=== block 1 ===
**config.mk**
```make
export PLATFORM = sky130hd
export DESIGN_NAME = sram_fifo_ctrl
export DESIGN_NICKNAME = d
export VERILOG_FILES = /design/src/rtl/sram_fifo_pkg.sv /design/src/rtl/sram_fifo_obuf.sv /design/src/rtl/sram_fifo_ctrl.sv
export SDC_FILE = /design/constraint.sdc
export NUM_CORES = 1
export LEC_CHECK = 0
export ABC_AREA = 1
export ABC_CLOCK_PERIOD_IN_PS = 5300
export CAP_MARGIN = 40
export CORE_MARGIN = 10
export CORE_UTILIZATION = 40
export CTS_BUF_LIST = sky130_fd_sc_hd__clkbuf_8
export DETAILED_ROUTE_END_ITERATION = 6
export PLACE_DENSITY_LB_ADDON = 0.3
export SLEW_MARGIN = 20
export SYNTH_ARGS = -nofsm -noshare
export SYNTH_HDL_FRONTEND = slang
export SYNTH_SLANG_ARGS = --single-unit
```
**constraint.sdc**
```tcl
create_clock -name clk -period 5.3 [get_ports clk]
set_input_delay 1.06 -clock clk [delete_from_list [all_inputs] [get_ports clk]]
set_output_delay 1.06 -clock clk [all_outputs]
set_load 0.05 [all_outputs]
```
**src/rtl/sram_fifo_pkg.sv**
```systemverilog
// sram_fifo_pkg: shared defaults for sram_fifo_ctrl (word/address width, depth derivation, occupancy width)
package sram_fifo_pkg;
    localparam int SF_DW = 4;
    localparam int SF_AW = 4;
    function automatic int depth_of(input int aw);
        return 2 ** aw;
    endfunction
    localparam int SF_DEPTH = depth_of(SF_AW);
    localparam int SF_CW = SF_AW + 1;
endpackage

```
**src/rtl/sram_fifo_obuf.sv**
```systemverilog
// sram_fifo_obuf: 2-entry output buffer (clk, rst_n; push/wdata append, pop shifts, cnt occupancy, head = oldest word)
module sram_fifo_obuf #(
    parameter int DW = 4
) (
    input  logic          clk,
    input  logic          rst_n,
    input  logic          push,
    input  logic [DW-1:0] wdata,
    input  logic          pop,
    output logic [1:0]    cnt,
    output logic [DW-1:0] head
);
    logic [DW-1:0] ob0, ob1;
    logic [1:0]    base;
    assign base = cnt - {1'b0, pop};
    assign head = ob0;
    always_ff @(posedge clk or negedge rst_n) begin
        if (!rst_n) begin
            cnt <= '0;
            ob0 <= '0;
            ob1 <= '0;
        end else begin
            cnt <= cnt + {1'b0, push} - {1'b0, pop};
            if (pop) ob0 <= ob1;
            if (push && base == 2'd0) ob0 <= wdata;
            if (push && base != 2'd0) ob1 <= wdata;
        end
    end
endmodule

```
**src/rtl/sram_fifo_ctrl.sv**
```systemverilog
// sram_fifo_ctrl: FIFO over a 1-port 1-cycle-read SRAM (push_valid/ready/data in, pop_valid/ready/data out, count, ram_we/addr/wdata/rdata); SRAM_FIFO_BYPASS_EN lets pushes skip the RAM when it is empty
module sram_fifo_ctrl
    import sram_fifo_pkg::*;
#(
    parameter int DW = SF_DW,
    parameter int AW = SF_AW
) (
    input  logic          clk,
    input  logic          rst_n,
    input  logic          push_valid,
    output logic          push_ready,
    input  logic [DW-1:0] push_data,
    output logic          pop_valid,
    input  logic          pop_ready,
    output logic [DW-1:0] pop_data,
    output logic [AW:0]   count,
    output logic          ram_we,
    output logic [AW-1:0] ram_addr,
    output logic [DW-1:0] ram_wdata,
    input  logic [DW-1:0] ram_rdata
);
    localparam int DEPTH = depth_of(AW);
    localparam logic [AW:0] DEPTH_C = (AW + 1)'(DEPTH);
    logic [AW-1:0] wr_ptr, rd_ptr;
    logic [AW:0]   mem_cnt;
    logic          inflight;
    logic [1:0]    ob_cnt;
    logic          read_issue, byp, push_fire, pop_fire, ram_wr, ob_push;
    logic [DW-1:0] ob_wdata;
`ifdef SRAM_FIFO_BYPASS_EN
    assign byp = (mem_cnt == '0) && !inflight && (ob_cnt < 2'd2);
`else
    assign byp = 1'b0;
`endif
    assign read_issue = (mem_cnt != '0) && ((ob_cnt + {1'b0, inflight}) < 2'd2);
    assign push_ready = rst_n && (byp || ((mem_cnt < DEPTH_C) && !read_issue));
    assign push_fire  = push_valid && push_ready;
    assign pop_fire   = pop_valid && pop_ready;
    assign ram_wr     = push_fire && !byp;
    assign ram_we     = ram_wr;
    assign ram_addr   = ram_wr ? wr_ptr : rd_ptr;
    assign ram_wdata  = push_data;
    assign ob_push    = inflight || (push_fire && byp);
    assign ob_wdata   = inflight ? ram_rdata : push_data;
    assign pop_valid  = ob_cnt != 2'd0;
    assign count      = mem_cnt + {{AW{1'b0}}, inflight} + {{(AW-1){1'b0}}, ob_cnt};
    always_ff @(posedge clk or negedge rst_n) begin
        if (!rst_n) begin
            wr_ptr   <= '0;
            rd_ptr   <= '0;
            mem_cnt  <= '0;
            inflight <= 1'b0;
        end else begin
            inflight <= read_issue;
            if (ram_wr) wr_ptr <= wr_ptr + 1'b1;
            if (read_issue) rd_ptr <= rd_ptr + 1'b1;
            mem_cnt <= mem_cnt + {{AW{1'b0}}, ram_wr} - {{AW{1'b0}}, read_issue};
        end
    end
    sram_fifo_obuf #(.DW(DW)) u_obuf (
        .clk   (clk),
        .rst_n (rst_n),
        .push  (ob_push),
        .wdata (ob_wdata),
        .pop   (pop_fire),
        .cnt   (ob_cnt),
        .head  (pop_data)
    );
endmodule

```
### Ports around the boundary, block 1

Pins as bars across the die edge, other pins in grey.
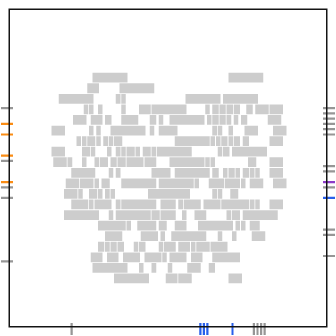
colour	port	pins	direction	edge
orange	ram_addr	4	output	left
blue	count	5	output	4 bottom, 1 right
purple	pop_ready	1	input	right
count of buffers inserted at the top-level ports: 23
horizontal extent of the die: 81.3 um

==> git commit body <==
Log flow metrics for this revision

- Per the final timing report, the hold violations number 0.
* Chip Area: 6620 um^2
- R2R Setup Slk: 2620 ps
- Worst path top cell family by delay: buffers and inverters
* Buffering overhead: 0.130
- Finish-stage setup viols: 0
- The non-clock inverters instantiated in the layout total 25.
- Crit path launch: rst_n
* Half-perimeter wire length after placement: 2110 um
- MUX area fraction: 0
- Synthesis-to-layout area growth: 21.4%
- The flow ran to the end, and the final reports show no timing, DRC or antenna violations.
- The first routing iteration left 68 violations.
* Setup WS post-layout: 1320 ps
- Clock period minus worst slack: 3980 ps
- Fill cells in the final layout number 342.
* Distinct lib cells used: 23
* Count of clock tree sinks: 24
- Of the total synthesized cell area, the portion taken by full adders, half adders and majority gates is 0.140.
* Worst-path maximum fanout: 10
* Largest clock skew in the final design: 6.29 ps
- Per the detail_route report, the via count comes to 1,128.
- After routing, the total negative slack on setup checks comes to 0 ps.
- Area share of and/or/nand/nor cells after synthesis: 0.272
- Yosys cell count: 173
[per-stage QoR]
stage	hold WS, ps
after floorplan	448
after global placement	467
after detailed placement	470
after CTS	490
after global routing	513
final	482
[routing by layer]
layer / up-vias / share of wire
li1: 586 / -
met3: 5 / 0.10
met5: - / 0
met1: 506 / 0.50
met4: 0 / 0.014
met2: 31 / 0.39
[worst min-delay path, cell delays in order, from the launching register on]
cell     delay, ps
dfrtp_1        350
o21ai_1         60
nand2_1         50

=== block 2 ===
### Ports around the boundary, block 2

Pins as bars across the die edge, other pins in grey.
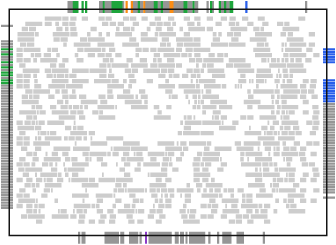
### Clock wires, drivers and flops, block 2

Scale bar: 50 um.
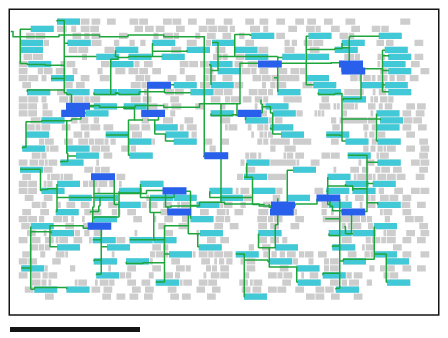
### Metal layers overlaid, block 2

Scale bar: 50 um.
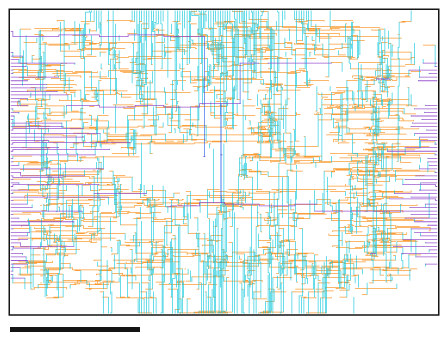
[src/rtl/regfile_access_ctrl_pkg.sv]
// Shared definitions for the register file access controller.
//   - Width limits of the 32x32 register file (index limits, width = limit + 1).
//   - Command opcodes carried on cmd_op.
//   - FSM state encoding used by regfile_access_ctrl.
package regfile_access_ctrl_pkg;

    localparam int unsigned DATA_INDEX_LIMIT     = 31;
    localparam int unsigned REG_ADDR_INDEX_LIMIT = 4;

    localparam logic [1:0] RFC_OP_READ  = 2'b01;
    localparam logic [1:0] RFC_OP_WRITE = 2'b10;

    typedef enum logic [2:0] {
        StIdle = 3'd0,
        StRd   = 3'd1,
        StWr   = 3'd2,
        StErr  = 3'd3,
        StRsp  = 3'd4
    } rfc_state_e;

endpackage

[src/rtl/rfc_rsp_hold.sv]
// Response holding register for the register file access controller.
// Captures a response payload on load and presents it with rsp_valid until the
// consumer takes it (rsp_valid & rsp_ready); the handshake clears the whole payload.
// Ports:
//   clk, rst_n              clock, asynchronous active-low reset
//   load                    capture load_* into the response register
//   load_is_wr, load_err    response kind / illegal-command flag
//   load_opnd1, load_opnd2  operand payload
//   rsp_ready               consumer ready
//   rsp_valid               response held
//   rsp_is_wr, rsp_err      held flags
//   rsp_opnd1, rsp_opnd2    held operands
//   rsp_fire                handshake completes this cycle
module rfc_rsp_hold
    import regfile_access_ctrl_pkg::*;
#(
    parameter int unsigned DATA_WIDTH = DATA_INDEX_LIMIT + 1
) (
    input  logic                  clk,
    input  logic                  rst_n,
    input  logic                  load,
    input  logic                  load_is_wr,
    input  logic                  load_err,
    input  logic [DATA_WIDTH-1:0] load_opnd1,
    input  logic [DATA_WIDTH-1:0] load_opnd2,
    input  logic                  rsp_ready,
    output logic                  rsp_valid,
    output logic                  rsp_is_wr,
    output logic                  rsp_err,
    output logic [DATA_WIDTH-1:0] rsp_opnd1,
    output logic [DATA_WIDTH-1:0] rsp_opnd2,
    output logic                  rsp_fire
);

    assign rsp_fire = rsp_valid & rsp_ready;

    always_ff @(posedge clk or negedge rst_n) begin
        if (!rst_n) begin
            rsp_valid <= 1'b0;
            rsp_is_wr <= 1'b0;
            rsp_err   <= 1'b0;
            rsp_opnd1 <= '0;
            rsp_opnd2 <= '0;
        end else if (rsp_fire) begin
            rsp_valid <= 1'b0;
            rsp_is_wr <= 1'b0;
            rsp_err   <= 1'b0;
            rsp_opnd1 <= '0;
            rsp_opnd2 <= '0;
        end else if (load) begin
            rsp_valid <= 1'b1;
            rsp_is_wr <= load_is_wr;
            rsp_err   <= load_err;
            rsp_opnd1 <= load_opnd1;
            rsp_opnd2 <= load_opnd2;
        end
    end

endmodule

[src/rtl/regfile_access_ctrl.sv]
// Initiator side of the 32x32 dual-read register file port.
// Accepts READ_OPND / WRITE_BACK commands over cmd_valid/cmd_ready, issues exactly one
// register file strobe cycle (never READ and WRITE together), then returns the result
// over a held rsp_valid/rsp_ready handshake. Flow: IDLE -> RD | WR | ERR -> RSP -> IDLE.
// Ports:
//   clk, rst_n                         clock, asynchronous active-low reset
//   cmd_valid, cmd_ready, cmd_op       command handshake and opcode (01 read, 10 write)
//   cmd_rs, cmd_rt, cmd_rd, cmd_wdata  command addresses and write data
//   rsp_valid, rsp_ready               response handshake
//   rsp_is_wr, rsp_err                 write completion / illegal opcode flags
//   rsp_opnd1, rsp_opnd2               operand values (0 for non-read responses)
//   rf_read, rf_write                  register file strobes (registered)
//   rf_addr_r1, rf_addr_r2, rf_addr_w  register file addresses (0 when strobe is 0)
//   rf_data_w                          register file write data (0 when rf_write is 0)
//   rf_data_r1, rf_data_r2             register file read data
//   txn_count                          completed responses, wraps
module regfile_access_ctrl
    import regfile_access_ctrl_pkg::*;
#(
    parameter int unsigned DATA_WIDTH = DATA_INDEX_LIMIT + 1,
    parameter int unsigned ADDR_WIDTH = REG_ADDR_INDEX_LIMIT + 1,
    parameter bit          ZERO_PROT  = 1'b1
) (
    input  logic                  clk,
    input  logic                  rst_n,
    input  logic                  cmd_valid,
    output logic                  cmd_ready,
    input  logic [1:0]            cmd_op,
    input  logic [ADDR_WIDTH-1:0] cmd_rs,
    input  logic [ADDR_WIDTH-1:0] cmd_rt,
    input  logic [ADDR_WIDTH-1:0] cmd_rd,
    input  logic [DATA_WIDTH-1:0] cmd_wdata,
    output logic                  rsp_valid,
    input  logic                  rsp_ready,
    output logic                  rsp_is_wr,
    output logic                  rsp_err,
    output logic [DATA_WIDTH-1:0] rsp_opnd1,
    output logic [DATA_WIDTH-1:0] rsp_opnd2,
    output logic                  rf_read,
    output logic                  rf_write,
    output logic [ADDR_WIDTH-1:0] rf_addr_r1,
    output logic [ADDR_WIDTH-1:0] rf_addr_r2,
    output logic [ADDR_WIDTH-1:0] rf_addr_w,
    output logic [DATA_WIDTH-1:0] rf_data_w,
    input  logic [DATA_WIDTH-1:0] rf_data_r1,
    input  logic [DATA_WIDTH-1:0] rf_data_r2,
    output logic [15:0]           txn_count
);

    rfc_state_e            state_q;
    logic                  cmd_ready_q;
    logic                  rf_read_q;
    logic                  rf_write_q;
    logic [ADDR_WIDTH-1:0] rs_q;
    logic [ADDR_WIDTH-1:0] rt_q;
    logic [ADDR_WIDTH-1:0] rd_q;
    logic [DATA_WIDTH-1:0] wdata_q;
    logic [15:0]           txn_count_q;

    logic                  cmd_accept;
    logic                  wr_allowed;
    logic                  rsp_load;
    logic                  rsp_load_is_wr;
    logic                  rsp_load_err;
    logic [DATA_WIDTH-1:0] rsp_load_opnd1;
    logic [DATA_WIDTH-1:0] rsp_load_opnd2;
    logic                  rsp_fire;

    assign cmd_accept = cmd_ready_q & cmd_valid;
    // A protected r0 write still runs the WR cycle, just without the strobe.
    assign wr_allowed = !(ZERO_PROT && (cmd_rd == '0));

    // Addresses/data are gated by their strobe so the bus idles at zero.
    assign cmd_ready  = cmd_ready_q;
    assign rf_read    = rf_read_q;
    assign rf_write   = rf_write_q;
    assign rf_addr_r1 = rf_read_q  ? rs_q    : '0;
    assign rf_addr_r2 = rf_read_q  ? rt_q    : '0;
    assign rf_addr_w  = rf_write_q ? rd_q    : '0;
    assign rf_data_w  = rf_write_q ? wdata_q : '0;
    assign txn_count  = txn_count_q;

    // Response payload is loaded at the edge that ends the strobe cycle.
    always_comb begin
        rsp_load       = 1'b0;
        rsp_load_is_wr = 1'b0;
        rsp_load_err   = 1'b0;
        rsp_load_opnd1 = '0;
        rsp_load_opnd2 = '0;
        unique case (state_q)
            StRd: begin
                rsp_load       = 1'b1;
                rsp_load_opnd1 = (ZERO_PROT && (rs_q == '0)) ? '0 : rf_data_r1;
                rsp_load_opnd2 = (ZERO_PROT && (rt_q == '0)) ? '0 : rf_data_r2;
            end
            StWr: begin
                rsp_load       = 1'b1;
                rsp_load_is_wr = 1'b1;
            end
            StErr: begin
                rsp_load     = 1'b1;
                rsp_load_err = 1'b1;
            end
            default: ;
        endcase
    end

    always_ff @(posedge clk or negedge rst_n) begin
        if (!rst_n) begin
            state_q     <= StIdle;
            cmd_ready_q <= 1'b0;
            rf_read_q   <= 1'b0;
            rf_write_q  <= 1'b0;
            rs_q        <= '0;
            rt_q        <= '0;
            rd_q        <= '0;
            wdata_q     <= '0;
            txn_count_q <= '0;
        end else begin
            unique case (state_q)
                StIdle: begin
                    if (cmd_accept) begin
                        cmd_ready_q <= 1'b0;
                        rs_q        <= cmd_rs;
                        rt_q        <= cmd_rt;
                        rd_q        <= cmd_rd;
                        wdata_q     <= cmd_wdata;
                        case (cmd_op)
                            RFC_OP_READ: begin
                                state_q   <= StRd;
                                rf_read_q <= 1'b1;
                            end
                            RFC_OP_WRITE: begin
                                state_q    <= StWr;
                                rf_write_q <= wr_allowed;
                            end
                            default: state_q <= StErr;
                        endcase
                    end else begin
                        // Raises ready in the first cycle after reset release.
                        cmd_ready_q <= 1'b1;
                    end
                end
                StRd: begin
                    rf_read_q <= 1'b0;
                    state_q   <= StRsp;
                end
                StWr: begin
                    rf_write_q <= 1'b0;
                    state_q    <= StRsp;
                end
                StErr: begin
                    state_q <= StRsp;
                end
                StRsp: begin
                    if (rsp_fire) begin
                        txn_count_q <= txn_count_q + 16'd1;
                        cmd_ready_q <= 1'b1;
                        state_q     <= StIdle;
                    end
                end
                default: begin
                    state_q     <= StIdle;
                    cmd_ready_q <= 1'b0;
                    rf_read_q   <= 1'b0;
                    rf_write_q  <= 1'b0;
                end
            endcase
        end
    end

    rfc_rsp_hold #(
        .DATA_WIDTH (DATA_WIDTH)
    ) u_rsp_hold (
        .clk        (clk),
        .rst_n      (rst_n),
        .load       (rsp_load),
        .load_is_wr (rsp_load_is_wr),
        .load_err   (rsp_load_err),
        .load_opnd1 (rsp_load_opnd1),
        .load_opnd2 (rsp_load_opnd2),
        .rsp_ready  (rsp_ready),
        .rsp_valid  (rsp_valid),
        .rsp_is_wr  (rsp_is_wr),
        .rsp_err    (rsp_err),
        .rsp_opnd1  (rsp_opnd1),
        .rsp_opnd2  (rsp_opnd2),
        .rsp_fire   (rsp_fire)
    );

endmodule

[config.mk]
export PLATFORM = sky130hd
export DESIGN_NAME = regfile_access_ctrl
export DESIGN_NICKNAME = d
export VERILOG_FILES = /design/src/rtl/regfile_access_ctrl_pkg.sv /design/src/rtl/rfc_rsp_hold.sv /design/src/rtl/regfile_access_ctrl.sv
export SDC_FILE = /design/constraint.sdc
export NUM_CORES = 1
export LEC_CHECK = 0
export CELL_PAD_IN_SITES_DETAIL_PLACEMENT = 0
export CELL_PAD_IN_SITES_GLOBAL_PLACEMENT = 1
export CORE_ASPECT_RATIO = 0.7
export CORE_MARGIN = 3
export CORE_UTILIZATION = 36
export DETAILED_ROUTE_END_ITERATION = 6
export PLACE_DENSITY_LB_ADDON = 0.1
export SYNTH_ARGS = -nofsm -noshare
export SYNTH_HDL_FRONTEND = slang
export SYNTH_HIERARCHICAL = 1
export SYNTH_SLANG_ARGS = --single-unit
[constraint.sdc]
create_clock -name clk -period 2.9 [get_ports clk]
set_input_delay 0.435 -clock clk [delete_from_list [all_inputs] [get_ports clk]]
set_output_delay 0.435 -clock clk [all_outputs]
set_load 0.01 [all_outputs]
==> git commit body <==
Log flow metrics for this revision

* Via density per instance: 4.58
* Hold Buf Count CTS: 0
- The commonest register cell is dfrtp_1.
- The share of total power dissipated in sequential elements is 0.362.
* Yosys cell count: 541
* Placed cell count: 997
* Sequential cell area in the final layout: 3400 um^2
- Number of nets with antenna violations after detailed routing: 0
- The run finished with clean final reports.
- DR pass1 iterations: 4
- Most utilized layer in the global route result: met2
* CTS clock-pin slew for the worst setup and hold paths: 60 ps
* Cells after Synth: 541
* Post-route cell area: 9640 um^2
* VDD IR max: 0.548 mV
- The largest registers in the layout are u_rsp_hold/rsp_opnd1: 32 flops, u_rsp_hold/rsp_opnd2: 32 flops, wdata_q: 32 flops.
- Ranked by total area, the top cell class in this layout is sequential cells.
* Sum of buffers and inverters on the critical path: 2
About 'Ports around the boundary' of block 2:
colour	port	pins	direction	edge
green	rf_data_w	32	output	24 top, 8 left
orange	cmd_rt	5	input	top
blue	txn_count	16	output	15 right, 1 top
purple	rsp_ready	1	input	bottom
all pins by edge	74 top, 66 left, 59 bottom, 51 right
die extent in y: 117 um
count of buffers inserted at the top-level ports: 249
horizontal extent of the die: 165 um

About 'Clock wires, drivers and flops' of block 2:
[blue] clock-net drivers | count: 17
[cyan] flip-flops | count: 136
[green] clock wires | length: 1,810 um
routed clock nets	18
flops lie	widely spread
Clock net power: 2190 uW
largest clock skew in the final design: 7.76 ps
clock share of power: 0.284
clock latency on the worst-skew pair: 410 ps

About 'Metal layers overlaid' of block 2:
colour	layer	wire length
orange	M1	7,460 um
blue	M4	100 um
cyan	M2	7,820 um
purple	M3	1,480 um
via count: 4,716
Routed Wire Length: 16,900 um
overall routing resource usage: 0.177
DR WL/cell: 16.4 um

-- kinds of logic (layout without fill, tap and decap cells) --
| logic type | after synthesis | count (layout) | share of synthesized area |
|---|---|---|---|
| xor+xnor | 15 | 15 | 0.0206 |
| compound gates | 10 | 10 | 0.0100 |
| buf+inv | 35 | 292 | 0.0398 |
| fa+ha+maj | 1 | 1 | 0.00196 |
| mux | 114 | 114 | 0.188 |
| flops | 136 | 136 | 0.533 |
| simple gates | 230 | 230 | 0.206 |

=== block 3 ===
### Clock wires, drivers and flops, block 3

Scale bar: 50 um.
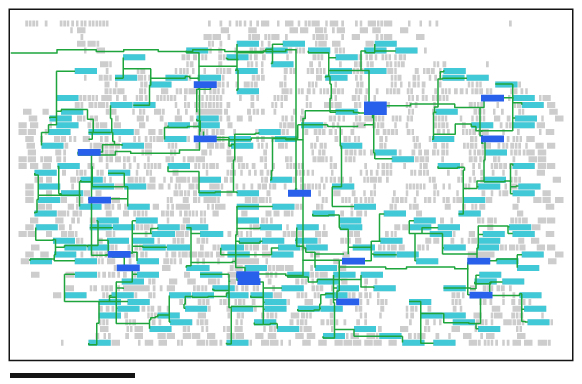
### Metal layers overlaid, block 3

Scale bar: 50 um.
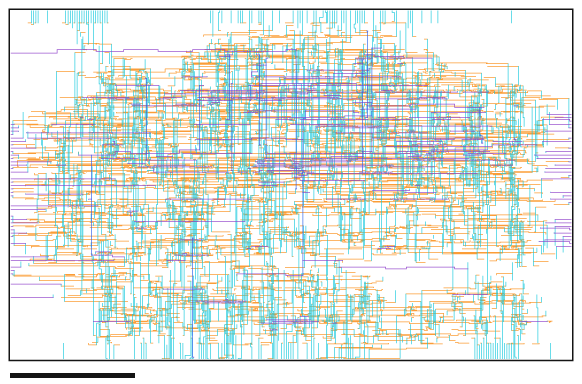
## src/rtl/fetch_stage.sv

```systemverilog
// Instruction fetch stage: owns the PC, drives blocking I-cache requests and feeds decode
// through a registered slot plus a one-entry skid buffer. Define FETCH_PERF_CNT_EN for perf counters.
module fetch_stage #(
  parameter logic [31:0] RESET_PC  = 32'h0000_1000,
  parameter logic [31:0] NOP_INSTR = 32'h0000_0013
) (
  input  logic        clk,
  input  logic        reset,
  input  logic        stall,
  input  logic        redirect_valid,
  input  logic [31:0] redirect_pc,
  output logic        icache_req,
  output logic [31:0] icache_addr,
  input  logic        icache_valid,
  input  logic [31:0] icache_data,
  output logic        if_valid,
  output logic [31:0] if_instruction,
  output logic [31:0] if_pc,
  output logic [31:0] perf_fetched,
  output logic [31:0] perf_wait
);

  typedef enum logic [1:0] {
    ST_IDLE   = 2'd0,
    ST_REQ    = 2'd1,
    ST_HOLD   = 2'd2,
    ST_SQUASH = 2'd3
  } state_e;

  state_e      state_q, state_d;
  logic [31:0] pc_q, pc_d;
  logic [31:0] req_addr_q, req_addr_d;
  logic        icache_req_q, icache_req_d;
  logic        if_valid_q, if_valid_d;
  logic [31:0] if_instr_q, if_instr_d;
  logic [31:0] if_pc_q, if_pc_d;
  logic        skid_valid_q, skid_valid_d;
  logic [31:0] skid_instr_q, skid_instr_d;
  logic [31:0] skid_pc_q, skid_pc_d;
  logic        slot_free_s;
  logic        consume_s;

  assign consume_s   = if_valid_q & ~stall;
  assign slot_free_s = ~if_valid_q | ~stall;

  // Next-state, PC and slot/skid update; redirect overrides stall and any capture.
  always_comb begin
    state_d      = state_q;
    pc_d         = pc_q;
    req_addr_d   = req_addr_q;
    if_valid_d   = if_valid_q;
    if_instr_d   = if_instr_q;
    if_pc_d      = if_pc_q;
    skid_valid_d = skid_valid_q;
    skid_instr_d = skid_instr_q;
    skid_pc_d    = skid_pc_q;
    if (consume_s) begin
      if_valid_d = 1'b0;
      if_instr_d = NOP_INSTR;
    end else begin
      if_valid_d = if_valid_q;
    end
    if (redirect_valid) begin
      if_valid_d   = 1'b0;
      if_instr_d   = NOP_INSTR;
      skid_valid_d = 1'b0;
      pc_d         = redirect_pc;
      case (state_q)
        ST_IDLE, ST_HOLD: begin
          state_d    = ST_REQ;
          req_addr_d = redirect_pc;
        end
        // An outstanding miss cannot be aborted, so its response must be drained first.
        ST_REQ, ST_SQUASH: begin
          if (icache_valid) begin
            state_d    = ST_REQ;
            req_addr_d = redirect_pc;
          end else begin
            state_d = ST_SQUASH;
          end
        end
        default: state_d = ST_IDLE;
      endcase
    end else begin
      case (state_q)
        ST_IDLE: begin
          state_d    = ST_REQ;
          req_addr_d = pc_q;
        end
        ST_REQ: begin
          if (icache_valid && slot_free_s) begin
            if_valid_d = 1'b1;
            if_instr_d = icache_data;
            if_pc_d    = req_addr_q;
            pc_d       = req_addr_q + 32'd4;
            req_addr_d = pc_q + 32'd4;
          end else if (icache_valid) begin
            skid_valid_d = 1'b1;
            skid_instr_d = icache_data;
            skid_pc_d    = req_addr_q;
            pc_d         = pc_q + 32'd4;
            state_d      = ST_HOLD;
          end else begin
            state_d = ST_REQ;
          end
        end
        ST_HOLD: begin
          if (consume_s) begin
            if_valid_d   = skid_valid_q;
            if_instr_d   = skid_instr_q;
            if_pc_d      = skid_pc_q;
            skid_valid_d = 1'b0;
            req_addr_d   = pc_q;
            state_d      = ST_REQ;
          end else begin
            state_d = ST_HOLD;
          end
        end
        ST_SQUASH: begin
          if (icache_valid) begin
            req_addr_d = pc_q;
            state_d    = ST_REQ;
          end else begin
            state_d = ST_SQUASH;
          end
        end
        default: state_d = ST_IDLE;
      endcase
    end
    icache_req_d = (state_d == ST_REQ) || (state_d == ST_SQUASH);
  end

  // Pipeline state and output registers.
  always_ff @(posedge clk or posedge reset) begin
    if (reset) begin
      state_q      <= ST_IDLE;
      pc_q         <= RESET_PC;
      req_addr_q   <= 32'h0000_0000;
      icache_req_q <= 1'b0;
      if_valid_q   <= 1'b0;
      if_instr_q   <= NOP_INSTR;
      if_pc_q      <= 32'h0000_0000;
      skid_valid_q <= 1'b0;
      skid_instr_q <= NOP_INSTR;
      skid_pc_q    <= 32'h0000_0000;
    end else begin
      state_q      <= state_d;
      pc_q         <= pc_d;
      req_addr_q   <= req_addr_d;
      icache_req_q <= icache_req_d;
      if_valid_q   <= if_valid_d;
      if_instr_q   <= if_instr_d;
      if_pc_q      <= if_pc_d;
      skid_valid_q <= skid_valid_d;
      skid_instr_q <= skid_instr_d;
      skid_pc_q    <= skid_pc_d;
    end
  end

  assign icache_req     = icache_req_q;
  assign icache_addr    = req_addr_q;
  assign if_valid       = if_valid_q;
  assign if_instruction = if_instr_q;
  assign if_pc          = if_pc_q;

`ifdef FETCH_PERF_CNT_EN
  logic [31:0] perf_fetched_q, perf_fetched_d;
  logic [31:0] perf_wait_q, perf_wait_d;

  // Delivered-instruction and cache-wait counters, both wrapping.
  always_comb begin
    perf_fetched_d = perf_fetched_q;
    perf_wait_d    = perf_wait_q;
    if (consume_s) begin
      perf_fetched_d = perf_fetched_q + 32'd1;
    end else begin
      perf_fetched_d = perf_fetched_q;
    end
    if (((state_q == ST_REQ) || (state_q == ST_SQUASH)) && !icache_valid) begin
      perf_wait_d = perf_wait_q + 32'd1;
    end else begin
      perf_wait_d = perf_wait_q;
    end
  end

  // Counter registers.
  always_ff @(posedge clk or posedge reset) begin
    if (reset) begin
      perf_fetched_q <= 32'd0;
      perf_wait_q    <= 32'd0;
    end else begin
      perf_fetched_q <= perf_fetched_d;
      perf_wait_q    <= perf_wait_d;
    end
  end

  assign perf_fetched = perf_fetched_q;
  assign perf_wait    = perf_wait_q;
`else
  assign perf_fetched = 32'd0;
  assign perf_wait    = 32'd0;
`endif

endmodule

```

## config.mk

```make
export PLATFORM = sky130hd
export DESIGN_NAME = fetch_stage
export DESIGN_NICKNAME = d
export VERILOG_FILES = /design/src/rtl/fetch_stage.sv
export SDC_FILE = /design/constraint.sdc
export NUM_CORES = 1
export LEC_CHECK = 0
export ABC_AREA = 1
export CORE_AREA = 3 3 222 137
export CTS_CLUSTER_SIZE = 14
export DETAILED_ROUTE_END_ITERATION = 12
export DIE_AREA = 0 0 225 140
export PLACE_DENSITY = 0.63
export SYNTH_ARGS = -nofsm -noshare
export SYNTH_HDL_FRONTEND = slang
export SYNTH_SLANG_ARGS = --single-unit
```

## constraint.sdc

```tcl
create_clock -name clk -period 21.1 [get_ports clk]
set_input_delay 4.22 -clock clk [delete_from_list [all_inputs] [get_ports clk]]
set_output_delay 4.22 -clock clk [all_outputs]
set_load 0.02 [all_outputs]
```

==> git commit body <==
Log flow metrics for this revision

- Measured slew at the worst slew-check pin: 1100 ps
* Total global routing overflow: 0
* Data required time at the worst endpoint: 21,460 ps
- Yosys shows that the main logic family after synthesis is simple AND/OR/NAND/NOR gates.
- Per STA, the worst path is made up of clkdlybuf4s50_1, nand2_1, nand2_2, nand2_2, nor2_4, buf_4, inv_2, o21ai_0.
- The first routing iteration left 1,249 violations.
- In this run, post-CTS hold repair placed 0 buffers.
- Met2 WL: 15,200 um
* Highest achievable clock rate: 0.149 GHz
* Clock-cell share of area: 0.0471
* Synth async-reset ratio: 1.00
- Most frequent cell after synthesis: nand2_1
* Status: complete, no violations
- Setup Fix Bufs, Post-CTS: 0
* Final weighted congestion in routability-driven placement: 0.969
- met1 is the most crowded layer.
* Critical Path AT: 7070 ps
- Per the TritonCTS log, the buffer count is 17.
- Netlist area before placement: 11,400 um^2
- Max fanout on the critical path was recorded as 74.
- The fraction of final cell area spent on non-clock buffers in this run is 0.126.
* Count of inserted tapcells: 375
- Worst hold stages: 2
* Detailed-route DRC error count: 0
* Pwr dens: 148 nW/um^2
- The tool flagged a number of max-cap violations equal to 0.
- In this run the worst setup path terminates at skid_pc_q[1].
## Picture notes: 'Clock wires, drivers and flops' of block 3
[cyan] flip-flops | count: 196
[blue] clock-net drivers | count: 17
[green] clock wires | length: 2,710 um
flops lie	widely spread
Clock net power: 364 uW
largest clock skew in the final design: 10.9 ps
clock share of power: 0.180
clock latency on the worst-skew pair: 460 ps

## Picture notes: 'Metal layers overlaid' of block 3
colour	layer	wire length
blue	M4	553 um
orange	M1	17,800 um
cyan	M2	15,200 um
purple	M3	3,640 um
via count: 10,900
Routed Wire Length: 37,100 um
DR WL/cell: 17.7 um

==> worst max-delay path: cells and delay by family <==
kind	cells	cell delay, ps
and+or+nand+nor	4	830
buffers and inverters	3	1550
AOI/OAI and AO/OA	1	370
==> state kept, by name, indices dropped and copies added, names as in the netlist <==
register and flops:
if_valid 1, if_instruction 32, skid_valid_q 1, if_pc 32, icache_addr 32, pc_q 32
skid_pc_q 32, skid_instr_q 32, state_q 2
==> power breakdown <==
part	leakage (uW)	total, uW	internal [uW]	switching [uW]
clock network	0.000306	364	202	162
registers	0.00236	709	544	165
logic	0.00359	952	350	601
total	0.00626	2020	1100	928

=== block 4 ===
### Clock wires, drivers and flops, block 4

Scale bar: 20 um.
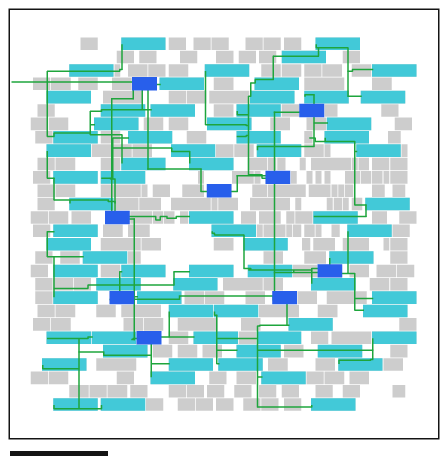
### Metal layers overlaid, block 4

Scale bar: 20 um.
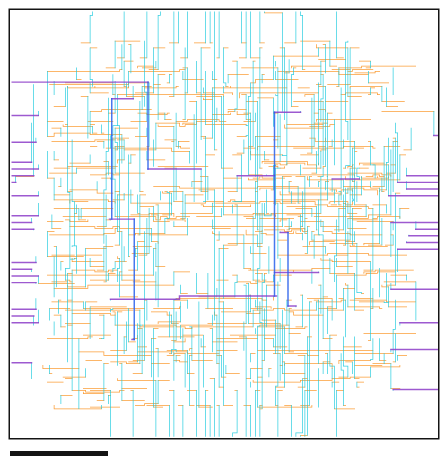
## config.mk

```make
export PLATFORM = sky130hd
export DESIGN_NAME = cmp_seq_n
export DESIGN_NICKNAME = d
export VERILOG_FILES = /design/src/rtl/cmp_seq_n.sv
export SDC_FILE = /design/constraint.sdc
export NUM_CORES = 1
export LEC_CHECK = 0
export CORE_MARGIN = 4
export CORE_UTILIZATION = 54
export DETAILED_ROUTE_END_ITERATION = 8
export PLACE_DENSITY = 0.83
export SLEW_MARGIN = 25
export SYNTH_ARGS = -nofsm -noshare
export SYNTH_HDL_FRONTEND = slang
export SYNTH_SLANG_ARGS = --single-unit
```

## constraint.sdc

```tcl
create_clock -name clk -period 9.55 [get_ports clk]
set_input_delay 1.4325 -clock clk [delete_from_list [all_inputs] [get_ports clk]]
set_output_delay 1.4325 -clock clk [all_outputs]
set_load 0.02 [all_outputs]
```

## src/rtl/cmp_seq_n.sv

```systemverilog
// ============================================================================
// Module   : cmp_seq_n
// Purpose  : Multi-cycle signed/unsigned magnitude comparator, MSB chunk first,
//            early exit on the first differing chunk. Optional min/max outputs
//            are enabled by defining CMP_MINMAX_EN.
// Revision : 1.0 - initial release
// ============================================================================
`default_nettype none

module cmp_seq_n #(
  parameter int N     = 32,
  parameter int CHUNK = 8
) (
  input  logic         clk,
  input  logic         rst_n,
  input  logic         i_valid,
  output logic         i_ready,
  input  logic [N-1:0] a,
  input  logic [N-1:0] b,
  input  logic         signed_mode,
  output logic         o_valid,
  input  logic         o_ready,
  output logic         lt,
  output logic         eq,
  output logic         gt
`ifdef CMP_MINMAX_EN
  ,
  output logic [N-1:0] min_out,
  output logic [N-1:0] max_out
`endif
);

  localparam int                c_K    = N / CHUNK;
  localparam int                c_IW   = (c_K > 1) ? $clog2(c_K) : 1;
  localparam logic [c_IW-1:0]   c_LAST = c_IW'(c_K - 1);
  localparam logic [CHUNK-1:0]  c_MSB  = CHUNK'(1) << (CHUNK - 1);

  localparam logic [1:0] c_IDLE = 2'd0;
  localparam logic [1:0] c_SCAN = 2'd1;
  localparam logic [1:0] c_DONE = 2'd2;

  logic [1:0]      state_q, state_d;
  logic [N-1:0]    a_q, a_d, b_q, b_d;
  logic            sgn_q, sgn_d;
  logic [c_IW-1:0] idx_q, idx_d;
  logic            lt_q, lt_d, eq_q, eq_d, gt_q, gt_d;
`ifdef CMP_MINMAX_EN
  logic [N-1:0]    min_q, min_d, max_q, max_d;
`endif

  logic [CHUNK-1:0] w_ca, w_cb, w_bias;
  logic             w_lt, w_gt;

  // Flipping the sign bit of the top chunk maps two's complement order onto unsigned order.
  assign w_bias = (sgn_q && (idx_q == c_LAST)) ? c_MSB : '0;
  assign w_ca   = a_q[CHUNK*int'(idx_q) +: CHUNK] ^ w_bias;
  assign w_cb   = b_q[CHUNK*int'(idx_q) +: CHUNK] ^ w_bias;
  assign w_lt   = (w_ca < w_cb);
  assign w_gt   = (w_ca > w_cb);

  always_comb begin
    state_d = state_q;
    a_d     = a_q;
    b_d     = b_q;
    sgn_d   = sgn_q;
    idx_d   = idx_q;
    lt_d    = lt_q;
    eq_d    = eq_q;
    gt_d    = gt_q;
`ifdef CMP_MINMAX_EN
    min_d   = min_q;
    max_d   = max_q;
`endif
    case (state_q)
      c_IDLE: begin
        if (i_valid) begin
          a_d     = a;
          b_d     = b;
          sgn_d   = signed_mode;
          idx_d   = c_LAST;
          lt_d    = 1'b0;
          eq_d    = 1'b0;
          gt_d    = 1'b0;
          state_d = c_SCAN;
        end
      end
      c_SCAN: begin
        if (w_lt || w_gt || (idx_q == '0)) begin
          lt_d    = w_lt;
          gt_d    = w_gt;
          eq_d    = !(w_lt || w_gt);
          state_d = c_DONE;
`ifdef CMP_MINMAX_EN
          // Equal operands fall through to min=A, max=B, which are identical.
          min_d   = w_gt ? b_q : a_q;
          max_d   = w_gt ? a_q : b_q;
`endif
        end else begin
          idx_d = idx_q - c_IW'(1);
        end
      end
      c_DONE: begin
        if (o_ready) state_d = c_IDLE;
      end
      default: state_d = c_IDLE;
    endcase
  end

  always_ff @(posedge clk or negedge rst_n) begin
    if (!rst_n) begin
      state_q <= c_IDLE;
      a_q     <= '0;
      b_q     <= '0;
      sgn_q   <= 1'b0;
      idx_q   <= '0;
      lt_q    <= 1'b0;
      eq_q    <= 1'b0;
      gt_q    <= 1'b0;
`ifdef CMP_MINMAX_EN
      min_q   <= '0;
      max_q   <= '0;
`endif
    end else begin
      state_q <= state_d;
      a_q     <= a_d;
      b_q     <= b_d;
      sgn_q   <= sgn_d;
      idx_q   <= idx_d;
      lt_q    <= lt_d;
      eq_q    <= eq_d;
      gt_q    <= gt_d;
`ifdef CMP_MINMAX_EN
      min_q   <= min_d;
      max_q   <= max_d;
`endif
    end
  end

  assign i_ready = (state_q == c_IDLE);
  assign o_valid = (state_q == c_DONE);
  assign lt      = lt_q;
  assign eq      = eq_q;
  assign gt      = gt_q;
`ifdef CMP_MINMAX_EN
  assign min_out = min_q;
  assign max_out = max_q;
`endif

endmodule

`default_nettype wire
```

==> git commit body <==
Log flow metrics for this revision

- The run finished with clean final reports.
- The layout report gives the register share of total cell area as 0.418.
* Worst flop-to-flop path startpoint: idx_q[0]
* Count of inserted tapcells: 75
- Buffers placed on the I/O ports in this run total 73.
- Commonest cells after routing, fill and taps aside: dfrtp_1, clkdlybuf4s50_1, mux2_2, mux4_2, inv_1
- Critical Path AT: 3400 ps
- Cell types with the largest area share after synthesis: dfrtp_1, mux2_2, mux4_2
- Traced cell by cell, the critical path runs through buf_4, mux4_2, xnor2_1, ha_1, a21oi_1, o21ai_0, o311a_4, nor2_1, mux2_2.
- CTS clock-pin slew for the worst setup and hold paths: 70 ps
- Drt first-iter violations: 88
- Clock Tree Buf Depth: 2
- The post-synth count of flops with an enable pin is 0.
- The final report lists a non-filler cell total of 377.
* Number of logic gates: 128
* Worst slack, placed: 6220 ps
- RSZ-0062 raised after global routing: no
* Antenna violations before repair: 0
- Summed over all nets, the half-perimeter wirelength after detailed placement is 4400 um.
- The first global-routing pass estimated 10,300 um of wire.
- Fraction of the yosys area taken by sequential cells: 0.533
Notes on 'Clock wires, drivers and flops' of block 4 above:
[green] clock wires | length: 868 um
[blue] clock-net drivers | count: 9
[cyan] flip-flops | count: 72
flops lie	widely spread
routed clock nets	10
Clock net power: 206 uW
clock latency on the worst-skew pair: 340 ps
largest clock skew in the final design: 7.82 ps
clock share of power: 0.165

Notes on 'Metal layers overlaid' of block 4 above:
colour	layer	wire length
cyan	M2	3,190 um
orange	M1	2,600 um
blue	M4	119 um
purple	M3	293 um
via count: 2,055
Routed Wire Length: 6200 um
DR WL/cell: 16.5 um
overall routing resource usage: 0.182

-- flip-flops by register name, indices dropped and copies added, names as in the netlist --
name / cells
b_q: 32
eq: 1
state_q: 2
lt: 1
a_q: 32
sgn_q: 1
idx_q: 2
gt: 1
-- layer usage --
metal | track usage | vias to the layer above
met5 | 0 | -
met4 | 0.0711 | 0
met3 | 0.0435 | 13
met2 | 0.303 | 46
met1 | 0.231 | 1027
li1 | - | 969

=== block 5 ===
### The clock network, block 5

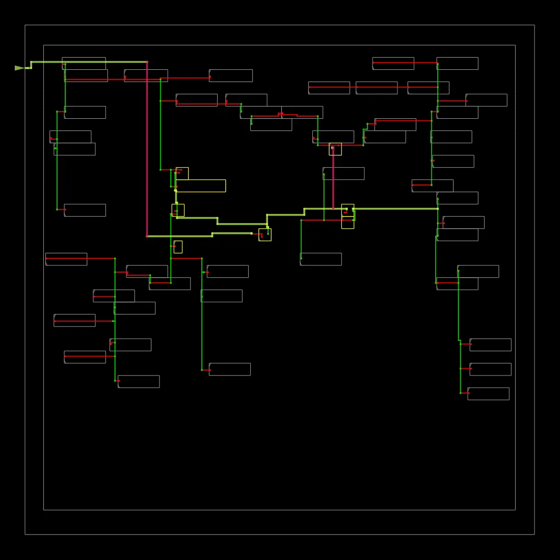
### Ports around the boundary, block 5

Pins as bars across the die edge, other pins in grey.
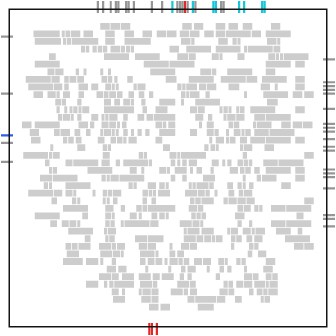
### Metal layers overlaid, block 5

Scale bar: 20 um.
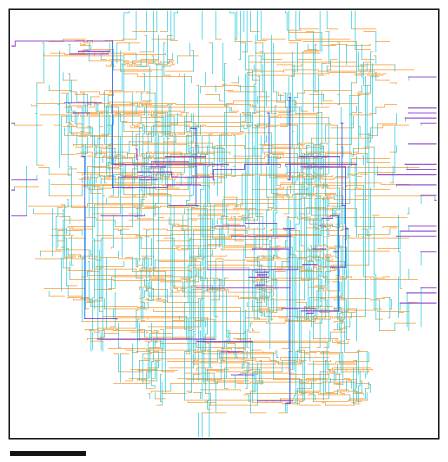
## src/rtl/b_calc_pkg.sv

```systemverilog
// Shared calculator types and constants: entry FSM states, operator codes,
// keypad codes and the sign helper used by the operand accumulator.
package b_calc_pkg;

    typedef enum logic [2:0] {
        ENTER_A,
        ENTER_B,
        EXEC,
        WAIT_ALU,
        RESULT
    } state_t;

    localparam logic [3:0] OP_ADD  = 4'h0;
    localparam logic [3:0] OP_SUB  = 4'h1;
    localparam logic [3:0] OP_AND  = 4'h2;
    localparam logic [3:0] OP_OR   = 4'h3;
    localparam logic [3:0] OP_NOT  = 4'h4;
    localparam logic [3:0] OP_XOR  = 4'h5;
    localparam logic [3:0] OP_ASL  = 4'hB;
    localparam logic [3:0] OP_NONE = 4'hF;

    localparam int         MAX_DIGITS_DEF = 3;
    localparam logic [3:0] KEY_EQ_DEF     = 4'hA;
    localparam logic [3:0] KEY_CLR_DEF    = 4'hB;

    function automatic logic [7:0] apply_sign(input logic [7:0] mag, input logic neg);
        return neg ? (~mag + 8'd1) : mag;
    endfunction

endpackage

```

## src/rtl/b_entry_digit_acc.sv

```systemverilog
// Combinational decimal accumulator: mag*10+d, range check against the
// signed 8-bit limit for the current sign, and two's-complement result.
module b_entry_digit_acc
    import b_calc_pkg::*;
#(
    parameter int MAX_DIGITS = MAX_DIGITS_DEF
) (
    input  logic [7:0] mag,
    input  logic       sign,
    input  logic [3:0] count,
    input  logic [3:0] digit,
    output logic [7:0] mag_next,
    output logic [7:0] value,
    output logic       accept
);

    logic [9:0] prod;
    logic [9:0] limit;

    always_comb begin
        prod     = 10'(mag) * 10'd10 + 10'(digit);
        // Negative operands may reach 128 because -128 is representable.
        limit    = sign ? 10'd128 : 10'd127;
        accept   = (count < 4'(MAX_DIGITS)) && (digit <= 4'd9) && (prod <= limit);
        mag_next = prod[7:0];
        value    = apply_sign(mag_next, sign);
    end

endmodule

```

## src/rtl/b_entry.sv

```systemverilog
// Operand/operator entry sequencer feeding the ALU.
// Build option: B_ENTRY_CHAIN_EN lets an operator in RESULT reuse the result as operand A.
module b_entry
    import b_calc_pkg::*;
#(
    parameter int         MAX_DIGITS = MAX_DIGITS_DEF,
    parameter logic [3:0] KEY_EQ     = KEY_EQ_DEF,
    parameter logic [3:0] KEY_CLR    = KEY_CLR_DEF
) (
    input  logic       i_sys_clock,
    input  logic       i_sys_reset,
    input  logic [3:0] i_b_entry_hex_keycode,
    input  logic       i_b_entry_hex_valid,
    input  logic [3:0] i_b_entry_op_keycode,
    input  logic       i_b_entry_op_valid,
    input  logic       i_b_entry_neg_flag,
    input  logic       i_b_entry_alu_done,
    input  logic [7:0] i_b_entry_alu_result,
    output logic       o_b_entry_hex_new_input,
    output logic [7:0] o_b_entry_operand_a,
    output logic [7:0] o_b_entry_operand_b,
    output logic [3:0] o_b_entry_opcode,
    output logic       o_b_entry_start,
    output logic [7:0] o_b_entry_disp_value,
    output logic       o_b_entry_err
);

    state_t     state;
    logic [7:0] mag;
    logic       sign;
    logic [3:0] count;
    logic       neg_q;

    logic       neg_rise, is_digit, is_eq, clr_req, op_load;
    logic [7:0] acc_mag_in, acc_mag, acc_value, tog_value;
    logic       acc_sign_in, acc_ok;
    logic [3:0] acc_count_in;

    assign neg_rise = i_b_entry_neg_flag & ~neg_q;
    assign is_digit = i_b_entry_hex_keycode <= 4'd9;
    assign is_eq    = i_b_entry_hex_keycode == KEY_EQ;
    assign clr_req  = i_b_entry_hex_valid && (i_b_entry_hex_keycode == KEY_CLR) && (state != WAIT_ALU);

`ifdef B_ENTRY_CHAIN_EN
    assign op_load = !i_b_entry_hex_valid && i_b_entry_op_valid &&
                     ((state == ENTER_A) || (state == RESULT));
`else
    assign op_load = !i_b_entry_hex_valid && i_b_entry_op_valid && (state == ENTER_A);
`endif

    // A digit in RESULT starts a fresh operand, so the accumulator sees an empty one.
    assign acc_mag_in   = (state == RESULT) ? 8'd0 : mag;
    assign acc_sign_in  = (state == RESULT) ? 1'b0 : sign;
    assign acc_count_in = (state == RESULT) ? 4'd0 : count;
    assign tog_value    = apply_sign(mag, ~sign);

    b_entry_digit_acc #(.MAX_DIGITS(MAX_DIGITS)) u_digit_acc (
        .mag      (acc_mag_in),
        .sign     (acc_sign_in),
        .count    (acc_count_in),
        .digit    (i_b_entry_hex_keycode),
        .mag_next (acc_mag),
        .value    (acc_value),
        .accept   (acc_ok)
    );

    always_ff @(posedge i_sys_clock or negedge i_sys_reset) begin
        if (!i_sys_reset) begin
            state                   <= ENTER_A;
            mag                     <= 8'd0;
            sign                    <= 1'b0;
            count                   <= 4'd0;
            neg_q                   <= 1'b0;
            o_b_entry_hex_new_input <= 1'b0;
            o_b_entry_operand_a     <= 8'd0;
            o_b_entry_operand_b     <= 8'd0;
            o_b_entry_opcode        <= OP_NONE;
            o_b_entry_start         <= 1'b0;
            o_b_entry_disp_value    <= 8'd0;
            o_b_entry_err           <= 1'b0;
        end else begin
            neg_q                   <= i_b_entry_neg_flag;
            o_b_entry_hex_new_input <= 1'b0;
            o_b_entry_start         <= 1'b0;
            o_b_entry_err           <= 1'b0;
            if (clr_req) begin
                state                <= ENTER_A;
                mag                  <= 8'd0;
                sign                 <= 1'b0;
                count                <= 4'd0;
                o_b_entry_operand_a  <= 8'd0;
                o_b_entry_operand_b  <= 8'd0;
                o_b_entry_opcode     <= OP_NONE;
                o_b_entry_disp_value <= 8'd0;
                o_b_entry_err        <= i_b_entry_op_valid;
            end else begin
                case (state)
                    ENTER_A, ENTER_B: begin
                        if (i_b_entry_hex_valid) begin
                            o_b_entry_err <= i_b_entry_op_valid;
                            if (is_digit) begin
                                if (acc_ok) begin
                                    mag                     <= acc_mag;
                                    count                   <= count + 4'd1;
                                    o_b_entry_hex_new_input <= 1'b1;
                                    o_b_entry_disp_value    <= acc_value;
                                    if (state == ENTER_A) o_b_entry_operand_a <= acc_value;
                                    else                  o_b_entry_operand_b <= acc_value;
                                end else begin
                                    o_b_entry_err <= 1'b1;
                                end
                            end else if (is_eq) begin
                                if (state == ENTER_B) begin
                                    state           <= EXEC;
                                    o_b_entry_start <= 1'b1;
                                end else begin
                                    o_b_entry_err <= 1'b1;
                                end
                            end
                        end else if (i_b_entry_op_valid) begin
                            o_b_entry_opcode <= i_b_entry_op_keycode;
                        end else if (neg_rise) begin
                            // +128 does not fit, so -128 cannot be flipped back.
                            if ((mag == 8'd128) && sign) begin
                                o_b_entry_err <= 1'b1;
                            end else begin
                                sign                 <= ~sign;
                                o_b_entry_disp_value <= tog_value;
                                if (state == ENTER_A) o_b_entry_operand_a <= tog_value;
                                else                  o_b_entry_operand_b <= tog_value;
                            end
                        end
                    end
                    EXEC: state <= WAIT_ALU;
                    WAIT_ALU: begin
                        if (i_b_entry_alu_done) begin
                            o_b_entry_disp_value <= i_b_entry_alu_result;
                            state                <= RESULT;
                        end
                    end
                    RESULT: begin
                        if (i_b_entry_hex_valid) begin
                            o_b_entry_err <= i_b_entry_op_valid;
                            if (is_digit) begin
                                state                   <= ENTER_A;
                                mag                     <= acc_mag;
                                sign                    <= 1'b0;
                                count                   <= 4'd1;
                                o_b_entry_operand_a     <= acc_value;
                                o_b_entry_operand_b     <= 8'd0;
                                o_b_entry_opcode        <= OP_NONE;
                                o_b_entry_disp_value    <= acc_value;
                                o_b_entry_hex_new_input <= 1'b1;
                            end else if (is_eq) begin
                                o_b_entry_err <= 1'b1;
                            end
                        end else if (i_b_entry_op_valid) begin
`ifdef B_ENTRY_CHAIN_EN
                            o_b_entry_operand_a <= o_b_entry_disp_value;
`else
                            o_b_entry_err <= 1'b1;
`endif
                        end
                    end
                    default: state <= ENTER_A;
                endcase
                if (op_load) begin
                    o_b_entry_opcode     <= i_b_entry_op_keycode;
                    o_b_entry_operand_b  <= 8'd0;
                    o_b_entry_disp_value <= 8'd0;
                    mag                  <= 8'd0;
                    sign                 <= 1'b0;
                    count                <= 4'd0;
                    if (i_b_entry_op_keycode == OP_NOT) begin
                        state           <= EXEC;
                        o_b_entry_start <= 1'b1;
                    end else begin
                        state <= ENTER_B;
                    end
                end
            end
        end
    end

endmodule

```

## config.mk

```make
export PLATFORM = sky130hd
export DESIGN_NAME = b_entry
export DESIGN_NICKNAME = d
export VERILOG_FILES = /design/src/rtl/b_calc_pkg.sv /design/src/rtl/b_entry_digit_acc.sv /design/src/rtl/b_entry.sv
export SDC_FILE = /design/constraint.sdc
export NUM_CORES = 1
export LEC_CHECK = 0
export ABC_CLOCK_PERIOD_IN_PS = 6100
export CORE_MARGIN = 4
export CORE_UTILIZATION = 38
export CTS_BUF_LIST = sky130_fd_sc_hd__clkbuf_4
export DETAILED_ROUTE_END_ITERATION = 8
export PLACE_DENSITY_LB_ADDON = 0.05
export SYNTH_ARGS = -nofsm -noshare
export SYNTH_HDL_FRONTEND = slang
export SYNTH_SLANG_ARGS = --single-unit
```

## constraint.sdc

```tcl
create_clock -name i_sys_clock -period 6.1 [get_ports i_sys_clock]
set_input_delay 1.83 -clock i_sys_clock [delete_from_list [all_inputs] [get_ports i_sys_clock]]
set_output_delay 1.83 -clock i_sys_clock [all_outputs]
set_load 0.03 [all_outputs]
```

==> git commit body <==
Log flow metrics for this revision

- Number of warning messages in the logs: 26
- The final timing report derives a shortest allowable period of 5470 ps.
* Cells after Synth: 501
- The number of gates resized after CTS was 0.
* Fraction of synthesized cell area in xor and xnor cells: 0.0493
- Number of nets at the end of the flow: 596
* Count of inserted tapcells: 140
- Adding up every negative setup slack in the final design gives 0 ps.
* Placed cell count: 682
- The largest single stage delay on the critical path is 470 ps.
- Detailed route wirelength on metal3: 633 um
* Routed metal-1 wirelength: 6040 um
- Max-cap check violation count: 0
- The class occupying the most area after layout is reported as logic gates.
- STA classifies the critical path endpoint as a flip-flop.
- Routed signal wires occupy layers up through met4.
- Per the layout area report, the sequential fraction of cell area is 0.241.
- During I/O placement, the number of pins put on the boundary was 53.
- Of the total synthesized cell area, the portion taken by full adders, half adders and majority gates is 0.0761.
- The timing report attributes the biggest portion of critical-path delay to AND-OR/OR-AND gates.
- Final std cells w/o fill: 690
- Kind of path behind the tightest hold check: flip-flop to flip-flop
- Of all the cell area in the finished design, non-clock buffers hold 0.139.
* Status: complete, no violations
Notes on 'The clock network' of block 5 above:
Inserted Clock Buffers: 5
final-layout clock buffer total: 5
largest clock skew in the final design: 10.1 ps
clock latency on the worst-skew pair: 370 ps

Notes on 'Ports around the boundary' of block 5 above:
colour	port	pins	direction	edge
blue	i_b_entry_hex_valid	1	input	left
red	i_b_entry_hex_keycode	4	input	3 bottom, 1 top
cyan	o_b_entry_operand_a	8	output	top
all pins by edge	26 top, 19 right, 5 left, 3 bottom
die extent in y: 113 um
horizontal extent of the die: 113 um
count of buffers inserted at the top-level ports: 52

Notes on 'Metal layers overlaid' of block 5 above:
colour	layer	wire length
orange	M1	6,040 um
cyan	M2	6,050 um
blue	M4	257 um
purple	M3	633 um
overall routing resource usage: 0.203
via count: 3,947
DR WL/cell: 18.8 um

==> worst paths after layout <==
path	end	slack [ps]	cells after the start
hold reg to reg	o_b_entry_operand_a[7]	510	2
hold / removal	o_b_entry_operand_a[7]	510	2
setup reg to reg	o_b_entry_operand_b[7]	930	17
min in group asynchronous	o_b_entry_operand_b[7]	1230	1
setup / recovery	o_b_entry_operand_b[7]	630	16
max in group asynchronous	mag[1]	4100	2

=== block 6 ===
### Metal layers overlaid, block 6

Scale bar: 20 um.
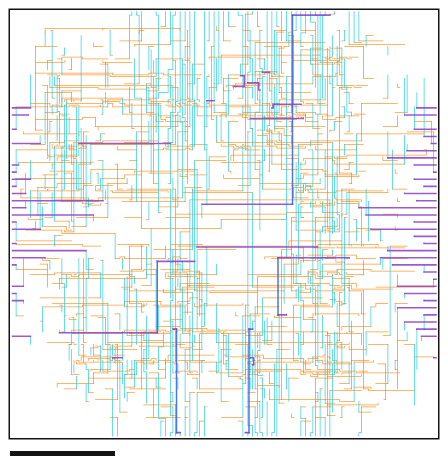
### Clock wires, drivers and flops, block 6

Scale bar: 20 um.
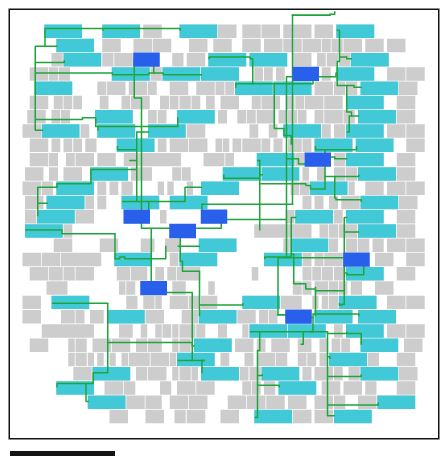
==> src/rtl/vector_lane_sequencer.sv <==
// vector_lane_sequencer: issues one vector FP op lane-by-lane through a shared FP unit,
// stalling the pipeline and driving registered writeback (scalar for vsum reductions).
module vector_lane_sequencer #(
    parameter int LANES  = 4,
    parameter int DATA_W = 32,
    parameter int LIDX_W = $clog2(LANES)
) (
    input  logic              clk_i,
    input  logic              reset_n_i,
    input  logic              start_i,
    input  logic [3:0]        alucontrol_i,
    output logic              stall_o,
    output logic              busy_o,
    output logic              done_o,
    output logic              err_o,
    output logic              fu_valid_o,
    input  logic              fu_ready_i,
    output logic [3:0]        fu_op_o,
    output logic [LIDX_W-1:0] fu_lane_o,
    output logic              fu_use_acc_o,
    output logic [DATA_W-1:0] acc_o,
    input  logic              fu_rvalid_i,
    input  logic [DATA_W-1:0] fu_result_i,
    output logic              wr_en_o,
    output logic              wr_scalar_o,
    output logic [LIDX_W-1:0] wr_lane_o,
    output logic [DATA_W-1:0] wr_data_o
);
    localparam logic [3:0] OP_ADD = 4'b0010;
    localparam logic [3:0] OP_MUL = 4'b0000;
    localparam logic [3:0] OP_SUM = 4'b0011;
    localparam logic [3:0] OP_SET = 4'b0111;

    typedef enum logic [1:0] {IDLE, ISSUE, WAIT, FINISH} state_t;

    state_t              state_q, state_d;
    logic [3:0]          op_q, op_d;
    logic [LIDX_W-1:0]   lane_q, lane_d;
    logic [DATA_W-1:0]   acc_q, acc_d;
    logic                err_q, err_d;
    logic                wr_en_q, wr_en_d;
    logic                wr_scalar_q, wr_scalar_d;
    logic [LIDX_W-1:0]   wr_lane_q, wr_lane_d;
    logic [DATA_W-1:0]   wr_data_q, wr_data_d;

    logic op_ok, accept, is_sum, last, got, issue;

    assign op_ok  = alucontrol_i == OP_ADD || alucontrol_i == OP_MUL ||
                    alucontrol_i == OP_SUM || alucontrol_i == OP_SET;
    assign accept = state_q == IDLE && start_i && op_ok;
    assign is_sum = op_q == OP_SUM;
    assign last   = lane_q == LIDX_W'(LANES - 1);
    assign got    = state_q == WAIT && fu_rvalid_i;
    assign issue  = state_q == ISSUE;

    always_ff @(posedge clk_i) begin
        if (!reset_n_i) begin
            state_q     <= IDLE;
            op_q        <= '0;
            lane_q      <= '0;
            acc_q       <= '0;
            err_q       <= 1'b0;
            wr_en_q     <= 1'b0;
            wr_scalar_q <= 1'b0;
            wr_lane_q   <= '0;
            wr_data_q   <= '0;
        end else begin
            state_q     <= state_d;
            op_q        <= op_d;
            lane_q      <= lane_d;
            acc_q       <= acc_d;
            err_q       <= err_d;
            wr_en_q     <= wr_en_d;
            wr_scalar_q <= wr_scalar_d;
            wr_lane_q   <= wr_lane_d;
            wr_data_q   <= wr_data_d;
        end
    end

    always_comb begin
        state_d = state_q;
        case (state_q)
            IDLE:    state_d = accept ? ISSUE : IDLE;
            ISSUE:   state_d = fu_ready_i ? WAIT : ISSUE;
            WAIT:    state_d = fu_rvalid_i ? (last ? FINISH : ISSUE) : WAIT;
            default: state_d = IDLE;
        endcase
    end

    // vsum only writes once, on the last lane, to the scalar destination
    always_comb begin
        op_d        = accept ? alucontrol_i : op_q;
        lane_d      = accept ? '0 : (got && !last) ? lane_q + LIDX_W'(1) : lane_q;
        acc_d       = accept ? '0 : (got && is_sum) ? fu_result_i : acc_q;
        err_d       = state_q == IDLE && start_i && !op_ok;
        wr_en_d     = got && (!is_sum || last);
        wr_scalar_d = wr_en_d && is_sum;
        wr_lane_d   = (wr_en_d && !is_sum) ? lane_q : '0;
        wr_data_d   = wr_en_d ? fu_result_i : '0;
    end

    always_comb begin
        stall_o      = accept || issue || state_q == WAIT;
        busy_o       = state_q != IDLE;
        done_o       = state_q == FINISH || err_q;
        err_o        = err_q;
        fu_valid_o   = issue;
        fu_op_o      = issue ? op_q : '0;
        fu_lane_o    = issue ? lane_q : '0;
        fu_use_acc_o = issue && is_sum;
        acc_o        = acc_q;
        wr_en_o      = wr_en_q;
        wr_scalar_o  = wr_scalar_q;
        wr_lane_o    = wr_lane_q;
        wr_data_o    = wr_data_q;
    end
endmodule
==> config.mk <==
export PLATFORM = sky130hd
export DESIGN_NAME = vector_lane_sequencer
export DESIGN_NICKNAME = d
export VERILOG_FILES = /design/src/rtl/vector_lane_sequencer.sv
export SDC_FILE = /design/constraint.sdc
export NUM_CORES = 1
export LEC_CHECK = 0
export ABC_AREA = 0
export CORE_MARGIN = 2
export CORE_UTILIZATION = 45
export CTS_BUF_LIST = sky130_fd_sc_hd__clkbuf_4 sky130_fd_sc_hd__clkbuf_8
export CTS_CLUSTER_SIZE = 24
export DETAILED_ROUTE_END_ITERATION = 8
export GPL_ROUTABILITY_DRIVEN = 0
export GPL_TIMING_DRIVEN = 0
export MAX_ROUTING_LAYER = met4
export PLACE_DENSITY = 0.95
export SETUP_SLACK_MARGIN = 0.15
export SLEW_MARGIN = 0
export SYNTH_ARGS = -nofsm -noshare
export SYNTH_HDL_FRONTEND = slang
export SYNTH_SLANG_ARGS = --single-unit
export TNS_END_PERCENT = 5
==> constraint.sdc <==
create_clock -name clk_i -period 4.05 [get_ports clk_i]
set_input_delay 1.0125 -clock clk_i [delete_from_list [all_inputs] [get_ports clk_i]]
set_output_delay 1.0125 -clock clk_i [all_outputs]
set_load 0.02 [all_outputs]
==> git commit body <==
Log flow metrics for this revision

* Relative slew margins: 0.512
* Cell types with the largest area share after synthesis: dfxtp_1, and2_1, a21oi_1
- Inserted Clock Buffers: 9
- Drt first-iter violations: 81
* Met2 track demand over resource in global routing: 0.364
* Max-cap check violation count: 0
- Synthesis-to-layout area growth: 56.3%
- Portion of total power attributed to combinational logic: 0.067
- Synthesized Nets: 321
* Antenna violations before repair: 0
- Cells along the critical path: clkdlybuf4s50_1, nor2b_1, nor4_4, or3_1, dlygate4sd2_1
- Per the synthesis report, the simple-gate share of the synthesized area is 0.218.
* Switch Pwr: 328 uW
* End of the worst register-to-register path: acc_o[18]
* Setup Fix Bufs, Post-CTS: 1
- Pwr Total: 1510 uW
- Distinct lib cells used: 34
- Status: complete, no violations
- The data arrival time reported for the critical path is 2700 ps.
- In this run, the synthesized area fraction spent on xor and xnor cells is recorded as 0.
- According to the cell report, flip-flops and latches in the layout number 77.
- Stages on worst setup path: 5
* Post-CTS resize count: 1
- Setup repair after global routing left no endpoint under its margin.
- Detailed route wirelength on metal3: 403 um
* Synthesized chip area reported by yosys: 2710 um^2
About 'Metal layers overlaid' of block 6:
colour	layer	wire length
purple	M3	403 um
blue	M4	100 um
orange	M1	3,030 um
cyan	M2	3,650 um
Routed Wire Length: 7180 um
via count: 2,496
DR WL/cell: 14.6 um

About 'Clock wires, drivers and flops' of block 6:
[blue] clock-net drivers | count: 9
[cyan] flip-flops | count: 77
[green] clock wires | length: 879 um
flops lie	widely spread
routed clock nets	10
clock latency on the worst-skew pair: 340 ps
Clock net power: 644 uW
largest clock skew in the final design: 10.1 ps
clock share of power: 0.427

-- power by group through the flow --
stage | Sequential (uW) | Clock, uW | Combinational, uW
after floorplan | 784 | 0 | 36.5
after global placement | 781 | 0 | 100
after detailed placement | 782 | 0 | 102
after CTS | 764 | 651 | 102
after global routing | 764 | 688 | 110
final | 764 | 644 | 102
-- per-stage QoR --
stage               utilization  cells  instance area [um^2]
floorplan                     -    279                  2710
global placement          0.684    474                  4000
CTS                       0.723    491                  4230
finish                    0.723    491                  4230
global route              0.723    491                  4230
detailed placement        0.684    474                  4000

=== block 7 ===
### Clock wires, drivers and flops, block 7

Scale bar: 20 um.
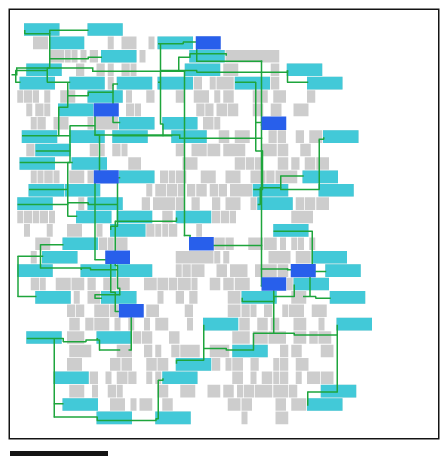
### Ports around the boundary, block 7

Pins as bars across the die edge, other pins in grey.
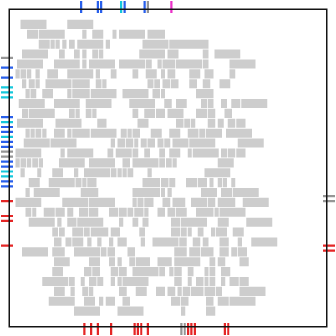
### The clock network, block 7

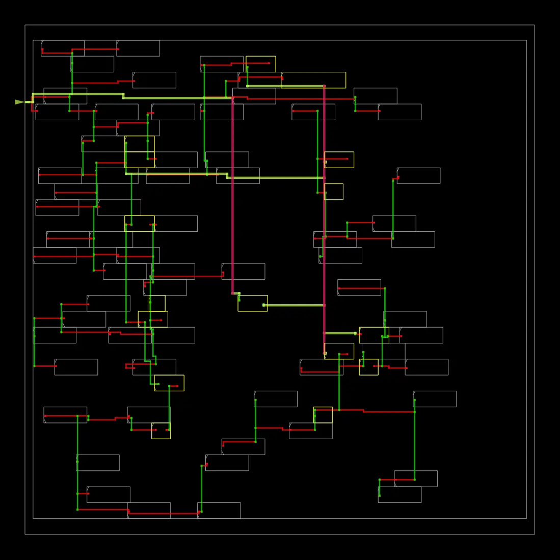
File: src/rtl/uart_pixel_packer.sv
// Packs UART bytes (high byte first) into RGB565 pixels for the SDRAM write FIFO,
// tracking frame position and recovering byte alignment with an inter-byte timeout.
module uart_pixel_packer #(
   parameter int unsigned FRAME_PIXELS   = 307200,
   parameter int unsigned TIMEOUT_CYCLES = 50000,
   parameter int unsigned CNT_W          = 19
) (
   input  logic             mclk,
   input  logic             rst_n,
   input  logic [7:0]       rx_data,
   input  logic             rx_done,
   input  logic             fifo_full,
   output logic             pix_wr_en,
   output logic [15:0]      pix_wr_data,
   output logic [CNT_W-1:0] pix_cnt,
   output logic             frame_start,
   output logic             frame_done,
   output logic             timeout,
   output logic             overflow
);

   localparam int unsigned      TO_W     = $clog2(TIMEOUT_CYCLES + 1);
   localparam logic [CNT_W-1:0] LAST_PIX = CNT_W'(FRAME_PIXELS - 1);
   localparam logic [TO_W-1:0]  TO_LAST  = TO_W'(TIMEOUT_CYCLES - 1);

   typedef enum logic [1:0] {StIdle, StLow, StHigh} state_e;

   state_e          state;
   logic [7:0]      high_byte;
   logic [TO_W-1:0] to_cnt;

   always_ff @(posedge mclk) begin
      if (!rst_n) begin
         state       <= StIdle;
         high_byte   <= 8'h00;
         to_cnt      <= '0;
         pix_wr_en   <= 1'b0;
         pix_wr_data <= 16'h0000;
         pix_cnt     <= '0;
         frame_start <= 1'b0;
         frame_done  <= 1'b0;
         timeout     <= 1'b0;
         overflow    <= 1'b0;
      end else begin
         pix_wr_en   <= 1'b0;
         frame_start <= 1'b0;
         frame_done  <= 1'b0;
         timeout     <= 1'b0;
         // The final count of a frame is shown for exactly one cycle.
         if (frame_done) pix_cnt <= '0;

         unique case (state)
            StIdle: begin
               to_cnt <= '0;
               if (rx_done) begin
                  high_byte   <= rx_data;
                  frame_start <= 1'b1;
                  state       <= StLow;
               end
            end
            StLow, StHigh: begin
               if (rx_done) begin
                  to_cnt <= '0;
                  if (state == StHigh) begin
                     high_byte <= rx_data;
                     state     <= StLow;
                  end else begin
                     // Dropped pixels still count so frame geometry is preserved.
                     pix_wr_data <= {high_byte, rx_data};
                     pix_wr_en   <= ~fifo_full;
                     if (fifo_full) overflow <= 1'b1;
                     pix_cnt <= pix_cnt + 1'b1;
                     if (pix_cnt == LAST_PIX) begin
                        frame_done <= 1'b1;
                        state      <= StIdle;
                     end else begin
                        state <= StHigh;
                     end
                  end
               end else if (to_cnt == TO_LAST) begin
                  state     <= StIdle;
                  pix_cnt   <= '0;
                  high_byte <= 8'h00;
                  to_cnt    <= '0;
                  timeout   <= 1'b1;
               end else begin
                  to_cnt <= to_cnt + 1'b1;
               end
            end
            default: state <= StIdle;
         endcase
      end
   end

endmodule

File: config.mk
export PLATFORM = sky130hd
export DESIGN_NAME = uart_pixel_packer
export DESIGN_NICKNAME = d
export VERILOG_FILES = /design/src/rtl/uart_pixel_packer.sv
export SDC_FILE = /design/constraint.sdc
export NUM_CORES = 1
export LEC_CHECK = 0
export CORE_UTILIZATION = 42
export CTS_CLUSTER_SIZE = 12
export DETAILED_ROUTE_END_ITERATION = 12
export DONT_BUFFER_PORTS = 1
export GPL_ROUTABILITY_DRIVEN = 0
export PLACE_DENSITY = 0.67
export SYNTH_ARGS = -nofsm -noshare
export SYNTH_HDL_FRONTEND = slang
export SYNTH_SLANG_ARGS = --single-unit
File: constraint.sdc
create_clock -name mclk -period 3.6 [get_ports mclk]
set_clock_uncertainty 0.1 [all_clocks]
set_input_delay 0.9 -clock mclk [delete_from_list [all_inputs] [get_ports mclk]]
set_output_delay 0.9 -clock mclk [all_outputs]
set_load 0.05 [all_outputs]
==> git commit body <==
Log flow metrics for this revision

* Buffering overhead: 0.00685
- The iteration count recorded for the first detailed-route pass is 4.
* Internal power of the cells: 1160 uW
* Chip Area: 7560 um^2
- The run finished with clean final reports.
* CTS H-Tree Depth: 3
- For this run, the register share of the synthesized area comes to 0.436.
- The tool warning count for the run is 28.
* Number of nets with antenna violations after detailed routing: 0
- The highest clock rate this design can be run at is 0.421 GHz.
- For this run, the number of standard cells in the final layout without fillers is 450.
- Worst-path maximum fanout: 14
* Worst flop-to-flop path startpoint: to_cnt[0]
* Multi-input gate area in the final layout: 1590 um^2
- Yosys stat counts 357 cells in the synthesized netlist.
- In the detailed route, the total length drawn on met3 is 466 um.
* Relative slew margins: 0.374
- At floorplan, the net count of the design was reported as 374.
* Data required time at the worst endpoint: 3690 ps
* Distinct lib cells used: 51
* Proportion of total power due to net switching: 0.299
- Looking at the critical path, the single cell with the biggest stage delay is a21oi_1.
- Setup Fix Bufs, Post-CTS: 0
- #FFs+latches synth: 66
Notes on 'Clock wires, drivers and flops' of block 7 above:
[cyan] flip-flops | count: 66
[green] clock wires | length: 855 um
[blue] clock-net drivers | count: 9
routed clock nets	10
Clock net power: 656 uW
clock share of power: 0.396
clock latency on the worst-skew pair: 340 ps

Notes on 'Ports around the boundary' of block 7 above:
colour	port	pins	direction	edge
cyan	rx_data	8	input	7 left, 1 top
magenta	timeout	1	output	top
blue	pix_wr_data	16	output	11 left, 5 top
red	pix_cnt	19	output	13 bottom, 4 left, 2 right
die extent in y: 86.9 um
horizontal extent of the die: 86.9 um

Notes on 'The clock network' of block 7 above:
count of clock tree sinks: 66
Inserted Clock Buffers: 9
FF+latch count: 66
final-layout clock buffer total: 10

metrics by stage:
stage	hold WS (ps)	power, uW
final	361	1660
after CTS	366	1670
after global routing	385	1720
after detailed placement	349	1020
after global placement	342	1010
after floorplan	332	978
how the worst max path moves through the flow:
stage                  endpoint        from  slack [ps]
global route         to_cnt[12]   to_cnt[0]         900
detailed placement   to_cnt[11]   to_cnt[0]        1240
finish                to_cnt[9]   to_cnt[0]        1230
global placement      to_cnt[6]   to_cnt[0]        1280
floorplan           pix_cnt[10]  pix_cnt[0]        1470
CTS                  to_cnt[10]   to_cnt[0]        1220

=== block 8 ===
## src/rtl/nanosoc_exp_pkg.sv

```systemverilog
// nanosoc_exp_pkg
// Shared definitions for the nanosoc expansion-region interconnect:
// AHB-Lite HTRANS/HRESP encodings, the default (error) target state
// encoding and the decode-error counter width.
package nanosoc_exp_pkg;

   localparam logic [1:0] HTRANS_IDLE   = 2'b00;
   localparam logic [1:0] HTRANS_BUSY   = 2'b01;
   localparam logic [1:0] HTRANS_NONSEQ = 2'b10;
   localparam logic [1:0] HTRANS_SEQ    = 2'b11;

   localparam logic HRESP_OKAY  = 1'b0;
   localparam logic HRESP_ERROR = 1'b1;

   localparam int ERR_CNT_W = 8;

   typedef enum logic [1:0] {
      ST_IDLE = 2'b00,
      ST_ERR1 = 2'b01,
      ST_ERR2 = 2'b10
   } err_state_e;

endpackage

```

## src/rtl/nanosoc_exp_err_target.sv

```systemverilog
// nanosoc_exp_err_target
// Internal default target: answers accepted NONSEQ/SEQ accesses to unmapped
// addresses with the two-cycle AHB ERROR response and counts them.
// Ports:
//   clk        clock
//   rst_n      synchronous active-low reset
//   accept     qualifying default access accepted this cycle (HREADY=1, NONSEQ/SEQ)
//   force_err  start an ERROR response without counting (hung-target timeout)
//   ready      HREADYOUT contribution while the default target owns the data phase
//   resp       HRESP contribution while the default target owns the data phase
//   err_count  saturating count of decode errors
module nanosoc_exp_err_target
   import nanosoc_exp_pkg::*;
(
   input  logic                 clk,
   input  logic                 rst_n,
   input  logic                 accept,
   input  logic                 force_err,
   output logic                 ready,
   output logic                 resp,
   output logic [ERR_CNT_W-1:0] err_count
);

   err_state_e           state_q, state_d;
   logic [ERR_CNT_W-1:0] cnt_q, cnt_d;
   logic                 count_en;

   always_comb begin
      state_d  = state_q;
      count_en = 1'b0;
      if (force_err) begin
         // Timeout-forced errors are not decode errors, so they are not counted.
         state_d = ST_ERR1;
      end else begin
         case (state_q)
            ST_IDLE: begin
               if (accept) begin
                  state_d  = ST_ERR1;
                  count_en = 1'b1;
               end
            end
            ST_ERR1: state_d = ST_ERR2;
            ST_ERR2: begin
               if (accept) begin
                  state_d  = ST_ERR1;
                  count_en = 1'b1;
               end else begin
                  state_d = ST_IDLE;
               end
            end
            default: state_d = ST_IDLE;
         endcase
      end

      cnt_d = cnt_q;
      if (count_en && (cnt_q != {ERR_CNT_W{1'b1}})) begin
         cnt_d = cnt_q + ERR_CNT_W'(1);
      end
   end

   always_ff @(posedge clk) begin
      if (!rst_n) begin
         state_q <= ST_IDLE;
         cnt_q   <= '0;
      end else begin
         state_q <= state_d;
         cnt_q   <= cnt_d;
      end
   end

   assign ready     = (state_q != ST_ERR1);
   assign resp      = (state_q == ST_IDLE) ? HRESP_OKAY : HRESP_ERROR;
   assign err_count = cnt_q;

endmodule

```

## src/rtl/nanosoc_exp_interconnect.sv

```systemverilog
// nanosoc_exp_interconnect
// AHB-Lite target-side fabric for the nanosoc expansion region. Splits the
// region into NUM_TARGETS contiguous windows of 2^TGT_AWIDTH bytes starting at
// page BASE_PAGE; everything else goes to an internal error target. The
// data-phase owner is registered in dsel and its response is muxed back.
// Ports:
//   HCLK, HRESETn                 clock, synchronous active-low reset
//   HSELS/HADDRS/HTRANSS/HWRITES  initiator address phase
//   HREADYS                       bus HREADY in
//   HREADYOUTS/HRESPS/HRDATAS     response to the initiator
//   HSELM                         per-target select (one-hot or zero)
//   HREADYOUTM/HRESPM/HRDATAM     per-target responses, target i at [32i+31:32i]
//   err_count                     saturating decode-error count
//   tgt_fault                     sticky per-target timeout flags
// Optional feature: define NANOSOC_EXP_TIMEOUT_EN to turn targets that stall
// for TIMEOUT_CYCLES wait states into bus errors and decode them as unmapped.
module nanosoc_exp_interconnect
   import nanosoc_exp_pkg::*;
#(
   parameter int ADDRWIDTH      = 29,
   parameter int TGT_AWIDTH     = 12,
   parameter int NUM_TARGETS    = 2,
   parameter int BASE_PAGE      = 'h00010,
   parameter int TIMEOUT_CYCLES = 256
)(
   input  logic                      HCLK,
   input  logic                      HRESETn,
   input  logic                      HSELS,
   input  logic [ADDRWIDTH-1:0]      HADDRS,
   input  logic [1:0]                HTRANSS,
   input  logic                      HWRITES,
   input  logic                      HREADYS,
   output logic                      HREADYOUTS,
   output logic                      HRESPS,
   output logic [31:0]               HRDATAS,
   output logic [NUM_TARGETS-1:0]    HSELM,
   input  logic [NUM_TARGETS-1:0]    HREADYOUTM,
   input  logic [NUM_TARGETS-1:0]    HRESPM,
   input  logic [32*NUM_TARGETS-1:0] HRDATAM,
   output logic [ERR_CNT_W-1:0]      err_count,
   output logic [NUM_TARGETS-1:0]    tgt_fault
);

   localparam int                PAGE_W      = ADDRWIDTH - TGT_AWIDTH;
   localparam logic [PAGE_W-1:0] BASE_PAGE_L = PAGE_W'(BASE_PAGE);

   logic [PAGE_W-1:0]      idx;
   logic [NUM_TARGETS-1:0] hit;
   logic [NUM_TARGETS-1:0] fault;
   logic                   default_hit;
   logic                   def_accept;
   logic                   force_err;
   logic                   def_ready;
   logic                   def_resp;
   // Bit NUM_TARGETS is the default target; all-zero means no data phase.
   logic [NUM_TARGETS:0]   dsel_q, dsel_d;

   // Addresses below BASE_PAGE wrap to a large idx and fall through to default.
   assign idx = HADDRS[ADDRWIDTH-1:TGT_AWIDTH] - BASE_PAGE_L;

   generate
      for (genvar gi = 0; gi < NUM_TARGETS; gi++) begin : g_decode
         assign hit[gi] = HSELS && (idx == PAGE_W'(gi)) && !fault[gi];
      end
   endgenerate

   assign HSELM       = hit;
   assign default_hit = HSELS && !(|hit);
   assign def_accept  = HREADYS && default_hit &&
                        ((HTRANSS == HTRANS_NONSEQ) || (HTRANSS == HTRANS_SEQ));

   // A timeout hands the stalled data phase to the default target even though
   // HREADYS is low, so it takes priority over the normal load.
   always_comb begin
      dsel_d = dsel_q;
      if (force_err) begin
         dsel_d = {1'b1, {NUM_TARGETS{1'b0}}};
      end else if (HREADYS) begin
         dsel_d = {default_hit, hit};
      end
   end

   always_ff @(posedge HCLK) begin
      if (!HRESETn) begin
         dsel_q <= '0;
      end else begin
         dsel_q <= dsel_d;
      end
   end

   always_comb begin
      HREADYOUTS = 1'b1;
      HRESPS     = HRESP_OKAY;
      HRDATAS    = '0;
      if (dsel_q[NUM_TARGETS]) begin
         HREADYOUTS = def_ready;
         HRESPS     = def_resp;
      end else begin
         for (int i = 0; i < NUM_TARGETS; i++) begin
            if (dsel_q[i]) begin
               HREADYOUTS = HREADYOUTM[i];
               HRESPS     = HRESPM[i];
               HRDATAS    = HRDATAM[32*i +: 32];
            end
         end
      end
   end

   nanosoc_exp_err_target u_err_target (
      .clk       (HCLK),
      .rst_n     (HRESETn),
      .accept    (def_accept),
      .force_err (force_err),
      .ready     (def_ready),
      .resp      (def_resp),
      .err_count (err_count)
   );

`ifdef NANOSOC_EXP_TIMEOUT_EN
   localparam int TO_W = $clog2(TIMEOUT_CYCLES + 1);

   logic [NUM_TARGETS-1:0] fault_q, fault_d;
   logic [NUM_TARGETS-1:0] timeout;
   logic                   dsel_change;

   assign dsel_change = (dsel_d != dsel_q);

   generate
      for (genvar gi = 0; gi < NUM_TARGETS; gi++) begin : g_timeout
         logic [TO_W-1:0] wait_cnt_q, wait_cnt_d;

         // Fires during the TIMEOUT_CYCLES-th consecutive wait state.
         assign timeout[gi] = dsel_q[gi] && !HREADYOUTM[gi] &&
                              (wait_cnt_q == TO_W'(TIMEOUT_CYCLES - 1));

         always_comb begin
            wait_cnt_d = '0;
            if (dsel_q[gi] && !HREADYOUTM[gi] && !dsel_change) begin
               wait_cnt_d = wait_cnt_q + TO_W'(1);
            end
         end

         always_ff @(posedge HCLK) begin
            if (!HRESETn) begin
               wait_cnt_q <= '0;
            end else begin
               wait_cnt_q <= wait_cnt_d;
            end
         end
      end
   endgenerate

   assign fault_d = fault_q | timeout;

   always_ff @(posedge HCLK) begin
      if (!HRESETn) begin
         fault_q <= '0;
      end else begin
         fault_q <= fault_d;
      end
   end

   assign fault     = fault_q;
   assign force_err = |timeout;
   assign tgt_fault = fault_q;
`else
   logic unused_timeout;

   assign fault          = '0;
   assign force_err      = 1'b0;
   assign tgt_fault      = '0;
   assign unused_timeout = (TIMEOUT_CYCLES != 0);
`endif

   // Write direction and in-window offset are the targets' business.
   logic unused_addr;
   assign unused_addr = ^{HWRITES, HADDRS[TGT_AWIDTH-1:0]};

endmodule

```

## config.mk

```make
export PLATFORM = sky130hd
export DESIGN_NAME = nanosoc_exp_interconnect
export DESIGN_NICKNAME = d
export VERILOG_FILES = /design/src/rtl/nanosoc_exp_pkg.sv /design/src/rtl/nanosoc_exp_err_target.sv /design/src/rtl/nanosoc_exp_interconnect.sv
export SDC_FILE = /design/constraint.sdc
export NUM_CORES = 1
export LEC_CHECK = 0
export CAP_MARGIN = 20
export CORE_MARGIN = 4
export CORE_UTILIZATION = 25
export DETAILED_ROUTE_END_ITERATION = 16
export MAX_ROUTING_LAYER = met4
export PLACE_DENSITY_LB_ADDON = 0.08
export SETUP_SLACK_MARGIN = 0.2
export SKIP_CTS_REPAIR_TIMING = 1
export SYNTH_ARGS = -nofsm -noshare
export SYNTH_HDL_FRONTEND = slang
export SYNTH_SLANG_ARGS = --single-unit
```

## constraint.sdc

```tcl
create_clock -name HCLK -period 1.8 [get_ports HCLK]
set_input_delay 0.18 -clock HCLK [delete_from_list [all_inputs] [get_ports HCLK]]
set_output_delay 0.18 -clock HCLK [all_outputs]
set_load 0.01 [all_outputs]
```

### Register map, names as in the netlist, block 8

Other cells in grey.
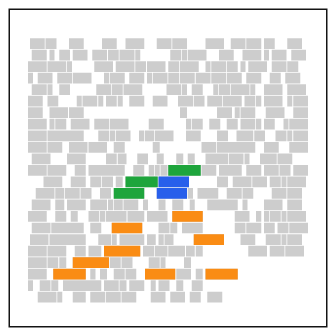
colour	netlist name	flops
orange	u_err_target.err_count	8
green	dsel_q	3
blue	u_err_target.state_q	2
Sequential Power: 297 uW
share of cell area taken by flip-flops and latches: 0.0925

### Metal layers overlaid, block 8

Scale bar: 20 um.
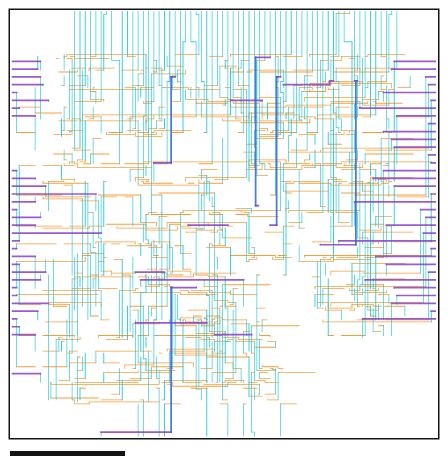
colour	layer	wire length
purple	M3	434 um
cyan	M2	3,050 um
blue	M4	120 um
orange	M1	2,120 um
via count: 1,802
Routed Wire Length: 5720 um
overall routing resource usage: 0.175
DR WL/cell: 16.1 um

### Ports around the boundary, block 8

Pins as bars across the die edge, other pins in grey.
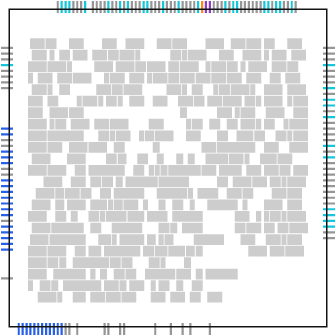
colour	port	pins	direction	edge
purple	HRESPM	2	input	top
blue	HADDRS	29	input	17 left, 12 bottom
orange	HRESPS	1	output	top
cyan	HRDATAS	32	output	20 top, 11 right, 1 left
die extent in y: 74.6 um
horizontal extent of the die: 74.6 um
count of buffers inserted at the top-level ports: 133

power groups by stage:
stage	Combinational, uW	Sequential, uW	Clock [uW]
6_report	274	297	254
4_1_cts	260	298	256
5_1_grt	292	298	267
3_5_place_dp	258	305	0
2_1_floorplan	39.5	301	0
3_3_place_gp	255	304	0
critical path: cells and delay by family, from the launching register on:
family	cells	cell delay [ps]
buf+inv	4	520
flops	1	330
simple gates	1	220
compound gates	2	190
flip-flops by register name, summed over array words and instances (netlist names):
register,count
dsel_q,3
u_err_target.state_q,2
u_err_target.err_count,8
==> git commit body <==
Log flow metrics for this revision

* Status: complete, no violations
- Routed metal-1 wirelength: 2120 um
- Share of Yosys cell area claimed by the top area cell type: 0.235
- Worst hold stages: 3
- Met3 usage: 0.0284
- In this run the core area contains 23 standard-cell rows.
- The final report gives the core utilization as 0.712.
- Setup repair after global routing could not meet its margin everywhere.
* CTS clock-pin slew for the worst setup and hold paths: 50 ps
- IR analysis of the VDD net gives a maximum drop of 0.345 mV.
- The synthesized netlist was found by Yosys to have 158 cells.
- The timing report gives the biggest stage delay along the critical path as 330 ps.
- The power report puts the leakage power at 0.00180 uW.
- Slowest cell on the critical path: dfxtp_2
- Critical Path AT: 1500 ps
- Highest achievable clock rate: 0.596 GHz
* Post-route cell area: 2950 um^2

=== block 9 ===
### Clock wires, drivers and flops, block 9

Scale bar: 100 um.
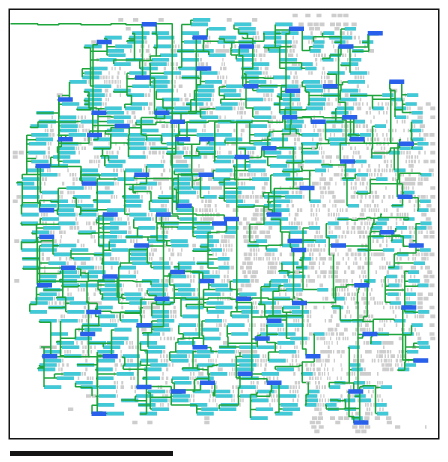
### Register map, names as in the netlist, block 9

Other sequential cells in the stronger grey, the rest of the logic in the fainter grey.
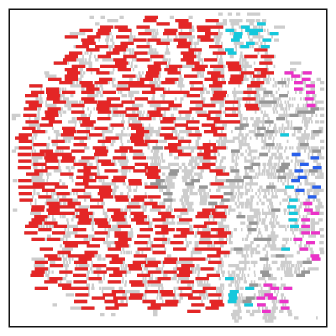
$ cat src/rtl/snake_cmd_decoder.sv
// Snake draw-command decoder: buffers the command stream, paints point/rect
// commands into the 32x24 tile framebuffer and pairs two-word line/text
// commands for the overlay renderer.
module snake_cmd_decoder #(
    parameter int unsigned CMD_WIDTH     = 32,
    parameter int unsigned H_LOGIC_WIDTH = 5,
    parameter int unsigned V_LOGIC_WIDTH = 5,
    parameter int unsigned H_LOGIC_MAX   = 31,
    parameter int unsigned V_LOGIC_MAX   = 23,
    parameter int unsigned COLOR_WIDTH   = 8,
    parameter int unsigned FIFO_DEPTH    = 16
) (
    input  logic                                   clk,
    input  logic                                   rst,
    input  logic [CMD_WIDTH-1:0]                   cmd,
    input  logic                                   cmd_vld,
    output logic                                   fb_we,
    output logic [V_LOGIC_WIDTH+H_LOGIC_WIDTH-1:0] fb_addr,
    output logic [COLOR_WIDTH-1:0]                 fb_data,
    output logic [CMD_WIDTH-1:0]                   ovl_cmd0,
    output logic [CMD_WIDTH-1:0]                   ovl_cmd1,
    output logic                                   ovl_vld,
    output logic                                   busy,
    output logic                                   err,
    output logic                                   ovf
);

    localparam int unsigned H_W     = H_LOGIC_WIDTH;
    localparam int unsigned V_W     = V_LOGIC_WIDTH;
    localparam int unsigned C_W     = COLOR_WIDTH;
    localparam int unsigned ADDR_W  = V_W + H_W;
    localparam int unsigned FIFO_AW = $clog2(FIFO_DEPTH);
    localparam int unsigned CNT_W   = FIFO_AW + 1;

    localparam logic [H_W-1:0] X_MAX   = H_W'(H_LOGIC_MAX);
    localparam logic [V_W-1:0] Y_MAX   = V_W'(V_LOGIC_MAX);
    localparam logic [H_W:0]   X_LIM   = (H_W+1)'(H_LOGIC_MAX);
    localparam logic [V_W:0]   Y_LIM   = (V_W+1)'(V_LOGIC_MAX);
    localparam logic [CNT_W-1:0] CNT_FULL = CNT_W'(FIFO_DEPTH);

    typedef enum logic [1:0] {
        S_IDLE  = 2'd0,
        S_POINT = 2'd1,
        S_FILL  = 2'd2
    } state_t;

    // FIFO storage and pointers
    logic [CMD_WIDTH-1:0] mem_q [FIFO_DEPTH];
    logic [FIFO_AW-1:0]   wr_ptr_q, wr_ptr_d;
    logic [FIFO_AW-1:0]   rd_ptr_q, rd_ptr_d;
    logic [CNT_W-1:0]     cnt_q, cnt_d;
    logic                 fifo_empty, fifo_full;
    logic                 push, pop;
    logic [CMD_WIDTH-1:0] head;

    // Engine state
    state_t         state_q, state_d;
    logic [H_W-1:0] cx_q, cx_d, x0_q, x0_d, x1_q, x1_d;
    logic [V_W-1:0] cy_q, cy_d, y1_q, y1_d;
    logic [C_W-1:0] col_q, col_d;
    logic           pend_q, pend_d;

    // Registered outputs
    logic                 fb_we_q, fb_we_d;
    logic [ADDR_W-1:0]    fb_addr_q, fb_addr_d;
    logic [C_W-1:0]       fb_data_q, fb_data_d;
    logic [CMD_WIDTH-1:0] ovl0_q, ovl0_d, ovl1_q, ovl1_d;
    logic                 ovl_vld_q, ovl_vld_d;
    logic                 busy_q, busy_d;
    logic                 err_q, err_d;
    logic                 ovf_q, ovf_d;

    // Decoded fields of the FIFO head
    logic [3:0]     op;
    logic [H_W-1:0] hx0, hx1, hx1c;
    logic [V_W-1:0] hy0, hy1, hy1c;
    logic [C_W-1:0] pcol, rcol;

    assign fifo_empty = (cnt_q == '0);
    assign fifo_full  = (cnt_q == CNT_FULL);
    assign head       = mem_q[rd_ptr_q];

    assign op   = head[31:28];
    assign hx0  = head[27 -: H_W];
    assign hy0  = head[22 -: V_W];
    assign pcol = head[17 -: C_W];
    assign hx1  = head[17 -: H_W];
    assign hy1  = head[12 -: V_W];
    assign rcol = head[7  -: C_W];
    assign hx1c = ({1'b0, hx1} > X_LIM) ? X_MAX : hx1;
    assign hy1c = ({1'b0, hy1} > Y_LIM) ? Y_MAX : hy1;

    // Command engine: decode at pop, then point gap or raster fill
    always_comb begin
        state_d   = state_q;
        cx_d      = cx_q;
        cy_d      = cy_q;
        x0_d      = x0_q;
        x1_d      = x1_q;
        y1_d      = y1_q;
        col_d     = col_q;
        pend_d    = pend_q;
        fb_we_d   = 1'b0;
        fb_addr_d = fb_addr_q;
        fb_data_d = fb_data_q;
        ovl0_d    = ovl0_q;
        ovl1_d    = ovl1_q;
        ovl_vld_d = 1'b0;
        err_d     = 1'b0;
        pop       = 1'b0;

        case (state_q)
            S_IDLE: begin
                if (!fifo_empty) begin
                    pop = 1'b1;
                    case (op)
                        4'h0: begin
                            state_d = S_POINT;
                            if (({1'b0, hx0} <= X_LIM) && ({1'b0, hy0} <= Y_LIM)) begin
                                fb_we_d   = 1'b1;
                                fb_addr_d = {hy0, hx0};
                                fb_data_d = pcol;
                            end else begin
                                err_d = 1'b1;
                            end
                        end
                        4'h1: begin
                            if ((hx0 > hx1c) || (hy0 > hy1c)) begin
                                err_d = 1'b1;
                            end else begin
                                // First cell is written at pop time to meet the 2-cycle latency
                                fb_we_d   = 1'b1;
                                fb_addr_d = {hy0, hx0};
                                fb_data_d = rcol;
                                x0_d      = hx0;
                                x1_d      = hx1c;
                                y1_d      = hy1c;
                                col_d     = rcol;
                                if (hx0 != hx1c) begin
                                    cx_d    = hx0 + H_W'(1);
                                    cy_d    = hy0;
                                    state_d = S_FILL;
                                end else if (hy0 != hy1c) begin
                                    cx_d    = hx0;
                                    cy_d    = hy0 + V_W'(1);
                                    state_d = S_FILL;
                                end
                            end
                        end
                        4'h9, 4'hA: begin
                            if (!head[0]) begin
                                ovl0_d = head;
                                pend_d = 1'b1;
                                err_d  = pend_q;
                            end else begin
                                if (pend_q && (ovl0_q[31:28] == op)) begin
                                    ovl1_d    = head;
                                    ovl_vld_d = 1'b1;
                                end else begin
                                    err_d = 1'b1;
                                end
                                pend_d = 1'b0;
                            end
                        end
                        default: err_d = 1'b1;
                    endcase
                end
            end
            S_POINT: state_d = S_IDLE;
            S_FILL: begin
                fb_we_d   = 1'b1;
                fb_addr_d = {cy_q, cx_q};
                fb_data_d = col_q;
                if (cx_q != x1_q) begin
                    cx_d = cx_q + H_W'(1);
                end else begin
                    cx_d = x0_q;
                    if (cy_q != y1_q) begin
                        cy_d = cy_q + V_W'(1);
                    end else begin
                        state_d = S_IDLE;
                    end
                end
            end
            default: state_d = S_IDLE;
        endcase
    end

    // FIFO bookkeeping; a push into a full FIFO survives only if a pop frees a slot
    always_comb begin
        push     = cmd_vld & (~fifo_full | pop);
        ovf_d    = ovf_q | (cmd_vld & fifo_full & ~pop);
        wr_ptr_d = push ? (wr_ptr_q + FIFO_AW'(1)) : wr_ptr_q;
        rd_ptr_d = pop  ? (rd_ptr_q + FIFO_AW'(1)) : rd_ptr_q;
        cnt_d    = cnt_q;
        case ({push, pop})
            2'b10:   cnt_d = cnt_q + CNT_W'(1);
            2'b01:   cnt_d = cnt_q - CNT_W'(1);
            default: cnt_d = cnt_q;
        endcase
        busy_d = (cnt_d != '0) | (state_d != S_IDLE);
    end

    // FIFO word storage
    always_ff @(posedge clk) begin
        if (push) begin
            mem_q[wr_ptr_q] <= cmd;
        end
    end

    // State and output registers, synchronous reset
    always_ff @(posedge clk) begin
        if (rst) begin
            state_q   <= S_IDLE;
            wr_ptr_q  <= '0;
            rd_ptr_q  <= '0;
            cnt_q     <= '0;
            cx_q      <= '0;
            cy_q      <= '0;
            x0_q      <= '0;
            x1_q      <= '0;
            y1_q      <= '0;
            col_q     <= '0;
            pend_q    <= 1'b0;
            fb_we_q   <= 1'b0;
            fb_addr_q <= '0;
            fb_data_q <= '0;
            ovl0_q    <= '0;
            ovl1_q    <= '0;
            ovl_vld_q <= 1'b0;
            busy_q    <= 1'b0;
            err_q     <= 1'b0;
            ovf_q     <= 1'b0;
        end else begin
            state_q   <= state_d;
            wr_ptr_q  <= wr_ptr_d;
            rd_ptr_q  <= rd_ptr_d;
            cnt_q     <= cnt_d;
            cx_q      <= cx_d;
            cy_q      <= cy_d;
            x0_q      <= x0_d;
            x1_q      <= x1_d;
            y1_q      <= y1_d;
            col_q     <= col_d;
            pend_q    <= pend_d;
            fb_we_q   <= fb_we_d;
            fb_addr_q <= fb_addr_d;
            fb_data_q <= fb_data_d;
            ovl0_q    <= ovl0_d;
            ovl1_q    <= ovl1_d;
            ovl_vld_q <= ovl_vld_d;
            busy_q    <= busy_d;
            err_q     <= err_d;
            ovf_q     <= ovf_d;
        end
    end

    assign fb_we    = fb_we_q;
    assign fb_addr  = fb_addr_q;
    assign fb_data  = fb_data_q;
    assign ovl_cmd0 = ovl0_q;
    assign ovl_cmd1 = ovl1_q;
    assign ovl_vld  = ovl_vld_q;
    assign busy     = busy_q;
    assign err      = err_q;
    assign ovf      = ovf_q;

endmodule

$ cat config.mk
export PLATFORM = sky130hd
export DESIGN_NAME = snake_cmd_decoder
export DESIGN_NICKNAME = d
export VERILOG_FILES = /design/src/rtl/snake_cmd_decoder.sv
export SDC_FILE = /design/constraint.sdc
export NUM_CORES = 1
export LEC_CHECK = 0
export ABC_AREA = 1
export CAP_MARGIN = 30
export CORE_UTILIZATION = 40
export CTS_CLUSTER_DIAMETER = 50
export DETAILED_ROUTE_END_ITERATION = 6
export PLACE_DENSITY = 0.54
export SKIP_LAST_GASP = 1
export SLEW_MARGIN = 20
export SYNTH_ARGS = -nofsm -noshare
export SYNTH_HDL_FRONTEND = slang
export SYNTH_SLANG_ARGS = --single-unit
$ cat constraint.sdc
create_clock -name clk -period 3.95 [get_ports clk]
set_clock_uncertainty 0.1 [all_clocks]
set_input_delay 0.9875 -clock clk [delete_from_list [all_inputs] [get_ports clk]]
set_output_delay 0.9875 -clock clk [all_outputs]
set_load 0.05 [all_outputs]
==> git commit body <==
Log flow metrics for this revision

* Maximum number of pins on one net before global-route repair: 85
- Worst path top cell family by delay: simple AND/OR/NAND/NOR gates
* Dominant kind of cell by area: sequential cells
- TritonRoute reported its final design rule violation total as 0.
- After clock tree synthesis, the flow added hold-fix buffers numbering 0.
- TritonRoute output was used to compute an average wire per cell of 21.2 um.
* Total global routing overflow: 0
- I/O pins: 122
- Cells along the critical path: inv_6, buf_12, nor2_1, nor2_1, o21ai_0, o211ai_1, nand3_1, nand2_1, ha_1, nand2_1, nor2_1, nand3_1, buf_4, nor2_1, nor3_1, nand4_1, nand2_1, buf_4, inv_2, nor3_1, nor2_1
- Setup repair after global routing left no endpoint under its margin.
- Netlist area before placement: 27,300 um^2
* Antenna diode instance count: 1
* Chip Area: 69,200 um^2
- Status: complete, no violations
- Final weighted congestion in routability-driven placement: 0.895
Notes on 'Clock wires, drivers and flops' of block 9 above:
[blue] clock-net drivers | count: 79
[green] clock wires | length: 8,360 um
[cyan] flip-flops | count: 651
routed clock nets	80
flops lie	widely spread
clock share of power: 0.312
clock latency on the worst-skew pair: 630 ps
Clock net power: 7040 uW

Notes on 'Register map, names as in the netlist' of block 9 above:
colour	netlist name	flops
red	mem_q	512
cyan	ovl_cmd0	31
magenta	ovl_cmd1	32
blue	fb_addr	10
not coloured	66
Sequential Power: 7980 uW
final standard cell utilization of the core: 0.481
share of cell area taken by flip-flops and latches: 0.562
sequential cell area in the final layout: 18,200 um^2

-- sequential cells by signal, indices dropped and copies added, names as in the netlist, 5 cells and up, named ones only --
signal	flops
mem_q	512
ovl_cmd1	32
ovl_cmd0	31
fb_addr	10
col_q	8
fb_data	8
cnt_q	5
cx_q	5
cy_q	5
x0_q	5
x1_q	5
y1_q	5
-- metrics by stage --
stage,hold WS (ps),total power [uW],instances,util
after detailed placement,350,15600,3537,0.442
final,359,22600,3678,0.481
after floorplan,330,13100,2592,-
after CTS,359,22600,3675,0.480
after global routing,372,23700,3678,0.481
after global placement,341,15500,3537,0.442

=== block 10 ===
`config.mk`:
```
export PLATFORM = sky130hd
export DESIGN_NAME = button_conditioner
export DESIGN_NICKNAME = d
export VERILOG_FILES = /design/src/rtl/button_conditioner.sv
export SDC_FILE = /design/constraint.sdc
export NUM_CORES = 1
export LEC_CHECK = 0
export CAP_MARGIN = 5
export CELL_PAD_IN_SITES_DETAIL_PLACEMENT = 0
export CELL_PAD_IN_SITES_GLOBAL_PLACEMENT = 1
export CORE_MARGIN = 4
export CORE_UTILIZATION = 38
export DETAILED_ROUTE_END_ITERATION = 10
export PLACE_DENSITY = 0.64
export RECOVER_POWER = 50
export SYNTH_ARGS = -nofsm -noshare
export SYNTH_HDL_FRONTEND = slang
export SYNTH_SLANG_ARGS = --single-unit
export TNS_END_PERCENT = 30
```
`constraint.sdc`:
```
create_clock -name clk -period 2.56 [get_ports clk]
set_input_delay 0.256 -clock clk [delete_from_list [all_inputs] [get_ports clk]]
set_output_delay 0.256 -clock clk [all_outputs]
set_load 0.02 [all_outputs]
```
`src/rtl/button_conditioner.sv`:
```
// Button conditioner: synchronises a raw push-button pin, debounces it with a
// cycle counter and turns the accepted level into single-cycle press, release,
// long-press and auto-repeat event pulses. All outputs are registered.
module button_conditioner #(
  parameter int DEBOUNCE_CYCLES = 1000000,
  parameter int LONG_CYCLES     = 100000000,
  parameter int REPEAT_CYCLES   = 25000000,
  parameter bit REPEAT_EN       = 1'b1,
  parameter bit ACTIVE_LOW      = 1'b0
) (
  input  logic clk,
  input  logic rst,
  input  logic btn_in,
  output logic pressed,
  output logic press_pulse,
  output logic release_pulse,
  output logic long_pulse,
  output logic repeat_pulse
);

  localparam int DEB_W  = $clog2(DEBOUNCE_CYCLES + 1);
  localparam int HOLD_W = $clog2(LONG_CYCLES + 1);
  localparam int REP_W  = $clog2(REPEAT_CYCLES + 1);

  localparam logic [DEB_W-1:0]  DEB_LAST  = DEB_W'(DEBOUNCE_CYCLES - 1);
  localparam logic [HOLD_W-1:0] HOLD_LAST = HOLD_W'(LONG_CYCLES - 1);
  localparam logic [REP_W-1:0]  REP_LAST  = REP_W'(REPEAT_CYCLES - 1);

  typedef enum logic [1:0] {
    IDLE        = 2'd0,
    DEB_PRESS   = 2'd1,
    HELD        = 2'd2,
    DEB_RELEASE = 2'd3
  } state_t;

  // Polarity is corrected before the synchroniser so every later stage sees
  // 1 = button active and the synchroniser's reset value means "released".
  logic sync_in;
  logic sync_reg [2];
  logic s;

  assign sync_in = ACTIVE_LOW ? ~btn_in : btn_in;
  assign s       = sync_reg[1];

  genvar gi;
  generate
    for (gi = 0; gi < 2; gi++) begin : g_sync
      if (gi == 0) begin : g_first
        // First synchroniser flop samples the asynchronous pin.
        always_ff @(posedge clk) begin
          if (rst) sync_reg[gi] <= 1'b0;
          else     sync_reg[gi] <= sync_in;
        end
      end else begin : g_chain
        // Later synchroniser flops resolve metastability of the previous stage.
        always_ff @(posedge clk) begin
          if (rst) sync_reg[gi] <= 1'b0;
          else     sync_reg[gi] <= sync_reg[gi-1];
        end
      end
    end
  endgenerate

  state_t              state_reg, state_next;
  logic [DEB_W-1:0]    deb_cnt_reg, deb_cnt_next;
  logic [HOLD_W-1:0]   hold_cnt_reg, hold_cnt_next;
  logic [REP_W-1:0]    rep_cnt_reg, rep_cnt_next;
  logic                long_fired_reg, long_fired_next;
  logic                pressed_reg, pressed_next;
  logic                press_pulse_reg, press_pulse_next;
  logic                release_pulse_reg, release_pulse_next;
  logic                long_pulse_reg, long_pulse_next;
  logic                repeat_pulse_reg, repeat_pulse_next;

  // Next-state, counter and output decode. Pulses default low every cycle.
  // Hold/repeat timers advance only on cycles spent in HELD with the input
  // still active; a release bounce (including the edge that returns to HELD)
  // leaves them frozen.
  always_comb begin
    state_next         = state_reg;
    deb_cnt_next       = deb_cnt_reg;
    hold_cnt_next      = hold_cnt_reg;
    rep_cnt_next       = rep_cnt_reg;
    long_fired_next    = long_fired_reg;
    pressed_next       = pressed_reg;
    press_pulse_next   = 1'b0;
    release_pulse_next = 1'b0;
    long_pulse_next    = 1'b0;
    repeat_pulse_next  = 1'b0;

    case (state_reg)
      IDLE: begin
        if (s) begin
          state_next   = DEB_PRESS;
          deb_cnt_next = '0;
        end
      end

      DEB_PRESS: begin
        if (!s) begin
          state_next = IDLE;
        end else if (deb_cnt_reg == DEB_LAST) begin
          state_next       = HELD;
          pressed_next     = 1'b1;
          press_pulse_next = 1'b1;
          hold_cnt_next    = '0;
        end else begin
          deb_cnt_next = deb_cnt_reg + DEB_W'(1);
        end
      end

      HELD: begin
        if (!s) begin
          state_next   = DEB_RELEASE;
          deb_cnt_next = '0;
        end else if (!long_fired_reg) begin
          if (hold_cnt_reg == HOLD_LAST) begin
            long_pulse_next = 1'b1;
            long_fired_next = 1'b1;
            rep_cnt_next    = '0;
          end else begin
            hold_cnt_next = hold_cnt_reg + HOLD_W'(1);
          end
        end else if (REPEAT_EN) begin
          if (rep_cnt_reg == REP_LAST) begin
            repeat_pulse_next = 1'b1;
            rep_cnt_next      = '0;
          end else begin
            rep_cnt_next = rep_cnt_reg + REP_W'(1);
          end
        end
      end

      DEB_RELEASE: begin
        if (s) begin
          state_next = HELD;
        end else if (deb_cnt_reg == DEB_LAST) begin
          state_next         = IDLE;
          pressed_next       = 1'b0;
          release_pulse_next = 1'b1;
          long_fired_next    = 1'b0;
        end else begin
          deb_cnt_next = deb_cnt_reg + DEB_W'(1);
        end
      end

      default: begin
        state_next = IDLE;
      end
    endcase
  end

  // State, counters and registered outputs; reset aborts any press silently.
  always_ff @(posedge clk) begin
    if (rst) begin
      state_reg         <= IDLE;
      deb_cnt_reg       <= '0;
      hold_cnt_reg      <= '0;
      rep_cnt_reg       <= '0;
      long_fired_reg    <= 1'b0;
      pressed_reg       <= 1'b0;
      press_pulse_reg   <= 1'b0;
      release_pulse_reg <= 1'b0;
      long_pulse_reg    <= 1'b0;
      repeat_pulse_reg  <= 1'b0;
    end else begin
      state_reg         <= state_next;
      deb_cnt_reg       <= deb_cnt_next;
      hold_cnt_reg      <= hold_cnt_next;
      rep_cnt_reg       <= rep_cnt_next;
      long_fired_reg    <= long_fired_next;
      pressed_reg       <= pressed_next;
      press_pulse_reg   <= press_pulse_next;
      release_pulse_reg <= release_pulse_next;
      long_pulse_reg    <= long_pulse_next;
      repeat_pulse_reg  <= repeat_pulse_next;
    end
  end

  assign pressed       = pressed_reg;
  assign press_pulse   = press_pulse_reg;
  assign release_pulse = release_pulse_reg;
  assign long_pulse    = long_pulse_reg;
  assign repeat_pulse  = repeat_pulse_reg;

endmodule
```
### Metal layers overlaid, block 10

Scale bar: 20 um.
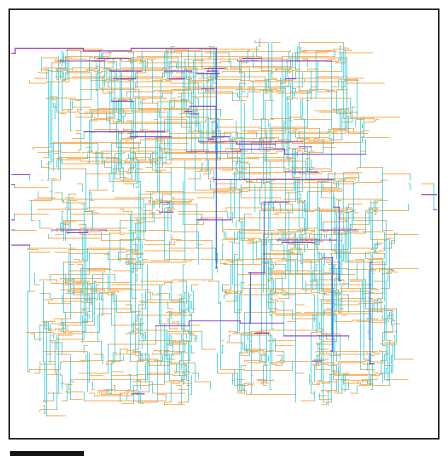
colour	layer	wire length
blue	M4	164 um
cyan	M2	5,200 um
purple	M3	509 um
orange	M1	6,160 um
overall routing resource usage: 0.196
Routed Wire Length: 12,000 um
via count: 4,326

==> git commit body <==
Log flow metrics for this revision

* Status: complete, no violations
- The first global-routing pass estimated 20,700 um of wire.
* Pwr dens: 514 nW/um^2
- After clock tree synthesis, the setup repair step added 0 buffers.
* Horizontal extent of the die: 115 um
- Summed over all layers, the global routing overflow is 0.
- The number of global-route vias before repair was 4,111.
- In the synthesized netlist, the number of instances is 546.
* Critical Path Max Stage Delay: 670 ps
* Flip-flops with a built-in enable: 0
* R2R Setup Slk: 260 ps
- Counting plain and timing-repair buffers in the layout gives 41.
- STA classifies the critical path startpoint as a flip-flop.
- The power report attributes to the clock group a share of 0.481.
* Proportion of total power due to net switching: 0.239
- Die extent in y: 115 um
- CTS added clock buffers totalling 9.
- Synthesis-to-layout area growth: 14.6%
- FF+latch count: 82
- Flip-flop count of the largest register, all copies and words added: 27
- The final report lists a non-filler cell total of 712.
* Internal power of the cells: 1960 uW
* Sequential Power: 1280 uW
- When the netlist entered floorplanning its net count stood at 552.
- For the clock group, total power comes out at 1240 uW.
* Endpoint, Worst Hold: sync_reg[1]
==> kinds of logic (layout without fill, tap and decap cells) <==
group,after synthesis,after routing,share of synthesized area
DFF,82,82,0.374
buffers and inverters,41,67,0.0408
xor gates and xnor gates,13,13,0.0260
muxes,2,2,0.00485
adders and majority gates,3,3,0.00856
and+or+nand+nor,254,254,0.329
AOI/OAI and AO/OA,151,151,0.217
==> repair_timing <==
action,4_1_cts,5_1_grt
gates resized,0,2
setup endpoints to repair,0,11
endpoints found under the hold margin,0,0

=== block 11 ===
`src/rtl/lim_debounce_pkg.sv`:
```
// Shared constants for the limit-switch debounce/interrupt block: register
// offsets, the CFG enable bit position and the default counter width.
package lim_debounce_pkg;

    localparam int DEF_CNT_W  = 8;
    localparam int CFG_EN_BIT = 31;

    localparam logic [4:0] LIMD_STATE    = 5'h00;
    localparam logic [4:0] LIMD_RAW      = 5'h04;
    localparam logic [4:0] LIMD_EVENT    = 5'h08;
    localparam logic [4:0] LIMD_RISE_EN  = 5'h0C;
    localparam logic [4:0] LIMD_FALL_EN  = 5'h10;
    localparam logic [4:0] LIMD_IRQ_MASK = 5'h14;
    localparam logic [4:0] LIMD_CFG      = 5'h18;
    localparam logic [4:0] LIMD_EVTCNT   = 5'h1C;

    // Word index of each register: byte offset bits [4:2].
    typedef enum logic [2:0] {
        REG_STATE    = 3'd0,
        REG_RAW      = 3'd1,
        REG_EVENT    = 3'd2,
        REG_RISE_EN  = 3'd3,
        REG_FALL_EN  = 3'd4,
        REG_IRQ_MASK = 3'd5,
        REG_CFG      = 3'd6,
        REG_EVTCNT   = 3'd7
    } limd_reg_e;

    function automatic limd_reg_e limd_decode(input logic [4:0] addr);
        return limd_reg_e'(addr[4:2]);
    endfunction

endpackage

```
`src/rtl/lim_deb_chan.sv`:
```
// One debounced limit channel: counts consecutive differing samples and
// flips the stable bit once the run reaches thr_eff, pulsing rise/fall.
module lim_deb_chan
    import lim_debounce_pkg::*;
#(
    parameter int CNT_W      = DEF_CNT_W,
    parameter bit INIT_LEVEL = 1'b0
) (
    input  logic             sys_clock,
    input  logic             resetn,
    input  logic             sample_bit,
    input  logic             sample_valid,
    input  logic             en,
    input  logic [CNT_W-1:0] thr_eff,
    output logic             state,
    output logic             rise,
    output logic             fall
);

    logic [CNT_W-1:0] cnt;
    logic [CNT_W:0]   cnt_inc;
    logic             differs;
    logic             accept;

    // One extra bit so the compare stays correct even at cnt = all-ones.
    always_comb begin
        cnt_inc = {1'b0, cnt} + (CNT_W+1)'(1);
        differs = sample_valid && en && (sample_bit != state);
        accept  = differs && (cnt_inc >= {1'b0, thr_eff});
        rise    = accept && sample_bit;
        fall    = accept && !sample_bit;
    end

    // NOTE: state uses <= only; a blocking write here would race with the
    // event logic in the parent that reads rise/fall on the same edge.
    always_ff @(posedge sys_clock) begin
        if (!resetn) begin
            cnt   <= '0;
            state <= INIT_LEVEL;
        end else if (!en) begin
            cnt <= '0;
        end else if (sample_valid) begin
            if (sample_bit == state) begin
                cnt <= '0;
            end else if (accept) begin
                state <= sample_bit;
                cnt   <= '0;
            end else begin
                cnt <= cnt_inc[CNT_W-1:0];
            end
        end
    end

endmodule

```
`src/rtl/lim_debounce_irq.sv`:
```
// Limit-switch debouncer with edge event latch, maskable level irq and CPU
// register port. Define LIM_DEBOUNCE_EVT_CNT_EN to add the EVT_CNT register.
module lim_debounce_irq
    import lim_debounce_pkg::*;
#(
    parameter int               CH_NUM      = 24,
    parameter int               CNT_W       = DEF_CNT_W,
    parameter logic [CNT_W-1:0] DEB_DEFAULT = CNT_W'(4),
    parameter bit               INIT_LEVEL  = 1'b0
) (
    input  logic              sys_clock,
    input  logic              resetn,
    input  logic              sample_valid,
    input  logic [CH_NUM-1:0] sample_data,
    input  logic              reg_sel,
    input  logic              reg_wr,
    input  logic [4:0]        reg_addr,
    input  logic [31:0]       reg_wdata,
    output logic [31:0]       reg_rdata,
    output logic [CH_NUM-1:0] lim_state,
    output logic              irq
);

    logic [CH_NUM-1:0] raw_q;
    logic [CH_NUM-1:0] event_q;
    logic [CH_NUM-1:0] rise_en_q;
    logic [CH_NUM-1:0] fall_en_q;
    logic [CH_NUM-1:0] irq_mask_q;
    logic [CNT_W-1:0]  thr_q;
    logic [CNT_W-1:0]  thr_eff;
    logic              en_q;

    logic [CH_NUM-1:0] rise_vec;
    logic [CH_NUM-1:0] fall_vec;
    logic [CH_NUM-1:0] evt_set;
    logic [CH_NUM-1:0] evt_clr;
    logic              wr_en;
    limd_reg_e         sel_reg;
    logic [31:0]       rd_word;
    logic              wdata_unused;

    assign wr_en        = reg_sel && reg_wr;
    assign sel_reg      = limd_decode(reg_addr);
    assign thr_eff      = (thr_q == '0) ? CNT_W'(1) : thr_q;
    assign wdata_unused = ^reg_wdata;

    for (genvar i = 0; i < CH_NUM; i++) begin : g_chan
        lim_deb_chan #(
            .CNT_W      (CNT_W),
            .INIT_LEVEL (INIT_LEVEL)
        ) u_chan (
            .sys_clock    (sys_clock),
            .resetn       (resetn),
            .sample_bit   (sample_data[i]),
            .sample_valid (sample_valid),
            .en           (en_q),
            .thr_eff      (thr_eff),
            .state        (lim_state[i]),
            .rise         (rise_vec[i]),
            .fall         (fall_vec[i])
        );
    end

    always_comb begin
        evt_set = (rise_vec & rise_en_q) | (fall_vec & fall_en_q);
        evt_clr = (wr_en && sel_reg == REG_EVENT) ? reg_wdata[CH_NUM-1:0] : '0;
    end

    always_ff @(posedge sys_clock) begin
        if (!resetn) begin
            raw_q      <= '0;
            event_q    <= '0;
            rise_en_q  <= '0;
            fall_en_q  <= '0;
            irq_mask_q <= '0;
            thr_q      <= DEB_DEFAULT;
            en_q       <= 1'b0;
            irq        <= 1'b0;
        end else begin
            if (sample_valid) begin
                raw_q <= sample_data;
            end
            // Set is ORed after the clear so a colliding edge is never lost.
            event_q <= (event_q & ~evt_clr) | evt_set;
            irq     <= |(event_q & irq_mask_q);
            if (wr_en) begin
                case (sel_reg)
                    REG_RISE_EN:  rise_en_q  <= reg_wdata[CH_NUM-1:0];
                    REG_FALL_EN:  fall_en_q  <= reg_wdata[CH_NUM-1:0];
                    REG_IRQ_MASK: irq_mask_q <= reg_wdata[CH_NUM-1:0];
                    REG_CFG: begin
                        thr_q <= reg_wdata[CNT_W-1:0];
                        en_q  <= reg_wdata[CFG_EN_BIT];
                    end
                    default: ;
                endcase
            end
        end
    end

`ifdef LIM_DEBOUNCE_EVT_CNT_EN
    logic [15:0] evt_cnt_q;

    // Counts cycles with at least one 0->1 EVENT transition, saturating.
    always_ff @(posedge sys_clock) begin
        if (!resetn) begin
            evt_cnt_q <= '0;
        end else if (wr_en && sel_reg == REG_EVTCNT) begin
            evt_cnt_q <= '0;
        end else if (|(evt_set & ~event_q) && evt_cnt_q != 16'hFFFF) begin
            evt_cnt_q <= evt_cnt_q + 16'd1;
        end
    end
`endif

    // NOTE: rd_word gets a default before the case so no latch is inferred
    // for offsets that do not drive it.
    always_comb begin
        rd_word = '0;
        case (sel_reg)
            REG_STATE:    rd_word[CH_NUM-1:0] = lim_state;
            REG_RAW:      rd_word[CH_NUM-1:0] = raw_q;
            REG_EVENT:    rd_word[CH_NUM-1:0] = event_q;
            REG_RISE_EN:  rd_word[CH_NUM-1:0] = rise_en_q;
            REG_FALL_EN:  rd_word[CH_NUM-1:0] = fall_en_q;
            REG_IRQ_MASK: rd_word[CH_NUM-1:0] = irq_mask_q;
            REG_CFG: begin
                rd_word[CNT_W-1:0]      = thr_q;
                rd_word[CFG_EN_BIT]     = en_q;
            end
`ifdef LIM_DEBOUNCE_EVT_CNT_EN
            REG_EVTCNT:   rd_word[15:0] = evt_cnt_q;
`endif
            default: ;
        endcase
        reg_rdata = reg_sel ? rd_word : 32'h0;
    end

endmodule

```
`config.mk`:
```
export PLATFORM = sky130hd
export DESIGN_NAME = lim_debounce_irq
export DESIGN_NICKNAME = d
export VERILOG_FILES = /design/src/rtl/lim_debounce_pkg.sv /design/src/rtl/lim_deb_chan.sv /design/src/rtl/lim_debounce_irq.sv
export SDC_FILE = /design/constraint.sdc
export NUM_CORES = 1
export LEC_CHECK = 0
export CAP_MARGIN = 20
export CORE_MARGIN = 1
export CORE_UTILIZATION = 23
export CTS_CLUSTER_SIZE = 8
export DETAILED_ROUTE_END_ITERATION = 12
export SYNTH_ARGS = -nofsm -noshare
export SYNTH_HDL_FRONTEND = slang
export SYNTH_HIERARCHICAL = 1
export SYNTH_SLANG_ARGS = --single-unit
```
`constraint.sdc`:
```
create_clock -name sys_clock -period 3.6 [get_ports sys_clock]
set_input_delay 0.72 -clock sys_clock [delete_from_list [all_inputs] [get_ports sys_clock]]
set_output_delay 0.72 -clock sys_clock [all_outputs]
set_load 0.005 [all_outputs]
```
### Register map, names as in the netlist, block 11

Other sequential cells in the stronger grey, the rest of the logic in the fainter grey.
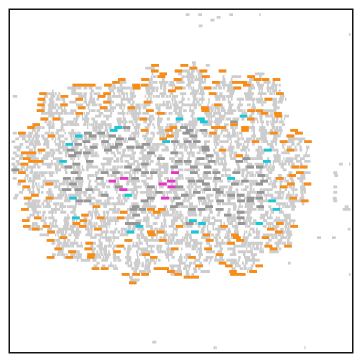
colour	netlist name	flops
orange	g_chan.u_chan/cnt	192
magenta	thr_q	8
cyan	g_chan.u_chan/state	24
share of cell area taken by flip-flops and latches: 0.240
sequential cell area in the final layout: 6940 um^2
final standard cell utilization of the core: 0.274
Sequential Power: 3890 uW

### Metal layers overlaid, block 11

Scale bar: 100 um.
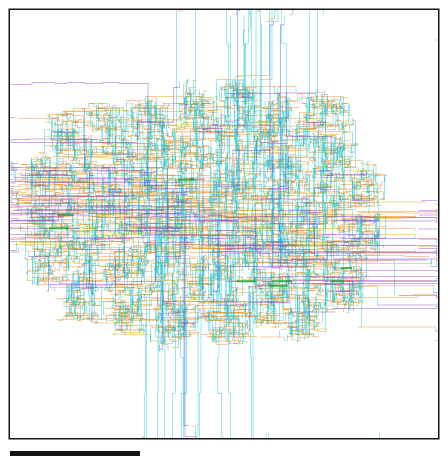
colour	layer	wire length
blue	M4	1,980 um
purple	M3	6,470 um
green	M5	91.1 um
orange	M1	35.3 mm
cyan	M2	32.1 mm
DR WL/cell: 17.0 um
via count: 21,700

==> git commit body <==
Log flow metrics for this revision

- The flow ran to the end, but the final reports show violations.
* Standby leakage power: 0.0119 uW
* Detailed-route DRC error count: 17
- Post-CTS resize count: 3
- Most frequent cell after synthesis: nand2_1
* Worst slack, placed: -81.3 ps
- The highest clock rate this design can be run at is 0.281 GHz.
* Proportion of total power due to net switching: 0.248
- Commonest Layout Cell: nand2_1
* Overall routing resource usage: 0.138
* Fraction of the yosys area taken by sequential cells: 0.281
- Sum of buffers and inverters on the critical path: 3
- The internal portion of the total power is 6460 uW.
- The checks that failed: design-rule violations.
* Tcrit/Tclk final: 0.988
* Portion of total power attributed to combinational logic: 0.068
- The layout summary lists the proportion of cells stronger than drive strength 1 as 0.124.
* Stages on worst setup path: 5
* Combinational gate power: 587 uW
- For the final routed database, the setup TNS stands at 0 ps.
- Including well taps, the total number of placed cells is 4,404.
- The tree is rooted in a clkbuf_16.
- OpenROAD emitted warnings numbering 38.
- The top cell types in the final layout, fill and taps aside, are nand2_1, dfxtp_1, ha_1, inv_1, nor2_1.
## state kept, by name, summed over array words and instances (netlist names), 8 cells and up
name                 count
fall_en_q               24
rise_en_q               24
raw_q                   24
event_q                 24
irq_mask_q              24
g_chan.u_chan/cnt      192
g_chan.u_chan/state     24
thr_q                    8
## layout make-up
| class | count | area share |
|---|---|---|
| multi-input combinational | 2311 | 0.577 |
| sequential | 346 | 0.240 |
| tap | 1391 | 0.0602 |
| timing repair buffer | 168 | 0.0550 |
| clock buffer | 50 | 0.0425 |
| inverter | 188 | 0.0244 |
| antenna | 9 | 0.000779 |
| clock inverter | 1 | 0.000303 |


==> gallery <==
Ports around the boundary.
Pins as bars across the die edge, other pins in grey.
(a)
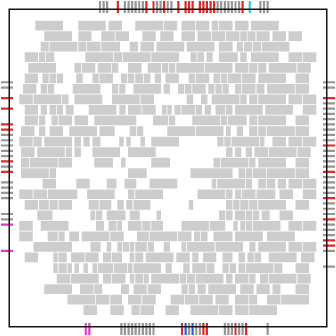
(b)
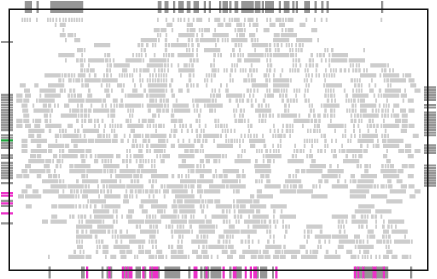
(c)
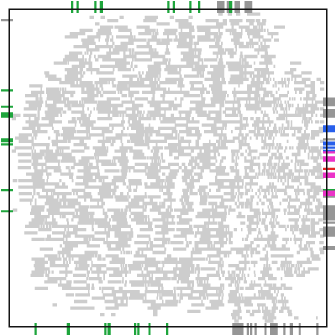
(d)
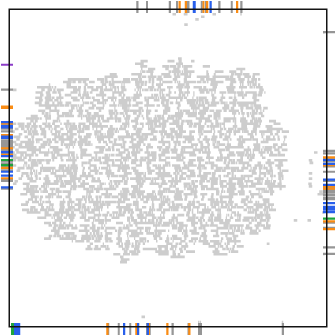
(e)
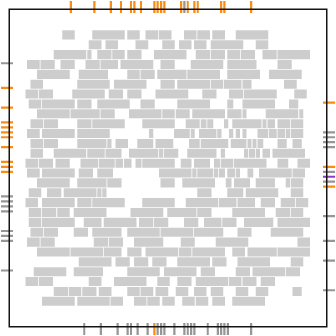
(a) comes from block 6.
(c) comes from block 9.
(b) comes from block 3.
(e) comes from block 4.
(d) comes from block 11.
The one with the most pins is (b).
The one with the fewest pins is (e).

Key to (a):
colour	port	pins	direction	edge
red	acc_o	32	output	14 top, 7 right, 6 left, 5 bottom
magenta	alucontrol_i	4	input	2 bottom, 2 left
cyan	clk_i	1	input	top
blue	wr_lane_o	2	output	bottom


==> layout pictures side by side <==
Clock wires, drivers and flops.
panel A
Scale bar: 20 um.
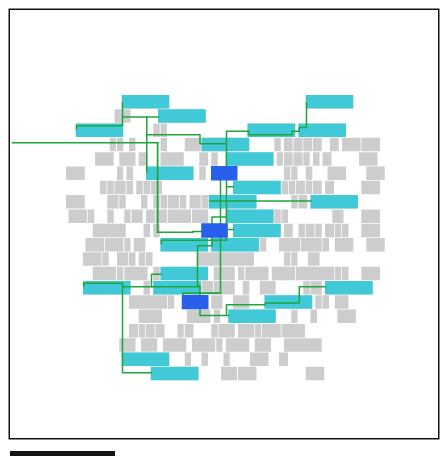
panel B
Scale bar: 20 um.
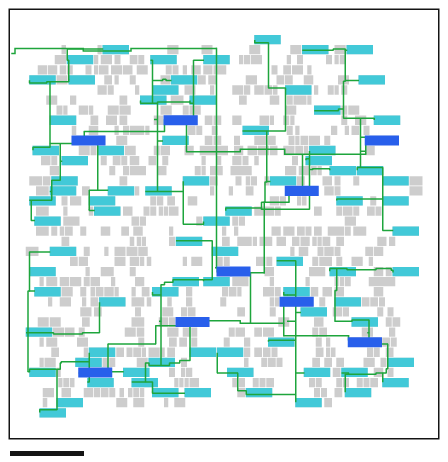
panel C
Scale bar: 20 um.
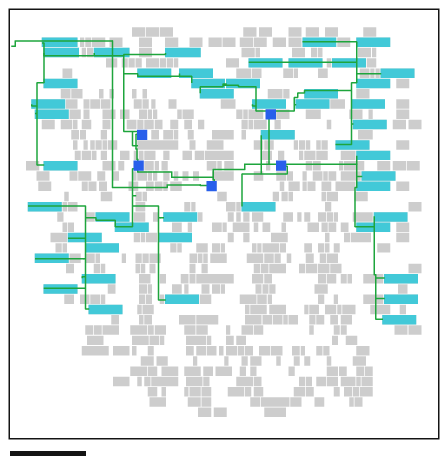
panel D
Scale bar: 20 um.
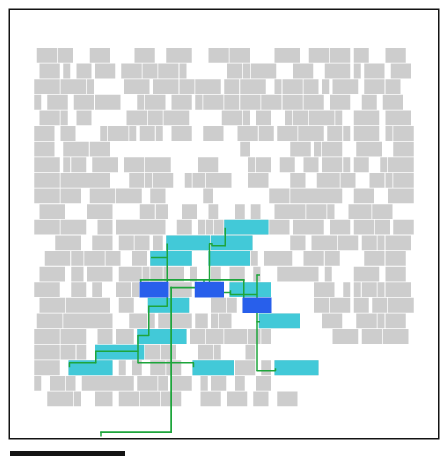
panel E
Scale bar: 100 um.
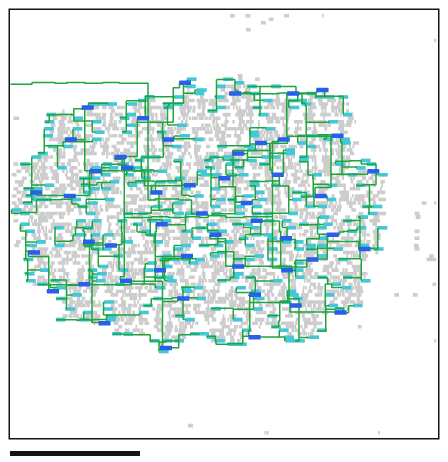
panel E -> block 11
panel B -> block 10
panel C -> block 5
panel D -> block 8
panel A -> block 1
Of these, largest die: panel E
Of these, smallest die: panel D

Key to panel D:
[blue] clock-net drivers | count: 3
[cyan] flip-flops | count: 13
[green] clock wires | length: 170 um
routed clock nets	4

Power figures rest on the tool's default switching activity, not on a simulated workload.
